=== block 1 ===
block_1/congestion.png
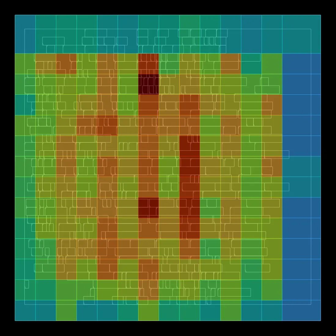

`config.mk`:
```
export PLATFORM = sky130hd
export DESIGN_NAME = ddr_cmd_scheduler
export DESIGN_NICKNAME = d
export VERILOG_FILES = /design/src/rtl/ddr_cmd_scheduler.sv
export SDC_FILE = /design/constraint.sdc
export NUM_CORES = 1
export LEC_CHECK = 0
export CORE_MARGIN = 3
export CORE_UTILIZATION = 48
export CTS_CLUSTER_DIAMETER = 30
export DETAILED_ROUTE_END_ITERATION = 12
export GPL_ROUTABILITY_DRIVEN = 0
export PLACE_DENSITY = 0.79
export SETUP_SLACK_MARGIN = 0.02
export SKIP_LAST_GASP = 1
export SLEW_MARGIN = 10
export SYNTH_ARGS = -nofsm -noshare
export SYNTH_HDL_FRONTEND = slang
export SYNTH_SLANG_ARGS = --single-unit
```
`constraint.sdc`:
```
create_clock -name clk -period 9.5 [get_ports clk]
set_input_delay 1.9 -clock clk [delete_from_list [all_inputs] [get_ports clk]]
set_output_delay 1.9 -clock clk [all_outputs]
set_load 0.02 [all_outputs]
```
`src/rtl/ddr_cmd_scheduler.sv`:
```
// ddr_cmd_scheduler: single-entry DDR command sequencer.
// Tracks open rows per bank and gates commands on bank_monitor status.
package ddr_pkg;
  typedef enum logic [1:0] {
    ONE_BYTE,
    TWO_BYTES,
    FOUR_BYTES,
    EIGHT_BYTES
  } burst_size_t;

  typedef enum logic [1:0] {
    BANK_NOT_READY,
    BANK_FULL_READY,
    BANK_READ_READY,
    BANK_WRITE_READY
  } bank_status_t;

  typedef enum logic [3:0] {
    MODE_REGISTER_SET = 4'b0000,
    PRECHARGE         = 4'b0010,
    ACTIVE            = 4'b0011,
    WRITE             = 4'b0100,
    READ              = 4'b0101,
    NOP               = 4'b0111
  } commands_t;
endpackage

module ddr_cmd_scheduler
  import ddr_pkg::*;
#(
  parameter int ROW_W  = 13,
  parameter int COL_W  = 10,
  parameter int ADDR_W = 13,
  parameter logic [ADDR_W-1:0] MODE_REG = 13'h032
) (
  input  logic                clk,
  input  logic                n_rst,
  input  logic                req_valid,
  output logic                req_ready,
  input  logic                req_write,
  input  logic [1:0]          req_bank,
  input  logic [ROW_W-1:0]    req_row,
  input  logic [COL_W-1:0]    req_col,
  input  burst_size_t         req_burst,
  input  bank_status_t [3:0]  bank_status,
  output logic                CS,
  output logic                RAS,
  output logic                CAS,
  output logic                WE,
  output logic [1:0]          B,
  output logic [ADDR_W-1:0]   A,
  output burst_size_t         pool_rburst_size,
  output burst_size_t         pool_wburst_size
);

  typedef enum logic [2:0] {
    ST_INIT,
    ST_MRS_WAIT,
    ST_IDLE,
    ST_DECIDE,
    ST_SETTLE
  } state_t;

  state_t              state_q, state_d;
  commands_t           cmd_q, cmd_d;
  logic [1:0]          b_q, b_d;
  logic [ADDR_W-1:0]   a_q, a_d;
  burst_size_t         rburst_q, rburst_d;
  burst_size_t         wburst_q, wburst_d;
  logic [3:0]          row_open_q, row_open_d;
  logic [ROW_W-1:0]    open_row_q [4];
  logic [ROW_W-1:0]    open_row_d [4];

  logic                rq_write_q, rq_write_d;
  logic [1:0]          rq_bank_q, rq_bank_d;
  logic [ROW_W-1:0]    rq_row_q, rq_row_d;
  logic [COL_W-1:0]    rq_col_q, rq_col_d;
  burst_size_t         rq_burst_q, rq_burst_d;

  logic                all_full;
  bank_status_t        tgt_status;
  logic                tgt_full;
  logic                tgt_rw_ok;
  logic                tgt_open;
  logic                tgt_hit;
  logic                take;
  logic                go_mrs;
  logic                go_rw;
  logic                go_act;
  logic                go_pre;

  always_comb begin
    all_full = 1'b1;
    for (int i = 0; i < 4; i++) begin
      if (bank_status[i] != BANK_FULL_READY) all_full = 1'b0;
    end
  end

  assign tgt_status = bank_status[rq_bank_q];
  assign tgt_full   = tgt_status == BANK_FULL_READY;
  assign tgt_rw_ok  = tgt_full ||
                      (rq_write_q ? tgt_status == BANK_WRITE_READY
                                  : tgt_status == BANK_READ_READY);
  assign tgt_open   = row_open_q[rq_bank_q];
  assign tgt_hit    = tgt_open &&
                      (open_row_q[rq_bank_q] == rq_row_q);

  // Status is only consulted outside SETTLE, so these never fire there
  assign take   = (state_q == ST_IDLE) && req_valid;
  assign go_mrs = (state_q == ST_INIT) && all_full;
  assign go_rw  = (state_q == ST_DECIDE) && tgt_hit && tgt_rw_ok;
  assign go_act = (state_q == ST_DECIDE) && !tgt_open && tgt_full;
  assign go_pre = (state_q == ST_DECIDE) && tgt_open && !tgt_hit &&
                  all_full;

  always_ff @(posedge clk) begin
    if (!n_rst) state_q <= ST_INIT;
    else        state_q <= state_d;
  end

  always_comb begin
    state_d = state_q;
    unique case (state_q)
      ST_INIT: begin
        if (go_mrs) state_d = ST_SETTLE;
      end
      ST_MRS_WAIT: begin
        if (all_full) state_d = ST_IDLE;
      end
      ST_IDLE: begin
        if (take) state_d = ST_DECIDE;
      end
      ST_DECIDE: begin
        if (go_rw || go_act || go_pre) state_d = ST_SETTLE;
      end
      ST_SETTLE: begin
        case (cmd_q)
          MODE_REGISTER_SET: state_d = ST_MRS_WAIT;
          READ, WRITE:       state_d = ST_IDLE;
          default:           state_d = ST_DECIDE;
        endcase
      end
      default: state_d = ST_INIT;
    endcase
  end

  always_comb begin
    cmd_d      = NOP;
    b_d        = b_q;
    a_d        = a_q;
    rburst_d   = rburst_q;
    wburst_d   = wburst_q;
    row_open_d = row_open_q;
    open_row_d = open_row_q;
    rq_write_d = rq_write_q;
    rq_bank_d  = rq_bank_q;
    rq_row_d   = rq_row_q;
    rq_col_d   = rq_col_q;
    rq_burst_d = rq_burst_q;

    if (take) begin
      rq_write_d = req_write;
      rq_bank_d  = req_bank;
      rq_row_d   = req_row;
      rq_col_d   = req_col;
      rq_burst_d = req_burst;
    end

    unique case (1'b1)
      go_mrs: begin
        cmd_d = MODE_REGISTER_SET;
        b_d   = '0;
        a_d   = MODE_REG;
      end
      go_rw: begin
        cmd_d = rq_write_q ? WRITE : READ;
        b_d   = rq_bank_q;
        a_d   = ADDR_W'(rq_col_q);
        if (rq_write_q) wburst_d = rq_burst_q;
        else            rburst_d = rq_burst_q;
      end
      go_act: begin
        cmd_d = ACTIVE;
        b_d   = rq_bank_q;
        a_d   = ADDR_W'(rq_row_q);
        row_open_d[rq_bank_q] = 1'b1;
        open_row_d[rq_bank_q] = rq_row_q;
      end
      go_pre: begin
        // A10 high: precharge closes every bank
        cmd_d      = PRECHARGE;
        b_d        = rq_bank_q;
        a_d        = '0;
        a_d[10]    = 1'b1;
        row_open_d = '0;
      end
      default: begin
      end
    endcase
  end

  always_ff @(posedge clk) begin
    if (!n_rst) begin
      cmd_q      <= NOP;
      b_q        <= '0;
      a_q        <= '0;
      rburst_q   <= ONE_BYTE;
      wburst_q   <= ONE_BYTE;
      row_open_q <= '0;
      rq_write_q <= 1'b0;
      rq_bank_q  <= '0;
      rq_row_q   <= '0;
      rq_col_q   <= '0;
      rq_burst_q <= ONE_BYTE;
    end else begin
      cmd_q      <= cmd_d;
      b_q        <= b_d;
      a_q        <= a_d;
      rburst_q   <= rburst_d;
      wburst_q   <= wburst_d;
      row_open_q <= row_open_d;
      rq_write_q <= rq_write_d;
      rq_bank_q  <= rq_bank_d;
      rq_row_q   <= rq_row_d;
      rq_col_q   <= rq_col_d;
      rq_burst_q <= rq_burst_d;
    end
  end

  always_ff @(posedge clk) begin
    open_row_q <= open_row_d;
  end

  assign {CS, RAS, CAS, WE} = cmd_q;
  assign B                  = b_q;
  assign A                  = a_q;
  assign pool_rburst_size   = rburst_q;
  assign pool_wburst_size   = wburst_q;
  assign req_ready          = state_q == ST_IDLE;

endmodule

```
=== block 2 ===
--- config.mk ---
export PLATFORM = sky130hd
export DESIGN_NAME = control_unit_flat
export DESIGN_NICKNAME = d
export VERILOG_FILES = /design/src/rtl/control_unit_pkg.sv /design/src/rtl/control_unit_if.sv /design/src/rtl/control_unit_alu_control_decoder.sv /design/src/rtl/control_unit.sv /design/src/flat_wrapper.sv
export SDC_FILE = /design/constraint.sdc
export NUM_CORES = 1
export LEC_CHECK = 0
export CORE_MARGIN = 2
export CORE_UTILIZATION = 45
export CTS_BUF_LIST = sky130_fd_sc_hd__clkbuf_4
export DETAILED_ROUTE_END_ITERATION = 16
export GPL_TIMING_DRIVEN = 0
export PLACE_DENSITY_LB_ADDON = 0.3
export SLEW_MARGIN = 10
export SYNTH_ARGS = -nofsm -noshare
export SYNTH_HDL_FRONTEND = slang
export SYNTH_SLANG_ARGS = --single-unit
--- constraint.sdc ---
create_clock -name CLK -period 1.89 [get_ports CLK]
set_input_delay 0.189 -clock CLK [delete_from_list [all_inputs] [get_ports CLK]]
set_output_delay 0.189 -clock CLK [all_outputs]
set_load 0.02 [all_outputs]
--- src/rtl/control_unit_pkg.sv ---
// Shared encodings for the multicycle control unit: opcodes, functs,
// ALU codes, mux selects, FSM states and the control word.
package control_unit_pkg;

    // Primary opcodes (Instr[31:26])
    localparam logic [5:0] OP_RTYPE = 6'h00;
    localparam logic [5:0] OP_J     = 6'h02;
    localparam logic [5:0] OP_JAL   = 6'h03;
    localparam logic [5:0] OP_BEQ   = 6'h04;
    localparam logic [5:0] OP_BNE   = 6'h05;
    localparam logic [5:0] OP_ADDI  = 6'h08;
    localparam logic [5:0] OP_SLTI  = 6'h0A;
    localparam logic [5:0] OP_ANDI  = 6'h0C;
    localparam logic [5:0] OP_ORI   = 6'h0D;
    localparam logic [5:0] OP_XORI  = 6'h0E;
    localparam logic [5:0] OP_LUI   = 6'h0F;
    localparam logic [5:0] OP_LB    = 6'h20;
    localparam logic [5:0] OP_LH    = 6'h21;
    localparam logic [5:0] OP_LW    = 6'h23;
    localparam logic [5:0] OP_LBU   = 6'h24;
    localparam logic [5:0] OP_LHU   = 6'h25;
    localparam logic [5:0] OP_SW    = 6'h2B;

    // R-type function codes (Instr[5:0])
    localparam logic [5:0] FN_SLL = 6'h00;
    localparam logic [5:0] FN_SRL = 6'h02;
    localparam logic [5:0] FN_SRA = 6'h03;
    localparam logic [5:0] FN_JR  = 6'h08;
    localparam logic [5:0] FN_ADD = 6'h20;
    localparam logic [5:0] FN_SUB = 6'h22;
    localparam logic [5:0] FN_AND = 6'h24;
    localparam logic [5:0] FN_OR  = 6'h25;
    localparam logic [5:0] FN_XOR = 6'h26;
    localparam logic [5:0] FN_NOR = 6'h27;
    localparam logic [5:0] FN_SLT = 6'h2A;

    // ALU operation codes
    typedef enum logic [3:0] {
        ALU_ADD = 4'd0,
        ALU_SUB = 4'd1,
        ALU_AND = 4'd2,
        ALU_OR  = 4'd3,
        ALU_XOR = 4'd4,
        ALU_NOR = 4'd5,
        ALU_SLT = 4'd6,
        ALU_SLL = 4'd7,
        ALU_SRL = 4'd8,
        ALU_SRA = 4'd9,
        ALU_LUI = 4'd10
    } alu_op_e;

    // PC source select
    localparam logic [1:0] PCS_ALU     = 2'd0;
    localparam logic [1:0] PCS_ALU_REG = 2'd1;
    localparam logic [1:0] PCS_JUMP    = 2'd2;
    localparam logic [1:0] PCS_EXC     = 2'd3;

    // Load data extension select
    localparam logic [2:0] RDS_WORD = 3'd0;
    localparam logic [2:0] RDS_BZX  = 3'd1;
    localparam logic [2:0] RDS_BSX  = 3'd2;
    localparam logic [2:0] RDS_HZX  = 3'd3;
    localparam logic [2:0] RDS_HSX  = 3'd4;

    // Write-back source select
    localparam logic [2:0] M2R_ALU_REG = 3'd0;
    localparam logic [2:0] M2R_INSTR   = 3'd1;
    localparam logic [2:0] M2R_EPC     = 3'd2;
    localparam logic [2:0] M2R_CAUSE   = 3'd3;
    localparam logic [2:0] M2R_LOAD    = 3'd4;
    localparam logic [2:0] M2R_PC      = 3'd5;

    // Destination register select
    localparam logic [1:0] RD_RT  = 2'd0;
    localparam logic [1:0] RD_RD  = 2'd1;
    localparam logic [1:0] RD_R31 = 2'd2;

    // ALU operand selects
    localparam logic       SEL1_PC   = 1'b0;
    localparam logic       SEL1_REG1 = 1'b1;
    localparam logic [2:0] SEL2_REG2 = 3'd0;
    localparam logic [2:0] SEL2_FOUR = 3'd1;
    localparam logic [2:0] SEL2_IMM  = 3'd2;
    localparam logic [2:0] SEL2_IMM2 = 3'd3;
    localparam logic [2:0] SEL2_ZERO = 3'd4;

    // Immediate extension and exception cause
    localparam logic EXT_SIGN     = 1'b0;
    localparam logic EXT_ZERO     = 1'b1;
    localparam logic CAUSE_UNDEF  = 1'b0;
    localparam logic CAUSE_OVF    = 1'b1;

    typedef enum logic [3:0] {
        S_INIT,
        S_FETCH,
        S_DECODE,
        S_MEM_ADDR,
        S_MEM_RD,
        S_MEM_WB,
        S_MEM_WR,
        S_R_EXEC,
        S_R_WB,
        S_I_EXEC,
        S_I_WB,
        S_BRANCH,
        S_JUMP,
        S_JAL,
        S_JR,
        S_EXC
    } state_t;

    typedef struct packed {
        logic       ir_write;
        logic       pc_en;
        logic       mem_write;
        logic       iord;
        logic       epc_en;
        logic       reg_ws;
        logic       cause_en;
        logic [1:0] pc_src;
        logic [2:0] reg_data_sel;
        logic [2:0] mem_to_reg;
        logic [1:0] reg_dest;
        logic       alu_sel1;
        logic [2:0] alu_sel2;
        logic       signext_sel;
        logic       cause_sel;
        alu_op_e    alu_control;
    } ctrl_t;

    // True for R-type functs the datapath can execute in R_EXEC
    function automatic logic is_rtype_alu(input logic [5:0] fn);
        case (fn)
            FN_ADD, FN_SUB, FN_AND, FN_OR, FN_XOR,
            FN_NOR, FN_SLT, FN_SLL, FN_SRL, FN_SRA: return 1'b1;
            default:                               return 1'b0;
        endcase
    endfunction

    // Load extension mode for each load opcode
    function automatic logic [2:0] load_ext(input logic [5:0] op);
        case (op)
            OP_LBU:  return RDS_BZX;
            OP_LB:   return RDS_BSX;
            OP_LHU:  return RDS_HZX;
            OP_LH:   return RDS_HSX;
            default: return RDS_WORD;
        endcase
    endfunction

endpackage

--- src/rtl/control_unit_if.sv ---
// Control bus between the control unit (master) and the datapath (slave).
// Instruction fields and ALU flags flow in; strobes and selects flow out.
interface control_unit_if;
    import control_unit_pkg::*;

    logic [5:0] OPCODE;
    logic [5:0] FUNCT;
    logic       ZF_OUT;
    logic       NF_OUT;
    logic       OF_OUT;
    logic       BF_OUT;

    logic       IR_WRITE;
    logic       PC_EN;
    logic       MEM_WRITE;
    logic       IorD;
    logic       EPC_EN;
    logic       REG_WS;
    logic       CAUSE_EN;
    logic [1:0] PC_SRC;
    logic [2:0] REG_DATA_SEL;
    logic [2:0] MEMtoREG;
    logic [1:0] Reg_Dest;
    logic       ALU_SEL1;
    logic [2:0] ALU_SEL2;
    logic       SIGNEXT_SEL;
    logic       CAUSE_SEL;
    logic [3:0] ALU_CONTROL;

    modport master (
        input  OPCODE, FUNCT, ZF_OUT, NF_OUT, OF_OUT, BF_OUT,
        output IR_WRITE, PC_EN, MEM_WRITE, IorD, EPC_EN, REG_WS,
        output CAUSE_EN, PC_SRC, REG_DATA_SEL, MEMtoREG, Reg_Dest,
        output ALU_SEL1, ALU_SEL2, SIGNEXT_SEL, CAUSE_SEL, ALU_CONTROL
    );

    modport slave (
        output OPCODE, FUNCT, ZF_OUT, NF_OUT, OF_OUT, BF_OUT,
        input  IR_WRITE, PC_EN, MEM_WRITE, IorD, EPC_EN, REG_WS,
        input  CAUSE_EN, PC_SRC, REG_DATA_SEL, MEMtoREG, Reg_Dest,
        input  ALU_SEL1, ALU_SEL2, SIGNEXT_SEL, CAUSE_SEL, ALU_CONTROL
    );

endinterface

--- src/rtl/control_unit_alu_control_decoder.sv ---
// Maps OPCODE/FUNCT to the ALU operation used in R_EXEC and I_EXEC.
// Purely combinational; unknown encodings fall back to ADD.
module alu_control_decoder
    import control_unit_pkg::*;
(
    input  logic [5:0] opcode,
    input  logic [5:0] funct,
    output alu_op_e    alu_ctrl
);

    // R-type uses FUNCT, immediates use OPCODE
    always_comb begin
        alu_ctrl = ALU_ADD;
        if (opcode == OP_RTYPE) begin
            case (funct)
                FN_ADD:  alu_ctrl = ALU_ADD;
                FN_SUB:  alu_ctrl = ALU_SUB;
                FN_AND:  alu_ctrl = ALU_AND;
                FN_OR:   alu_ctrl = ALU_OR;
                FN_XOR:  alu_ctrl = ALU_XOR;
                FN_NOR:  alu_ctrl = ALU_NOR;
                FN_SLT:  alu_ctrl = ALU_SLT;
                FN_SLL:  alu_ctrl = ALU_SLL;
                FN_SRL:  alu_ctrl = ALU_SRL;
                FN_SRA:  alu_ctrl = ALU_SRA;
                default: alu_ctrl = ALU_ADD;
            endcase
        end else begin
            case (opcode)
                OP_ADDI: alu_ctrl = ALU_ADD;
                OP_ANDI: alu_ctrl = ALU_AND;
                OP_ORI:  alu_ctrl = ALU_OR;
                OP_XORI: alu_ctrl = ALU_XOR;
                OP_SLTI: alu_ctrl = ALU_SLT;
                OP_LUI:  alu_ctrl = ALU_LUI;
                default: alu_ctrl = ALU_ADD;
            endcase
        end
    end

endmodule

--- src/rtl/control_unit.sv ---
// Multicycle MIPS-style control FSM. Outputs are a function of the
// state and instruction fields, plus ZF_OUT for the branch PC enable.
module control_unit
    import control_unit_pkg::*;
(
    input  logic            CLK,
    input  logic            RST,
    control_unit_if.master  bus
);

    state_t  state_q, state_d;
    logic    cause_q, cause_d;
    ctrl_t   ctrl;
    alu_op_e dec_alu;
    logic    unused_flags;

    // Negative and borrow flags have no consumer in this revision
    assign unused_flags = bus.NF_OUT ^ bus.BF_OUT;

    alu_control_decoder u_alu_dec (
        .opcode   (bus.OPCODE),
        .funct    (bus.FUNCT),
        .alu_ctrl (dec_alu)
    );

    // State and latched exception cause; reset aborts any instruction
    always_ff @(posedge CLK or posedge RST) begin
        if (RST) begin
            state_q <= S_INIT;
            cause_q <= CAUSE_UNDEF;
        end else begin
            state_q <= state_d;
            cause_q <= cause_d;
        end
    end

    // Next-state and control word for the current state
    always_comb begin
        ctrl    = '0;
        state_d = state_q;
        cause_d = cause_q;
        case (state_q)
            S_INIT: begin
                state_d = S_FETCH;
            end
            S_FETCH: begin
                ctrl.iord        = 1'b0;
                ctrl.ir_write    = 1'b1;
                ctrl.alu_sel1    = SEL1_PC;
                ctrl.alu_sel2    = SEL2_FOUR;
                ctrl.alu_control = ALU_ADD;
                ctrl.pc_src      = PCS_ALU;
                ctrl.pc_en       = 1'b1;
                state_d          = S_DECODE;
            end
            S_DECODE: begin
                ctrl.alu_sel1    = SEL1_PC;
                ctrl.alu_sel2    = SEL2_IMM2;
                ctrl.signext_sel = EXT_SIGN;
                ctrl.alu_control = ALU_ADD;
                case (bus.OPCODE)
                    OP_LW, OP_LB, OP_LBU,
                    OP_LH, OP_LHU, OP_SW: state_d = S_MEM_ADDR;
                    OP_RTYPE: begin
                        if (bus.FUNCT == FN_JR) begin
                            state_d = S_JR;
                        end else if (is_rtype_alu(bus.FUNCT)) begin
                            state_d = S_R_EXEC;
                        end else begin
                            state_d = S_EXC;
                            cause_d = CAUSE_UNDEF;
                        end
                    end
                    OP_ADDI, OP_ANDI, OP_ORI,
                    OP_XORI, OP_SLTI, OP_LUI: state_d = S_I_EXEC;
                    OP_BEQ, OP_BNE:           state_d = S_BRANCH;
                    OP_J:                     state_d = S_JUMP;
                    OP_JAL:                   state_d = S_JAL;
                    default: begin
                        state_d = S_EXC;
                        cause_d = CAUSE_UNDEF;
                    end
                endcase
            end
            S_MEM_ADDR: begin
                ctrl.alu_sel1    = SEL1_REG1;
                ctrl.alu_sel2    = SEL2_IMM;
                ctrl.signext_sel = EXT_SIGN;
                ctrl.alu_control = ALU_ADD;
                state_d = (bus.OPCODE == OP_SW) ? S_MEM_WR : S_MEM_RD;
            end
            S_MEM_RD: begin
                ctrl.iord = 1'b1;
                state_d   = S_MEM_WB;
            end
            S_MEM_WB: begin
                ctrl.reg_ws       = 1'b1;
                ctrl.reg_dest     = RD_RT;
                ctrl.mem_to_reg   = M2R_LOAD;
                ctrl.reg_data_sel = load_ext(bus.OPCODE);
                state_d           = S_FETCH;
            end
            S_MEM_WR: begin
                ctrl.iord      = 1'b1;
                ctrl.mem_write = 1'b1;
                state_d        = S_FETCH;
            end
            S_R_EXEC: begin
                ctrl.alu_sel1    = SEL1_REG1;
                ctrl.alu_sel2    = SEL2_REG2;
                ctrl.alu_control = dec_alu;
                if ((bus.FUNCT == FN_ADD || bus.FUNCT == FN_SUB)
                    && bus.OF_OUT) begin
                    state_d = S_EXC;
                    cause_d = CAUSE_OVF;
                end else begin
                    state_d = S_R_WB;
                end
            end
            S_R_WB: begin
                ctrl.reg_ws     = 1'b1;
                ctrl.reg_dest   = RD_RD;
                ctrl.mem_to_reg = M2R_ALU_REG;
                state_d         = S_FETCH;
            end
            S_I_EXEC: begin
                ctrl.alu_sel1    = SEL1_REG1;
                ctrl.alu_sel2    = SEL2_IMM;
                ctrl.alu_control = dec_alu;
                case (bus.OPCODE)
                    OP_ANDI, OP_ORI, OP_XORI: ctrl.signext_sel = EXT_ZERO;
                    default:                  ctrl.signext_sel = EXT_SIGN;
                endcase
                if (bus.OPCODE == OP_ADDI && bus.OF_OUT) begin
                    state_d = S_EXC;
                    cause_d = CAUSE_OVF;
                end else begin
                    state_d = S_I_WB;
                end
            end
            S_I_WB: begin
                ctrl.reg_ws     = 1'b1;
                ctrl.reg_dest   = RD_RT;
                ctrl.mem_to_reg = M2R_ALU_REG;
                state_d         = S_FETCH;
            end
            S_BRANCH: begin
                ctrl.alu_sel1    = SEL1_REG1;
                ctrl.alu_sel2    = SEL2_REG2;
                ctrl.alu_control = ALU_SUB;
                ctrl.pc_src      = PCS_ALU_REG;
                ctrl.pc_en       = (bus.OPCODE == OP_BNE) ? !bus.ZF_OUT
                                                          : bus.ZF_OUT;
                state_d          = S_FETCH;
            end
            S_JUMP: begin
                ctrl.pc_src = PCS_JUMP;
                ctrl.pc_en  = 1'b1;
                state_d     = S_FETCH;
            end
            S_JAL: begin
                ctrl.pc_src     = PCS_JUMP;
                ctrl.pc_en      = 1'b1;
                ctrl.reg_ws     = 1'b1;
                ctrl.reg_dest   = RD_R31;
                ctrl.mem_to_reg = M2R_PC;
                state_d         = S_FETCH;
            end
            S_JR: begin
                ctrl.alu_sel1    = SEL1_REG1;
                ctrl.alu_sel2    = SEL2_ZERO;
                ctrl.alu_control = ALU_ADD;
                ctrl.pc_src      = PCS_ALU;
                ctrl.pc_en       = 1'b1;
                state_d          = S_FETCH;
            end
            S_EXC: begin
                // PC already advanced by 4; subtract to recover faulting PC
                ctrl.cause_en    = 1'b1;
                ctrl.cause_sel   = cause_q;
                ctrl.epc_en      = 1'b1;
                ctrl.alu_sel1    = SEL1_PC;
                ctrl.alu_sel2    = SEL2_FOUR;
                ctrl.alu_control = ALU_SUB;
                ctrl.pc_src      = PCS_EXC;
                ctrl.pc_en       = 1'b1;
                state_d          = S_FETCH;
            end
            default: begin
                state_d = S_INIT;
            end
        endcase
    end

    assign bus.IR_WRITE     = ctrl.ir_write;
    assign bus.PC_EN        = ctrl.pc_en;
    assign bus.MEM_WRITE    = ctrl.mem_write;
    assign bus.IorD         = ctrl.iord;
    assign bus.EPC_EN       = ctrl.epc_en;
    assign bus.REG_WS       = ctrl.reg_ws;
    assign bus.CAUSE_EN     = ctrl.cause_en;
    assign bus.PC_SRC       = ctrl.pc_src;
    assign bus.REG_DATA_SEL = ctrl.reg_data_sel;
    assign bus.MEMtoREG     = ctrl.mem_to_reg;
    assign bus.Reg_Dest     = ctrl.reg_dest;
    assign bus.ALU_SEL1     = ctrl.alu_sel1;
    assign bus.ALU_SEL2     = ctrl.alu_sel2;
    assign bus.SIGNEXT_SEL  = ctrl.signext_sel;
    assign bus.CAUSE_SEL    = ctrl.cause_sel;
    assign bus.ALU_CONTROL  = ctrl.alu_control;

endmodule

--- src/flat_wrapper.sv ---
// flat-port wrapper written by rule: the top's interface ports become plain ports
module control_unit_flat import control_unit_pkg::*;
  (CLK, RST, bus_OPCODE, bus_FUNCT, bus_ZF_OUT, bus_NF_OUT, bus_OF_OUT, bus_BF_OUT, bus_IR_WRITE, bus_PC_EN, bus_MEM_WRITE, bus_IorD, bus_EPC_EN, bus_REG_WS, bus_CAUSE_EN, bus_PC_SRC, bus_REG_DATA_SEL, bus_MEMtoREG, bus_Reg_Dest, bus_ALU_SEL1, bus_ALU_SEL2, bus_SIGNEXT_SEL, bus_CAUSE_SEL, bus_ALU_CONTROL);
  control_unit_if bus_i ();
  input  logic CLK;
  input  logic RST;
  input wire logic [$bits(bus_i.OPCODE)-1:0] bus_OPCODE;
  input wire logic [$bits(bus_i.FUNCT)-1:0] bus_FUNCT;
  input wire logic [$bits(bus_i.ZF_OUT)-1:0] bus_ZF_OUT;
  input wire logic [$bits(bus_i.NF_OUT)-1:0] bus_NF_OUT;
  input wire logic [$bits(bus_i.OF_OUT)-1:0] bus_OF_OUT;
  input wire logic [$bits(bus_i.BF_OUT)-1:0] bus_BF_OUT;
  output wire logic [$bits(bus_i.IR_WRITE)-1:0] bus_IR_WRITE;
  output wire logic [$bits(bus_i.PC_EN)-1:0] bus_PC_EN;
  output wire logic [$bits(bus_i.MEM_WRITE)-1:0] bus_MEM_WRITE;
  output wire logic [$bits(bus_i.IorD)-1:0] bus_IorD;
  output wire logic [$bits(bus_i.EPC_EN)-1:0] bus_EPC_EN;
  output wire logic [$bits(bus_i.REG_WS)-1:0] bus_REG_WS;
  output wire logic [$bits(bus_i.CAUSE_EN)-1:0] bus_CAUSE_EN;
  output wire logic [$bits(bus_i.PC_SRC)-1:0] bus_PC_SRC;
  output wire logic [$bits(bus_i.REG_DATA_SEL)-1:0] bus_REG_DATA_SEL;
  output wire logic [$bits(bus_i.MEMtoREG)-1:0] bus_MEMtoREG;
  output wire logic [$bits(bus_i.Reg_Dest)-1:0] bus_Reg_Dest;
  output wire logic [$bits(bus_i.ALU_SEL1)-1:0] bus_ALU_SEL1;
  output wire logic [$bits(bus_i.ALU_SEL2)-1:0] bus_ALU_SEL2;
  output wire logic [$bits(bus_i.SIGNEXT_SEL)-1:0] bus_SIGNEXT_SEL;
  output wire logic [$bits(bus_i.CAUSE_SEL)-1:0] bus_CAUSE_SEL;
  output wire logic [$bits(bus_i.ALU_CONTROL)-1:0] bus_ALU_CONTROL;
  assign bus_i.OPCODE = bus_OPCODE;
  assign bus_i.FUNCT = bus_FUNCT;
  assign bus_i.ZF_OUT = bus_ZF_OUT;
  assign bus_i.NF_OUT = bus_NF_OUT;
  assign bus_i.OF_OUT = bus_OF_OUT;
  assign bus_i.BF_OUT = bus_BF_OUT;
  assign bus_IR_WRITE = bus_i.IR_WRITE;
  assign bus_PC_EN = bus_i.PC_EN;
  assign bus_MEM_WRITE = bus_i.MEM_WRITE;
  assign bus_IorD = bus_i.IorD;
  assign bus_EPC_EN = bus_i.EPC_EN;
  assign bus_REG_WS = bus_i.REG_WS;
  assign bus_CAUSE_EN = bus_i.CAUSE_EN;
  assign bus_PC_SRC = bus_i.PC_SRC;
  assign bus_REG_DATA_SEL = bus_i.REG_DATA_SEL;
  assign bus_MEMtoREG = bus_i.MEMtoREG;
  assign bus_Reg_Dest = bus_i.Reg_Dest;
  assign bus_ALU_SEL1 = bus_i.ALU_SEL1;
  assign bus_ALU_SEL2 = bus_i.ALU_SEL2;
  assign bus_SIGNEXT_SEL = bus_i.SIGNEXT_SEL;
  assign bus_CAUSE_SEL = bus_i.CAUSE_SEL;
  assign bus_ALU_CONTROL = bus_i.ALU_CONTROL;
  control_unit u_core (.CLK(CLK), .RST(RST), .bus(bus_i));
endmodule
block_2/layer_met3.png
Bar = 20 µm.
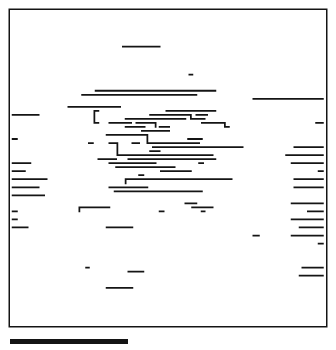
share of all routed wire: 9.1%
wire length on this layer: 373 µm
longest straight run: 20.2 µm
main direction: horizontal
nets with wire on the layer: 57
met3 routing resource usage after global routing: 3.390%
total wire length: 4.105 mm
vias post-DR: 1,572

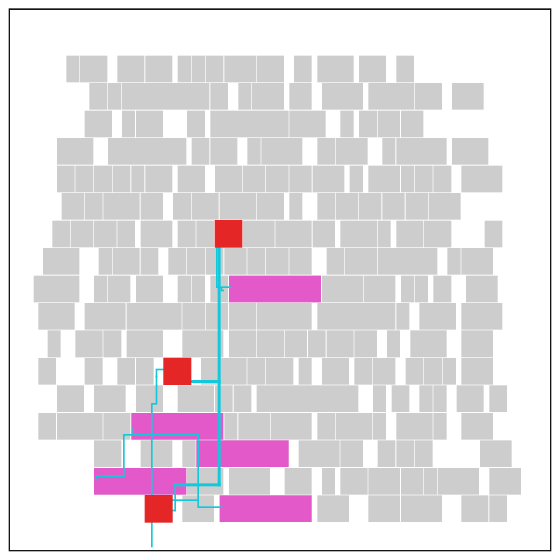
block_2/clk_routes.png
[red] clock drivers | count: 3
[cyan] clock wires | length: 96.5 µm
[magenta] flip-flops | count: 5
routed clock nets: 4
flops lie: south
Insertion Delay late pin: 0.26 ns
largest clock skew in the final design: 0.007376 ns

==> results.txt, block 2 <==
Results of an implementation run.

The run finished, with violations left. The checks that failed: setup timing. The worst hold path belongs to the class in2async. Setup slack on the critical path of the routed design comes to -0.01211 ns. The chip area is 2855 µm². STA lists the maximum fanout along the critical path as 6.

After routing the design area is 1729 µm². Per the final report, the share of cell area in clock cells is 1.592%. Per the post-synthesis report, the nets total 185. The launch point of the critical path was reported as u_core.state_q[3]. The total clock sinks is 5. The number of endpoints failing setup at the final stage is 1. In this run switching power makes up 55.07% of total power. The number of antenna violations at the first check in global routing is 0.

The adder-cell share of the synthesized area is 0%. The mux contribution to synthesized area is 3.641%. Gates resized during post-CTS repair numbered 85. The weighted congestion at the end of routability-driven global placement is 0.9245. A synthesized cell averages 6.586 µm². The TritonCTS buffer count is 3. The starting density of the core is 48.78%. Leaving out filler cells and counting taps, the final layout contains 248.
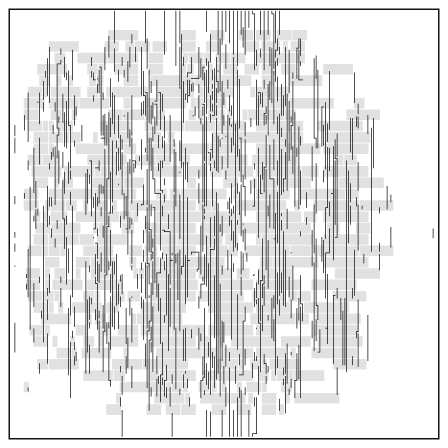
block_1/layer_met2.png
longest straight run: 50.7 µm
wire length on this layer: 4,710 µm
share of all routed wire: 51%
total wire length: 9.333 mm
vias post-DR: 2,982
met2 track demand over resource in global routing: 31.43%

About block_1/congestion.png:
final core utilization: 59.96%
all-layer global routing usage: 18.75%
met1 routing resource usage after global routing: 24.65%

==> results.txt, block 1 <==
Results of an implementation run.

The data required time at the worst endpoint is 9.71 ns. The run finished with clean final reports. Among all flip-flop cells after synthesis, the most frequent one is sky130_fd_sc_hd__dfxtp_1. In this run, the number of DRC markers left after iteration 0 of detailed routing was 197. The area recorded from the Yosys report for this design is 4481 µm².

The post-synthesis net count is 407. The worst slew margin relative to its limit is 27.92%. The number of unique standard cell types used by synthesis is 48. The global-route wire length before repair is 14.85 mm.

The maximum operating frequency is 209.7 MHz. Looking at the post-CTS report, the setup buffer insertion count equals 0. The die is 102.6 µm wide. Once the floorplan was initialized, standard cells occupied 50.39% of the core. After floorplanning, the core was divided into 34 placement rows. The average vias per placed instance is 5.584. The instance tally after logic synthesis is 368. The cell area that synthesis handed to floorplanning was 4481 µm².

=== block 3 ===
block_3/layer_met2.png
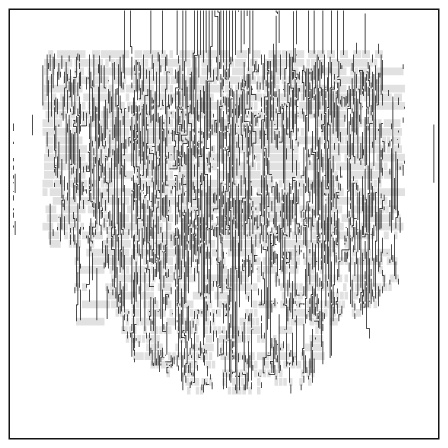

$ cat src/rtl/muldiv_seq_if.sv
// Handshake and operand/result bundle for the iterative multiply/divide unit.
// The master side issues requests and consumes results; the slave is the unit.
interface muldiv_seq_if #(
   parameter int WIDTH = 16
);
   logic             in_valid;
   logic             in_ready;
   logic             op;
   logic [WIDTH-1:0] a;
   logic [WIDTH-1:0] b;
   logic             out_valid;
   logic             out_ready;
   logic [WIDTH-1:0] res_hi;
   logic [WIDTH-1:0] res_lo;
   logic             div_zero;
   logic             busy;

   modport master (
      output in_valid, op, a, b, out_ready,
      input  in_ready, out_valid, res_hi, res_lo, div_zero, busy
   );

   modport slave (
      input  in_valid, op, a, b, out_ready,
      output in_ready, out_valid, res_hi, res_lo, div_zero, busy
   );
endinterface

$ cat src/rtl/muldiv_seq.sv
// Iterative unsigned multiply/divide unit, one radix-2 step per clock.
// Both operations share the {hi, lo} register pair and the operand register:
// multiply runs shift-add with the multiplier in lo, divide runs restoring
// division with the dividend shifting out of lo and the quotient shifting in.
module muldiv_seq #(
   parameter int WIDTH = 16
) (
   input  logic         clk,
   input  logic         rst_n,
   muldiv_seq_if.slave  bus
);
   localparam int CW = $clog2(WIDTH);

   typedef enum logic [1:0] {IDLE, RUN, DONE} state_t;

   state_t           state_q;
   logic             op_q;
   logic             dz_q;
   logic [WIDTH-1:0] opnd_q;
   logic [WIDTH-1:0] hi_q;
   logic [WIDTH-1:0] lo_q;
   logic [CW-1:0]    cnt_q;
   logic             in_ready_q;
   logic             out_valid_q;
   logic             busy_q;
   logic             div_zero_q;
   logic [WIDTH-1:0] res_hi_q;
   logic [WIDTH-1:0] res_lo_q;

   logic [WIDTH:0]   mul_sum;
   logic [WIDTH+1:0] div_trial;
   logic             div_neg;
   logic [WIDTH-1:0] step_hi_d;
   logic [WIDTH-1:0] step_lo_d;

   // One datapath step: shift-add for multiply, trial subtract for divide.
   // The trial carries an extra top bit so the borrow is visible even when
   // the shifted remainder itself needs WIDTH+1 bits.
   always_comb begin
      mul_sum   = {1'b0, hi_q} + (lo_q[0] ? {1'b0, opnd_q} : '0);
      div_trial = {1'b0, hi_q, lo_q[WIDTH-1]} - {2'b00, opnd_q};
      div_neg   = |div_trial[WIDTH+1:WIDTH];
      if (!op_q) begin
         step_hi_d = mul_sum[WIDTH:1];
         step_lo_d = {mul_sum[0], lo_q[WIDTH-1:1]};
      end else if (div_neg) begin
         step_hi_d = {hi_q[WIDTH-2:0], lo_q[WIDTH-1]};
         step_lo_d = {lo_q[WIDTH-2:0], 1'b0};
      end else begin
         step_hi_d = div_trial[WIDTH-1:0];
         step_lo_d = {lo_q[WIDTH-2:0], 1'b1};
      end
   end

   // Control FSM with registered handshake/result outputs.
   // A divide by zero still passes through RUN for one cycle, so its result
   // appears one edge after accept instead of WIDTH edges.
   always_ff @(posedge clk or negedge rst_n) begin
      if (!rst_n) begin
         state_q     <= IDLE;
         op_q        <= 1'b0;
         dz_q        <= 1'b0;
         opnd_q      <= '0;
         hi_q        <= '0;
         lo_q        <= '0;
         cnt_q       <= '0;
         in_ready_q  <= 1'b1;
         out_valid_q <= 1'b0;
         busy_q      <= 1'b0;
         div_zero_q  <= 1'b0;
         res_hi_q    <= '0;
         res_lo_q    <= '0;
      end else begin
         case (state_q)
            IDLE: begin
               if (bus.in_valid && in_ready_q) begin
                  op_q       <= bus.op;
                  dz_q       <= bus.op && (bus.b == '0);
                  cnt_q      <= '0;
                  hi_q       <= '0;
                  in_ready_q <= 1'b0;
                  busy_q     <= 1'b1;
                  state_q    <= RUN;
                  if (bus.op) begin
                     lo_q   <= bus.a;
                     opnd_q <= bus.b;
                  end else begin
                     lo_q   <= bus.b;
                     opnd_q <= bus.a;
                  end
               end
            end
            RUN: begin
               if (dz_q) begin
                  res_lo_q    <= '1;
                  res_hi_q    <= lo_q;
                  div_zero_q  <= 1'b1;
                  out_valid_q <= 1'b1;
                  state_q     <= DONE;
               end else begin
                  hi_q  <= step_hi_d;
                  lo_q  <= step_lo_d;
                  cnt_q <= cnt_q + CW'(1);
                  if (cnt_q == CW'(WIDTH-1)) begin
                     res_hi_q    <= step_hi_d;
                     res_lo_q    <= step_lo_d;
                     out_valid_q <= 1'b1;
                     state_q     <= DONE;
                  end
               end
            end
            DONE: begin
               if (bus.out_ready) begin
                  out_valid_q <= 1'b0;
                  div_zero_q  <= 1'b0;
                  busy_q      <= 1'b0;
                  in_ready_q  <= 1'b1;
                  state_q     <= IDLE;
               end
            end
            default: state_q <= IDLE;
         endcase
      end
   end

   assign bus.in_ready  = in_ready_q;
   assign bus.out_valid = out_valid_q;
   assign bus.busy      = busy_q;
   assign bus.div_zero  = div_zero_q;
   assign bus.res_hi    = res_hi_q;
   assign bus.res_lo    = res_lo_q;
endmodule

$ cat src/flat_wrapper.sv
// flat-port wrapper written by rule: the top's interface ports become plain ports
module muldiv_seq_flat 
#(
   parameter int WIDTH = 16
)
  (clk, rst_n, bus_in_valid, bus_op, bus_a, bus_b, bus_out_ready, bus_in_ready, bus_out_valid, bus_res_hi, bus_res_lo, bus_div_zero, bus_busy);
  muldiv_seq_if #(.WIDTH(WIDTH)) bus_i ();
  input  logic clk;
  input  logic rst_n;
  input wire logic [$bits(bus_i.in_valid)-1:0] bus_in_valid;
  input wire logic [$bits(bus_i.op)-1:0] bus_op;
  input wire logic [$bits(bus_i.a)-1:0] bus_a;
  input wire logic [$bits(bus_i.b)-1:0] bus_b;
  input wire logic [$bits(bus_i.out_ready)-1:0] bus_out_ready;
  output wire logic [$bits(bus_i.in_ready)-1:0] bus_in_ready;
  output wire logic [$bits(bus_i.out_valid)-1:0] bus_out_valid;
  output wire logic [$bits(bus_i.res_hi)-1:0] bus_res_hi;
  output wire logic [$bits(bus_i.res_lo)-1:0] bus_res_lo;
  output wire logic [$bits(bus_i.div_zero)-1:0] bus_div_zero;
  output wire logic [$bits(bus_i.busy)-1:0] bus_busy;
  assign bus_i.in_valid = bus_in_valid;
  assign bus_i.op = bus_op;
  assign bus_i.a = bus_a;
  assign bus_i.b = bus_b;
  assign bus_i.out_ready = bus_out_ready;
  assign bus_in_ready = bus_i.in_ready;
  assign bus_out_valid = bus_i.out_valid;
  assign bus_res_hi = bus_i.res_hi;
  assign bus_res_lo = bus_i.res_lo;
  assign bus_div_zero = bus_i.div_zero;
  assign bus_busy = bus_i.busy;
  muldiv_seq #(.WIDTH(WIDTH)) u_core (.clk(clk), .rst_n(rst_n), .bus(bus_i));
endmodule
$ cat config.mk
export PLATFORM = sky130hd
export DESIGN_NAME = muldiv_seq_flat
export DESIGN_NICKNAME = d
export VERILOG_FILES = /design/src/rtl/muldiv_seq_if.sv /design/src/rtl/muldiv_seq.sv /design/src/flat_wrapper.sv
export SDC_FILE = /design/constraint.sdc
export NUM_CORES = 1
export LEC_CHECK = 0
export ABC_AREA = 1
export CAP_MARGIN = 30
export CORE_MARGIN = 10
export CORE_UTILIZATION = 53
export DETAILED_ROUTE_END_ITERATION = 8
export GPL_TIMING_DRIVEN = 1
export HOLD_SLACK_MARGIN = 0.06
export PLACE_DENSITY = 0.9
export SKIP_LAST_GASP = 1
export SLEW_MARGIN = 10
export SYNTH_ARGS = -nofsm -noshare
export SYNTH_HDL_FRONTEND = slang
export SYNTH_SLANG_ARGS = --single-unit
export TNS_END_PERCENT = 50
$ cat constraint.sdc
create_clock -name clk -period 2.6 [get_ports clk]
set_input_delay 0.52 -clock clk [delete_from_list [all_inputs] [get_ports clk]]
set_output_delay 0.52 -clock clk [all_outputs]
set_load 0.1 [all_outputs]
=== block 4 ===
$ cat config.mk
export PLATFORM = sky130hd
export DESIGN_NAME = key_debounce
export DESIGN_NICKNAME = d
export VERILOG_FILES = /design/src/rtl/key_pkg.sv /design/src/rtl/key_debounce_bit.sv /design/src/rtl/key_debounce.sv
export SDC_FILE = /design/constraint.sdc
export NUM_CORES = 1
export LEC_CHECK = 0
export ABC_AREA = 1
export CORE_ASPECT_RATIO = 1.5
export CORE_MARGIN = 4
export CORE_UTILIZATION = 60
export CTS_CLUSTER_DIAMETER = 50
export DETAILED_ROUTE_END_ITERATION = 10
export PLACE_DENSITY = 0.77
export SLEW_MARGIN = 20
export SYNTH_ARGS = -nofsm -noshare
export SYNTH_HDL_FRONTEND = slang
export SYNTH_SLANG_ARGS = --single-unit
export TNS_END_PERCENT = 10
$ cat constraint.sdc
create_clock -name CLK -period 3.15 [get_ports CLK]
set_input_delay 0.315 -clock CLK [delete_from_list [all_inputs] [get_ports CLK]]
set_output_delay 0.315 -clock CLK [all_outputs]
set_load 0.02 [all_outputs]
$ cat src/rtl/key_pkg.sv
// -----------------------------------------------------------------------------
// key_pkg
// Shared definitions for the key debouncer and the memory-mapped key device:
//   - keyState_t   : per-key debounce FSM state encoding
//   - KEY_RELEASED : pin level of a key that is not pressed (pins are active-low)
//   - DEBOUNCE_DEFAULT : default settle time in CLK cycles, so both ends agree
// -----------------------------------------------------------------------------
package key_pkg;

   // Per-key debounce FSM states
   typedef enum logic {
      IDLE   = 1'b0,
      SETTLE = 1'b1
   } keyState_t;

   // Released level of an active-low key pin
   localparam logic KEY_RELEASED = 1'b1;

   // Default settle time in CLK cycles
   localparam int unsigned DEBOUNCE_DEFAULT = 250000;

   // Counter width needed to hold 0..debounce-1
   function automatic int unsigned cntWidth(input int unsigned debounce);
      return (debounce > 1) ? $clog2(debounce) : 1;
   endfunction

endpackage : key_pkg

$ cat src/rtl/key_debounce_bit.sv
// -----------------------------------------------------------------------------
// key_debounce_bit
// Synchroniser, settle counter and press/release pulse generation for a single
// active-low key line.
//
// Ports:
//   CLK      in   system clock
//   RESET    in   asynchronous, active-high reset
//   KEYRAW   in   raw pin level, asynchronous to CLK (1 = released)
//   KEYOUT   out  debounced level, same polarity as KEYRAW
//   PRESS    out  one-cycle pulse when KEYOUT falls 1->0
//   RELEASE  out  one-cycle pulse when KEYOUT rises 0->1
// -----------------------------------------------------------------------------
module key_debounce_bit
   import key_pkg::*;
#(
   parameter int unsigned DEBOUNCE = DEBOUNCE_DEFAULT,
   parameter int unsigned CNTBITS  = cntWidth(DEBOUNCE)
)(
   input  logic CLK,
   input  logic RESET,
   input  logic KEYRAW,
   output logic KEYOUT,
   output logic PRESS,
   output logic RELEASE
);

   // Last count value before the output is allowed to follow
   localparam logic [CNTBITS-1:0] CNT_LAST = CNTBITS'(DEBOUNCE - 1);
   localparam logic [CNTBITS-1:0] CNT_ZERO = '0;
   localparam logic [CNTBITS-1:0] CNT_ONE  = CNTBITS'(1);

   logic               sync1;
   logic               sync2;
   keyState_t          state;
   keyState_t          stateNext;
   logic [CNTBITS-1:0] cnt;
   logic [CNTBITS-1:0] cntNext;
   logic               keyOutNext;
   logic               pressNext;
   logic               releaseNext;
   logic               differ;

   // Two-flop synchroniser; only sync2 is used downstream
   always_ff @(posedge CLK or posedge RESET) begin
      if (RESET) begin
         sync1 <= KEY_RELEASED;
         sync2 <= KEY_RELEASED;
      end else begin
         sync1 <= KEYRAW;
         sync2 <= sync1;
      end
   end

   // Synchronised input disagrees with the debounced output
   assign differ = (sync2 != KEYOUT);

   // FSM state register
   always_ff @(posedge CLK or posedge RESET) begin
      if (RESET) begin
         state <= IDLE;
      end else begin
         state <= stateNext;
      end
   end

   // FSM next-state logic
   always_comb begin
      stateNext = state;
      case (state)
         IDLE: begin
            if (differ) begin
               stateNext = SETTLE;
            end
         end
         SETTLE: begin
            // Either a bounce back or the settle time has fully elapsed
            if (!differ || (cnt == CNT_LAST)) begin
               stateNext = IDLE;
            end
         end
         default: stateNext = IDLE;
      endcase
   end

   // FSM output logic: next values for the counter and registered outputs
   always_comb begin
      cntNext     = cnt;
      keyOutNext  = KEYOUT;
      pressNext   = 1'b0;
      releaseNext = 1'b0;
      case (state)
         IDLE: begin
            cntNext = differ ? CNT_ONE : CNT_ZERO;
         end
         SETTLE: begin
            if (!differ) begin
               // Bounced back to the old level: restart the count
               cntNext = CNT_ZERO;
            end else if (cnt == CNT_LAST) begin
               cntNext     = CNT_ZERO;
               keyOutNext  = sync2;
               pressNext   = ~sync2;
               releaseNext = sync2;
            end else begin
               cntNext = cnt + CNT_ONE;
            end
         end
         default: begin
            cntNext = CNT_ZERO;
         end
      endcase
   end

   // Counter and registered outputs
   always_ff @(posedge CLK or posedge RESET) begin
      if (RESET) begin
         cnt     <= CNT_ZERO;
         KEYOUT  <= KEY_RELEASED;
         PRESS   <= 1'b0;
         RELEASE <= 1'b0;
      end else begin
         cnt     <= cntNext;
         KEYOUT  <= keyOutNext;
         PRESS   <= pressNext;
         RELEASE <= releaseNext;
      end
   end

endmodule : key_debounce_bit

$ cat src/rtl/key_debounce.sv
// -----------------------------------------------------------------------------
// key_debounce
// Synchronises and debounces KEYS independent active-low push-button pins
// ahead of the memory-mapped key device. Each key gets its own
// key_debounce_bit; there is no interaction between bits.
//
// Ports:
//   CLK      in   system clock
//   RESET    in   asynchronous, active-high reset
//   KEYRAW   in   [KEYS] raw pin levels, asynchronous to CLK (1 = released)
//   KEYOUT   out  [KEYS] debounced levels, drives the key device DEVICE port
//   PRESS    out  [KEYS] one-cycle pulse per key on a debounced 1->0 change
//   RELEASE  out  [KEYS] one-cycle pulse per key on a debounced 0->1 change
// -----------------------------------------------------------------------------
module key_debounce
   import key_pkg::*;
#(
   parameter int unsigned KEYS     = 4,
   parameter int unsigned DEBOUNCE = DEBOUNCE_DEFAULT,
   parameter int unsigned CNTBITS  = cntWidth(DEBOUNCE)
)(
   input  logic            CLK,
   input  logic            RESET,
   input  logic [KEYS-1:0] KEYRAW,
   output logic [KEYS-1:0] KEYOUT,
   output logic [KEYS-1:0] PRESS,
   output logic [KEYS-1:0] RELEASE
);

   // One independent debouncer per key line
   for (genvar i = 0; i < KEYS; i++) begin : genKey
      key_debounce_bit #(
         .DEBOUNCE (DEBOUNCE),
         .CNTBITS  (CNTBITS)
      ) uBit (
         .CLK     (CLK),
         .RESET   (RESET),
         .KEYRAW  (KEYRAW[i]),
         .KEYOUT  (KEYOUT[i]),
         .PRESS   (PRESS[i]),
         .RELEASE (RELEASE[i])
      );
   end

endmodule : key_debounce

=== block 5 ===
## src/rtl/lcd_instr_engine.sv

```systemverilog
// lcd_instr_engine: 4-bit character-LCD instruction transmitter.
// One command per valid/ready handshake, internally timed nibble strobes.
module lcd_instr_engine #(
  parameter int SETUP_CYC      = 2,
  parameter int PULSE_CYC      = 12,
  parameter int HOLD_CYC       = 1,
  parameter int GAP_CYC        = 50,
  parameter int WAIT_SHORT_CYC = 2000,
  parameter int WAIT_LONG_CYC  = 82000,
  parameter int CNT_W          = 17
) (
  input  logic       clk,
  input  logic       reset,
  input  logic       instr_valid,
  output logic       instr_ready,
  input  logic       instr_rs,
  input  logic       instr_rw,
  input  logic [7:0] instr_data,
  input  logic       instr_long,
  input  logic       instr_nibble_only,
  output logic       LCD_RS,
  output logic       LCD_RW,
  output logic       LCD_E,
  output logic [3:0] SF_D,
  output logic       done
);

  typedef enum logic [3:0] {
    IDLE,
    SETUP_H,
    PULSE_H,
    HOLD_H,
    GAP,
    SETUP_L,
    PULSE_L,
    HOLD_L,
    WAIT
  } state_t;

  localparam logic [CNT_W-1:0] SETUP_LAST =
    CNT_W'(SETUP_CYC - 1);
  localparam logic [CNT_W-1:0] PULSE_LAST =
    CNT_W'(PULSE_CYC - 1);
  localparam logic [CNT_W-1:0] HOLD_LAST =
    CNT_W'(HOLD_CYC - 1);
  localparam logic [CNT_W-1:0] GAP_LAST =
    CNT_W'(GAP_CYC - 1);
  localparam logic [CNT_W-1:0] WS_LAST =
    CNT_W'(WAIT_SHORT_CYC - 1);
  localparam logic [CNT_W-1:0] WL_LAST =
    CNT_W'(WAIT_LONG_CYC - 1);

  state_t           state;
  state_t           state_n;
  logic [CNT_W-1:0] cnt;
  logic [CNT_W-1:0] wait_last;

  logic       rs_q;
  logic       rw_q;
  logic [7:0] data_q;
  logic       long_q;
  logic       nib_q;

  logic       accept;
  logic       rs_d;
  logic       rw_d;
  logic [7:0] data_d;
  logic       nib_d;

  logic       is_hi;
  logic       is_lo;
  logic       rs_n;
  logic       rw_n;
  logic       e_n;
  logic [3:0] sf_n;

  assign accept = instr_valid && instr_ready;

  // Command fields as they will be after this edge, so the
  // registered outputs see a new command on its acceptance edge.
  assign rs_d   = accept ? instr_rs          : rs_q;
  assign rw_d   = accept ? instr_rw          : rw_q;
  assign data_d = accept ? instr_data        : data_q;
  assign nib_d  = accept ? instr_nibble_only : nib_q;

  assign wait_last = long_q ? WL_LAST : WS_LAST;

  // State register.
  always_ff @(posedge clk or posedge reset) begin
    if (reset) begin
      state <= IDLE;
    end else begin
      state <= state_n;
    end
  end

  // Next-state logic; each timed state ends at cnt == N-1.
  always_comb begin
    state_n = state;
    unique case (state)
      IDLE: begin
        if (accept) state_n = SETUP_H;
      end
      SETUP_H: begin
        if (cnt == SETUP_LAST) state_n = PULSE_H;
      end
      PULSE_H: begin
        if (cnt == PULSE_LAST) state_n = HOLD_H;
      end
      HOLD_H: begin
        if (cnt == HOLD_LAST) begin
          state_n = nib_q ? WAIT : GAP;
        end
      end
      GAP: begin
        if (cnt == GAP_LAST) state_n = SETUP_L;
      end
      SETUP_L: begin
        if (cnt == SETUP_LAST) state_n = PULSE_L;
      end
      PULSE_L: begin
        if (cnt == PULSE_LAST) state_n = HOLD_L;
      end
      HOLD_L: begin
        if (cnt == HOLD_LAST) state_n = WAIT;
      end
      WAIT: begin
        if (cnt == wait_last) state_n = IDLE;
      end
      default: state_n = IDLE;
    endcase
  end

  // Phase counter, cleared on every state entry.
  always_ff @(posedge clk or posedge reset) begin
    if (reset) begin
      cnt <= '0;
    end else if (state_n != state) begin
      cnt <= '0;
    end else if (state != IDLE) begin
      cnt <= cnt + 1'b1;
    end
  end

  // Command latch, loaded only on acceptance.
  always_ff @(posedge clk or posedge reset) begin
    if (reset) begin
      rs_q   <= 1'b0;
      rw_q   <= 1'b0;
      data_q <= 8'h00;
      long_q <= 1'b0;
      nib_q  <= 1'b0;
    end else if (accept) begin
      rs_q   <= instr_rs;
      rw_q   <= instr_rw;
      data_q <= instr_data;
      long_q <= instr_long;
      nib_q  <= instr_nibble_only;
    end
  end

  // Pin values decoded from the state being entered.
  always_comb begin
    is_hi = (state_n == SETUP_H) ||
            (state_n == PULSE_H) ||
            (state_n == HOLD_H);
    is_lo = (state_n == SETUP_L) ||
            (state_n == PULSE_L) ||
            (state_n == HOLD_L);
    e_n   = (state_n == PULSE_H) ||
            (state_n == PULSE_L);
    rs_n  = 1'b0;
    rw_n  = 1'b0;
    sf_n  = 4'h0;
    unique case (1'b1)
      is_hi: begin
        rs_n = rs_d;
        rw_n = rw_d;
        sf_n = data_d[7:4];
      end
      is_lo: begin
        rs_n = rs_d;
        rw_n = rw_d;
        sf_n = data_d[3:0];
      end
      (state_n == GAP): begin
        sf_n = data_d[7:4];
      end
      (state_n == WAIT): begin
        sf_n = nib_d ? data_d[7:4] : data_d[3:0];
      end
      default: ;
    endcase
  end

  // Registered pins, handshake and completion pulse.
  always_ff @(posedge clk or posedge reset) begin
    if (reset) begin
      LCD_RS      <= 1'b0;
      LCD_RW      <= 1'b0;
      LCD_E       <= 1'b0;
      SF_D        <= 4'h0;
      instr_ready <= 1'b0;
      done        <= 1'b0;
    end else begin
      LCD_RS      <= rs_n;
      LCD_RW      <= rw_n;
      LCD_E       <= e_n;
      SF_D        <= sf_n;
      instr_ready <= (state_n == IDLE);
      done        <= (state == WAIT) &&
                     (state_n == IDLE);
    end
  end

endmodule

```

## config.mk

```make
export PLATFORM = sky130hd
export DESIGN_NAME = lcd_instr_engine
export DESIGN_NICKNAME = d
export VERILOG_FILES = /design/src/rtl/lcd_instr_engine.sv
export SDC_FILE = /design/constraint.sdc
export NUM_CORES = 1
export LEC_CHECK = 0
export ABC_CLOCK_PERIOD_IN_PS = 2200
export CAP_MARGIN = 30
export CORE_MARGIN = 2
export CORE_UTILIZATION = 50
export DETAILED_ROUTE_END_ITERATION = 6
export PLACE_DENSITY = 0.75
export SYNTH_ARGS = -nofsm -noshare
export SYNTH_HDL_FRONTEND = slang
export SYNTH_SLANG_ARGS = --single-unit
```

## constraint.sdc

```tcl
create_clock -name clk -period 2.2 [get_ports clk]
set_clock_uncertainty 0.05 [all_clocks]
set_input_delay 0.44 -clock clk [delete_from_list [all_inputs] [get_ports clk]]
set_output_delay 0.44 -clock clk [all_outputs]
set_load 0.05 [all_outputs]
```

=== block 6 ===
`config.mk`:
```
export PLATFORM = sky130hd
export DESIGN_NAME = alu_arbiter
export DESIGN_NICKNAME = d
export VERILOG_FILES = /design/src/rtl/alu_pkg.sv /design/src/rtl/alu_arbiter_rr.sv /design/src/rtl/alu_arbiter.sv
export SDC_FILE = /design/constraint.sdc
export NUM_CORES = 1
export LEC_CHECK = 0
export ABC_CLOCK_PERIOD_IN_PS = 4600
export CORE_AREA = 2 2 127 129
export DETAILED_ROUTE_END_ITERATION = 8
export DIE_AREA = 0 0 129 131
export DONT_BUFFER_PORTS = 1
export SLEW_MARGIN = 20
export SYNTH_ARGS = -nofsm -noshare
export SYNTH_HDL_FRONTEND = slang
export SYNTH_HIERARCHICAL = 1
export SYNTH_SLANG_ARGS = --single-unit
export TNS_END_PERCENT = 1
```
`constraint.sdc`:
```
create_clock -name clk -period 4.6 [get_ports clk]
set_input_delay 0.46 -clock clk [delete_from_list [all_inputs] [get_ports clk]]
set_output_delay 0.46 -clock clk [all_outputs]
set_load 0.02 [all_outputs]
```
`src/rtl/alu_pkg.sv`:
```
// alu_pkg: opcode codes, default widths and flag layout shared by the ALU and its arbiter
package alu_pkg;
    localparam int DEF_WORDSIZE = 32;
    localparam int DEF_OPSIZE   = 4;
    localparam logic [3:0] NOP = 4'd0;
    localparam logic [3:0] ADD = 4'd1;
    localparam logic [3:0] SUB = 4'd2;
    localparam logic [3:0] SLL = 4'd3;
    localparam logic [3:0] SRL = 4'd4;
    localparam logic [3:0] SRA = 4'd5;
    localparam logic [3:0] SLU = 4'd6;
    localparam logic [3:0] SLT = 4'd7;
    localparam logic [3:0] OR  = 4'd8;
    localparam logic [3:0] AND = 4'd9;
    localparam logic [3:0] XOR = 4'd10;
    localparam logic [3:0] SIU = 4'd11;
    localparam logic [3:0] AIU = 4'd12;
    localparam logic [3:0] JLX = 4'd13;
    localparam int FLAG_V = 3;
    localparam int FLAG_N = 2;
    localparam int FLAG_Z = 1;
    localparam int FLAG_C = 0;

    function automatic logic [3:0] pack_flags(input logic v, input logic n, input logic z, input logic c);
        logic [3:0] f;
        f = '0;
        f[FLAG_V] = v;
        f[FLAG_N] = n;
        f[FLAG_Z] = z;
        f[FLAG_C] = c;
        return f;
    endfunction
endpackage

```
`src/rtl/alu_arbiter_rr.sv`:
```
// rr_arbiter2: two-way round-robin grant; last_grant moves only on an accepted grant
module rr_arbiter2 (
    input  logic       clk,
    input  logic       rst_n,
    input  logic [1:0] eligible,
    input  logic       accept,
    output logic [1:0] grant
);
    logic last_grant_q, last_grant_d;

    always_comb begin
        grant = &eligible ? (last_grant_q ? 2'b01 : 2'b10) : eligible;
        last_grant_d = accept ? grant[1] : last_grant_q;
    end

    always_ff @(posedge clk or negedge rst_n) begin
        if (!rst_n) last_grant_q <= 1'b1;
        else        last_grant_q <= last_grant_d;
    end
endmodule

```
`src/rtl/alu_arbiter.sv`:
```
// alu_arbiter: shares one combinational ALU between two requesters with per-port response slots
module alu_arbiter
    import alu_pkg::*;
#(
    parameter int WORDSIZE = DEF_WORDSIZE,
    parameter int OPSIZE   = DEF_OPSIZE
) (
    input  logic                clk,
    input  logic                rst_n,
    input  logic                req0_valid,
    output logic                req0_ready,
    input  logic [WORDSIZE-1:0] req0_a,
    input  logic [WORDSIZE-1:0] req0_b,
    input  logic [OPSIZE-1:0]   req0_op,
    input  logic                req1_valid,
    output logic                req1_ready,
    input  logic [WORDSIZE-1:0] req1_a,
    input  logic [WORDSIZE-1:0] req1_b,
    input  logic [OPSIZE-1:0]   req1_op,
    output logic [WORDSIZE-1:0] alu_a,
    output logic [WORDSIZE-1:0] alu_b,
    output logic [OPSIZE-1:0]   alu_op,
    input  logic [WORDSIZE-1:0] alu_r,
    input  logic                alu_v,
    input  logic                alu_n,
    input  logic                alu_z,
    input  logic                alu_c,
    output logic                rsp0_valid,
    input  logic                rsp0_ready,
    output logic [WORDSIZE-1:0] rsp0_r,
    output logic [3:0]          rsp0_flags,
    output logic                rsp1_valid,
    input  logic                rsp1_ready,
    output logic [WORDSIZE-1:0] rsp1_r,
    output logic [3:0]          rsp1_flags
);
    logic [1:0]          eligible, grant, rsp_valid_q, rsp_valid_d;
    logic [WORDSIZE-1:0] rsp0_r_q, rsp0_r_d, rsp1_r_q, rsp1_r_d;
    logic [3:0]          rsp0_flags_q, rsp0_flags_d, rsp1_flags_q, rsp1_flags_d, alu_flags;

    // a slot being drained this cycle can take a new result without a bubble
    assign eligible = {req1_valid & (~rsp_valid_q[1] | rsp1_ready),
                       req0_valid & (~rsp_valid_q[0] | rsp0_ready)} & {2{rst_n}};

    rr_arbiter2 u_rr (
        .clk      (clk),
        .rst_n    (rst_n),
        .eligible (eligible),
        .accept   (|grant),
        .grant    (grant)
    );

    assign req0_ready = grant[0];
    assign req1_ready = grant[1];
    assign alu_a  = grant[0] ? req0_a  : grant[1] ? req1_a  : '0;
    assign alu_b  = grant[0] ? req0_b  : grant[1] ? req1_b  : '0;
    assign alu_op = grant[0] ? req0_op : grant[1] ? req1_op : '0;
    assign alu_flags = pack_flags(alu_v, alu_n, alu_z, alu_c);

    always_comb begin
        rsp_valid_d  = grant | (rsp_valid_q & ~{rsp1_ready, rsp0_ready});
        rsp0_r_d     = grant[0] ? alu_r : rsp0_r_q;
        rsp1_r_d     = grant[1] ? alu_r : rsp1_r_q;
        rsp0_flags_d = grant[0] ? alu_flags : rsp0_flags_q;
        rsp1_flags_d = grant[1] ? alu_flags : rsp1_flags_q;
    end

    always_ff @(posedge clk or negedge rst_n) begin
        if (!rst_n) begin
            rsp_valid_q  <= '0;
            rsp0_r_q     <= '0;
            rsp1_r_q     <= '0;
            rsp0_flags_q <= '0;
            rsp1_flags_q <= '0;
        end else begin
            rsp_valid_q  <= rsp_valid_d;
            rsp0_r_q     <= rsp0_r_d;
            rsp1_r_q     <= rsp1_r_d;
            rsp0_flags_q <= rsp0_flags_d;
            rsp1_flags_q <= rsp1_flags_d;
        end
    end

    assign rsp0_valid = rsp_valid_q[0];
    assign rsp1_valid = rsp_valid_q[1];
    assign rsp0_r     = rsp0_r_q;
    assign rsp1_r     = rsp1_r_q;
    assign rsp0_flags = rsp0_flags_q;
    assign rsp1_flags = rsp1_flags_q;
endmodule
```
block_4/layer_met2.png
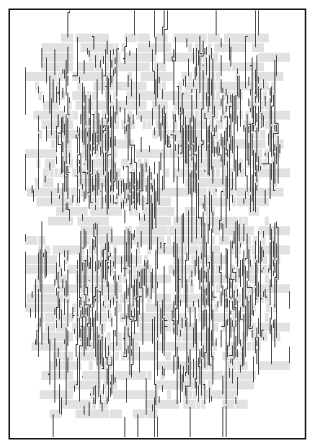
longest straight run: 34.7 µm
main direction: vertical
wire length on this layer: 5,170 µm
nets with wire on the layer: 569
share of all routed wire: 54%
vias post-DR: 4,084
met2 track demand over resource in global routing: 37.40%
total wire length: 9.624 mm

==> results.txt, block 4 <==
Results of an implementation run.

The launch point of the worst register-to-register path is recorded as genKey[3].uBit.cnt[0]. The mean cell area of the mapped netlist is 7.614 µm². The post-synthesis net count is 678. The CTS tree is built. Ranked by instance count, the synthesized netlist is headed by 176 x sky130_fd_sc_hd__nor2_1, 147 x sky130_fd_sc_hd__nand2_1, 84 x sky130_fd_sc_hd__dfrtp_1, 79 x sky130_fd_sc_hd__inv_1, 37 x sky130_fd_sc_hd__nand3_1. The post-synthesis sequential area ratio is 47.53%. Summing all placed instances gives a cell area of 5275 µm². The flow ran to the end, and the final reports show no timing, DRC or antenna violations. The highest supply drop recorded on VDD is 0.4111 mV. The instance count on the critical path is 1. Sorting the synthesized cells by area gives the leading types as sky130_fd_sc_hd__dfrtp_1 41%, sky130_fd_sc_hd__nor2_1 13%, sky130_fd_sc_hd__nand2_1 11%. The report lists the cells along the critical path as clkdlybuf4s50_1. Cell internal power was estimated by the tool at 2.060 mW. The routed design uses 273 µm of met3 wire. The worst hold slack is 0.3532 ns.

Per the GRT log, the top usage layer is met2. The critical path maximum fanout is 3. Multiplexer cells account for 0% of the synthesized area. The relative contribution of sequential cells to total power is 48.8%. Dividing the detail-routed via count by the number of cells gives 5.163.

In the final layout, the clock buffer count is 12. The layout buffer count excluding clock buffers is 18. In this run, placement finished with an instance count of 775. The final instance area is 5615 µm². The synthesized netlist devotes 2.165% of its cell area to compound gates. Multi-input combinational cells in the finished layout were counted as 475. In the final report, the number of hold violations comes to 0. The category of the worst setup path launch point is a flip-flop.

The launching element of the worst setup path is genKey[2].uBit.KEYOUT. The maximum operating frequency is 553.1 MHz. At the end of the flow the core is filled with cells to 68.83%. The area taken by multi-input logic gates is 2230 µm². The dominant cell type by area after synthesis is sky130_fd_sc_hd__dfrtp_1. Looking at the gate-level netlist, the highest instance count belongs to sky130_fd_sc_hd__nor2_1.
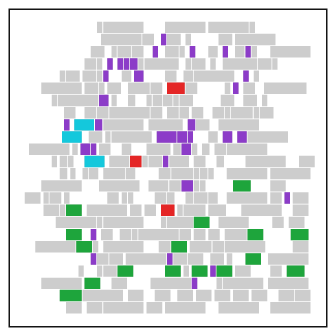
block_5/logic_types.png
| colour | family | cells |
|---|---|---|
| red | non-inverting ao/oa cells | 3 |
| purple | nand cells | 33 |
| cyan | fa/ha/maj cells | 3 |
| green | mux cells | 16 |
fraction of area in multi-input gates: 39.09%
most numerous logic cell after layout: sky130_fd_sc_hd__dfrtp_1
post-layout instance count excluding filler cells: 318

==> results.txt, block 5 <==
Results of an implementation run.

met2 is the most crowded layer. Walking the worst path, the cells encountered are nor4_4, nand4_2, or4_1, a21o_2, nand2_1, o221ai_1. The peak per-stage delay on the critical path is 0.43 ns. In the post-route report, total wirelength is listed as 4.436 mm. The adder-cell share of the synthesized area is 1.697%. The met1 track demand over resource is 27.57%.

After clock tree synthesis, the repair step resized 0 gates. Counting pins that exceed their max-slew limit in the final report gives 0. The first-pass iteration count of the detailed router is 4. Per the synthesis report, the AND-OR/OR-AND share of the synthesized area is 7.692%.

The slew at the pin closest to its max-slew limit is 0.5231 ns. The run finished with clean final reports. The maximum operating frequency is 472.9 MHz.

Grouping non-sequential cells by family puts the most area in simple AND/OR/NAND/NOR gates. The met3 track utilization from global routing is 3.752%. According to the floorplan report, the die height is 70.52 µm. The power in sequential cells is 0.771 mW. The number of nets handed over by synthesis was 234. Per the detail_route report, the via count comes to 1,681. In this run, post-CTS hold repair placed 0 buffers. The count of inserted tapcells is 52. Once detail routing completed, the nets flagged for antenna violations numbered 0. The registers of the reported paths see a clock transition of 0.08 ns. The HPWL after detailed placement is 3.177 mm.

The number of antenna violations at the first check in global routing is 0. The global-route wire length before repair is 7.521 mm. Entering global routing, the biggest net connects 43 pins. Looking at the cell usage after synthesis, the top flip-flop cell is sky130_fd_sc_hd__dfrtp_1.

Clock buffers in the final layout number 7. Per the GRT congestion report, total overflow comes to 0. Checking hold timing, the worst path is listed with class reg2reg. The maximum vdd ir drop is 0.3346 mV. The sequential share of cell area is 38.00%.

Looking at the power breakdown, sequential logic takes 58.4% of the total. After synthesis, flip-flops and latches occupy 47.51% of the total area. Cells fill 64.48% of the core in the end.

The standby leakage power is 1.439 nW. The total clock sinks is 42.
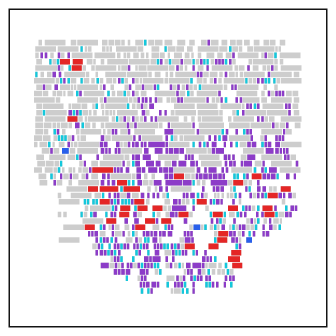
block_3/logic_types.png
| colour | family | cells |
|---|---|---|
| red | fa/ha/maj cells | 38 |
| cyan | inv cells | 152 |
| blue | non-inverting ao/oa cells | 3 |
| purple | nand cells | 427 |
most numerous logic cell after layout: sky130_fd_sc_hd__nand2_1
post-layout instance count excluding filler cells: 1,284
fraction of area in multi-input gates: 49.10%

About block_3/layer_met2.png:
nets with wire on the layer: 983
share of all routed wire: 45%
longest straight run: 62.2 µm
main direction: vertical
total wire length: 22.87 mm
met2 track demand over resource in global routing: 38.90%
vias post-DR: 7,469

==> results.txt, block 3 <==
Results of an implementation run.

The flow ran to the end, and the final reports show no timing, DRC or antenna violations. The count of input and output buffers is 72. The clock network is responsible for 11.4% of the overall power. The number of endpoints failing setup at the final stage is 0. Across all register-to-register paths, the minimum setup slack is 0.1 ns. The data required time at the worst endpoint is 2.83 ns.

The top-level port count is 73. The fraction of the cycle the final worst path needs is 96.29%. The final HPWL from detailed placement is 17.37 mm. Data arrives at the worst endpoint at 2.73 ns. The detail route stage leaves a number of antenna-violating nets equal to 0.

Measured in cells, the most critical reg-to-reg path has a length of 16. The mean cell area of the mapped netlist is 6.723 µm². The switching power of the nets is 6.905 mW.

The placement-stage worst setup slack is 0.02009 ns. The biggest slice of the area belongs to combinational gates. The H-tree level count is 3.

The total clock sinks is 92. Detailed placement reports a standard cell area of 7810 µm². The sum of met2 wire segment lengths after detailed routing is 10.25 mm. The commonest cells after synthesis are 307 x sky130_fd_sc_hd__nand2_1, 142 x sky130_fd_sc_hd__inv_1, 91 x sky130_fd_sc_hd__dfrtp_1, 89 x sky130_fd_sc_hd__o21ai_0, 72 x sky130_fd_sc_hd__a21oi_1.

TritonCTS built the clock tree. The ratio of cells with drive above 1 in the final layout is 11.60%.
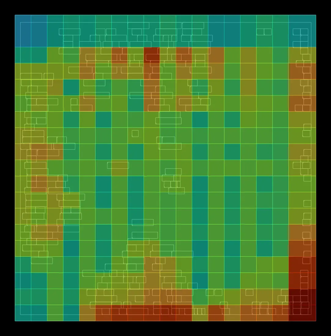
block_6/congestion.png
final core utilization: 26.22%
met3 routing resource usage after global routing: 10.95%

==> results.txt, block 6 <==
Results of an implementation run.

After synthesis, the cell types taking the most area are sky130_fd_sc_hd__dfrtp_1 53%, sky130_fd_sc_hd__mux2_2 23%, sky130_fd_sc_hd__a22o_1 17%. The count of hold-fix buffers inserted at cts is 1. The number of antenna violations at the first check in global routing is 6. In the setup report, the worst path falls into the class reg2out. Sequential cells account for 48.8% of the total power. Including well taps, the total number of placed cells is 449. The fraction of power consumed by the clock network is 36.0%.

Routing resource usage on met2 recorded by global route was 22.88%. Leaving out the clock tree, the finished layout contains an inverter count of 1. The data required time reported for the critical path is 4.14 ns. The flow reports power dissipated in combinational cells as 0.340 mW. Across all hold checks on the routed design, the worst slack comes to 0.01623 ns.

In the final layout, flip-flops and latches take up 45.92% of the cell area. The number of buffers inserted to repair setup after CTS is 0. The mux contribution to synthesized area is 23.44%. The mapped cell area is 3523 µm². The clock H-tree reported by CTS has 3 levels. After synthesis, the most frequently instantiated cells are 74 x sky130_fd_sc_hd__dfrtp_1, 72 x sky130_fd_sc_hd__mux2_2, 67 x sky130_fd_sc_hd__a22o_1, 10 x sky130_fd_sc_hd__buf_2, 7 x sky130_fd_sc_hd__buf_4. Sequential cells were found to cover 53.30% of the synthesized design area. Per the final layout report, the fraction of cells sized above drive strength 1 comes to 39.60%. The cell area after placement is 3702 µm². Setup repair after global routing left no endpoint under its margin.

Among all flip-flop cells after synthesis, the most frequent one is sky130_fd_sc_hd__dfrtp_1. The startpoint identified for the worst register-to-register timing path is rsp_valid_q[0]. The final HPWL from detailed placement is 10.60 mm.

The family with the most delay on the worst path is buffers and inverters. The total clock sinks is 75. The flow ran to the end, and the final reports show no timing, DRC or antenna violations. The first global-routing pass estimated 16.72 mm of wire. The synthesized-area fraction occupied by ao, oa, aoi and oai cells is 17.33%.

STA classifies the critical path startpoint as a flip-flop. The number of unique standard cell types used by synthesis is 18. The end of the critical path is req0_ready. The area fraction in and, or, nand and nor cells after synthesis is 1.847%. The cell occurring most often along the worst timing path is sky130_fd_sc_hd__buf_4.

==> notes/layouts.md <==
Pictures saved along the way, in no particular order.

Signal wires on met3.
(a)
Bar = 50 µm.
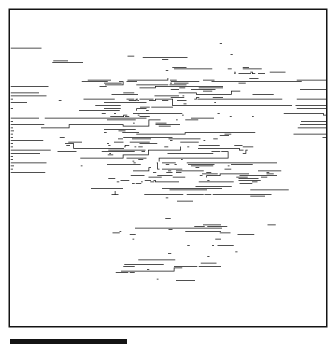
(b)
Bar = 20 µm.
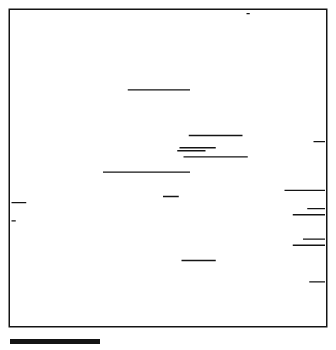
(c)
Bar = 20 µm.
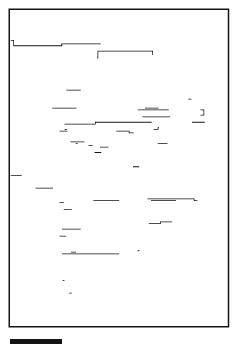
(d)
Bar = 50 µm.
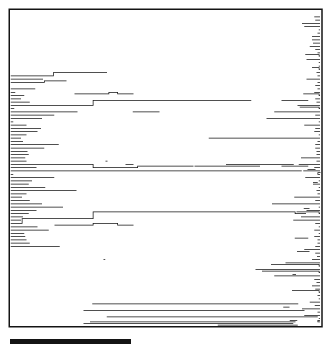
- smallest die: (b)
(a): block 3
(d): block 6
(c): block 4
(b): block 5

Key to (c):
share of all routed wire: 2.8%
nets with wire on the layer: 25
main direction: horizontal
longest straight run: 21.6 µm
wire length on this layer: 273 µm



## Gallery

Logic cells by family.
shot_01.png
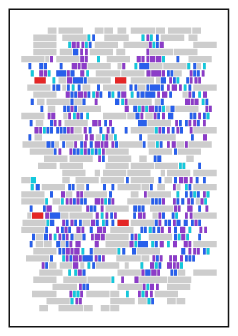
shot_02.png
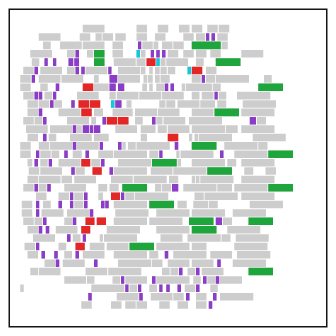
shot_03.png
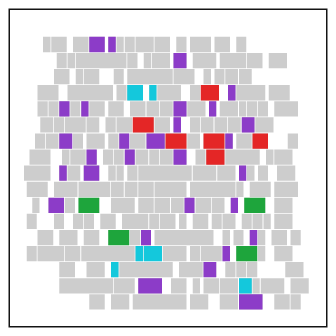
shot_04.png
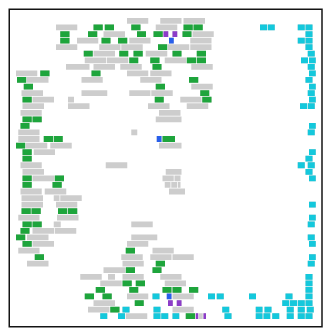
| picture | from |
|---|---|
| shot_03.png | block 2 |
| shot_02.png | block 1 |
| shot_04.png | block 6 |
| shot_01.png | block 4 |
- fewest cells: shot_03.png
- most cells: shot_01.png


==> layout pictures side by side <==
Congestion heat map.
panel A
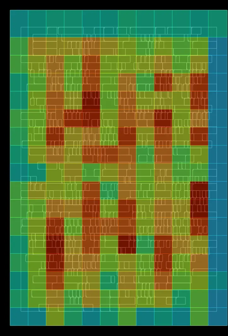
panel B
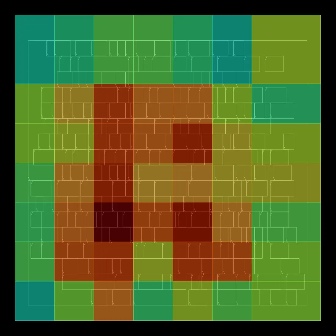
panel C
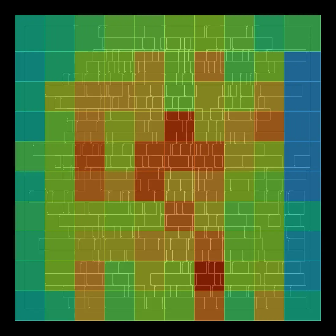
- block 4 = panel A
- block 2 = panel B
- block 5 = panel C

Power figures rest on the tool's default switching activity, not on a simulated workload.
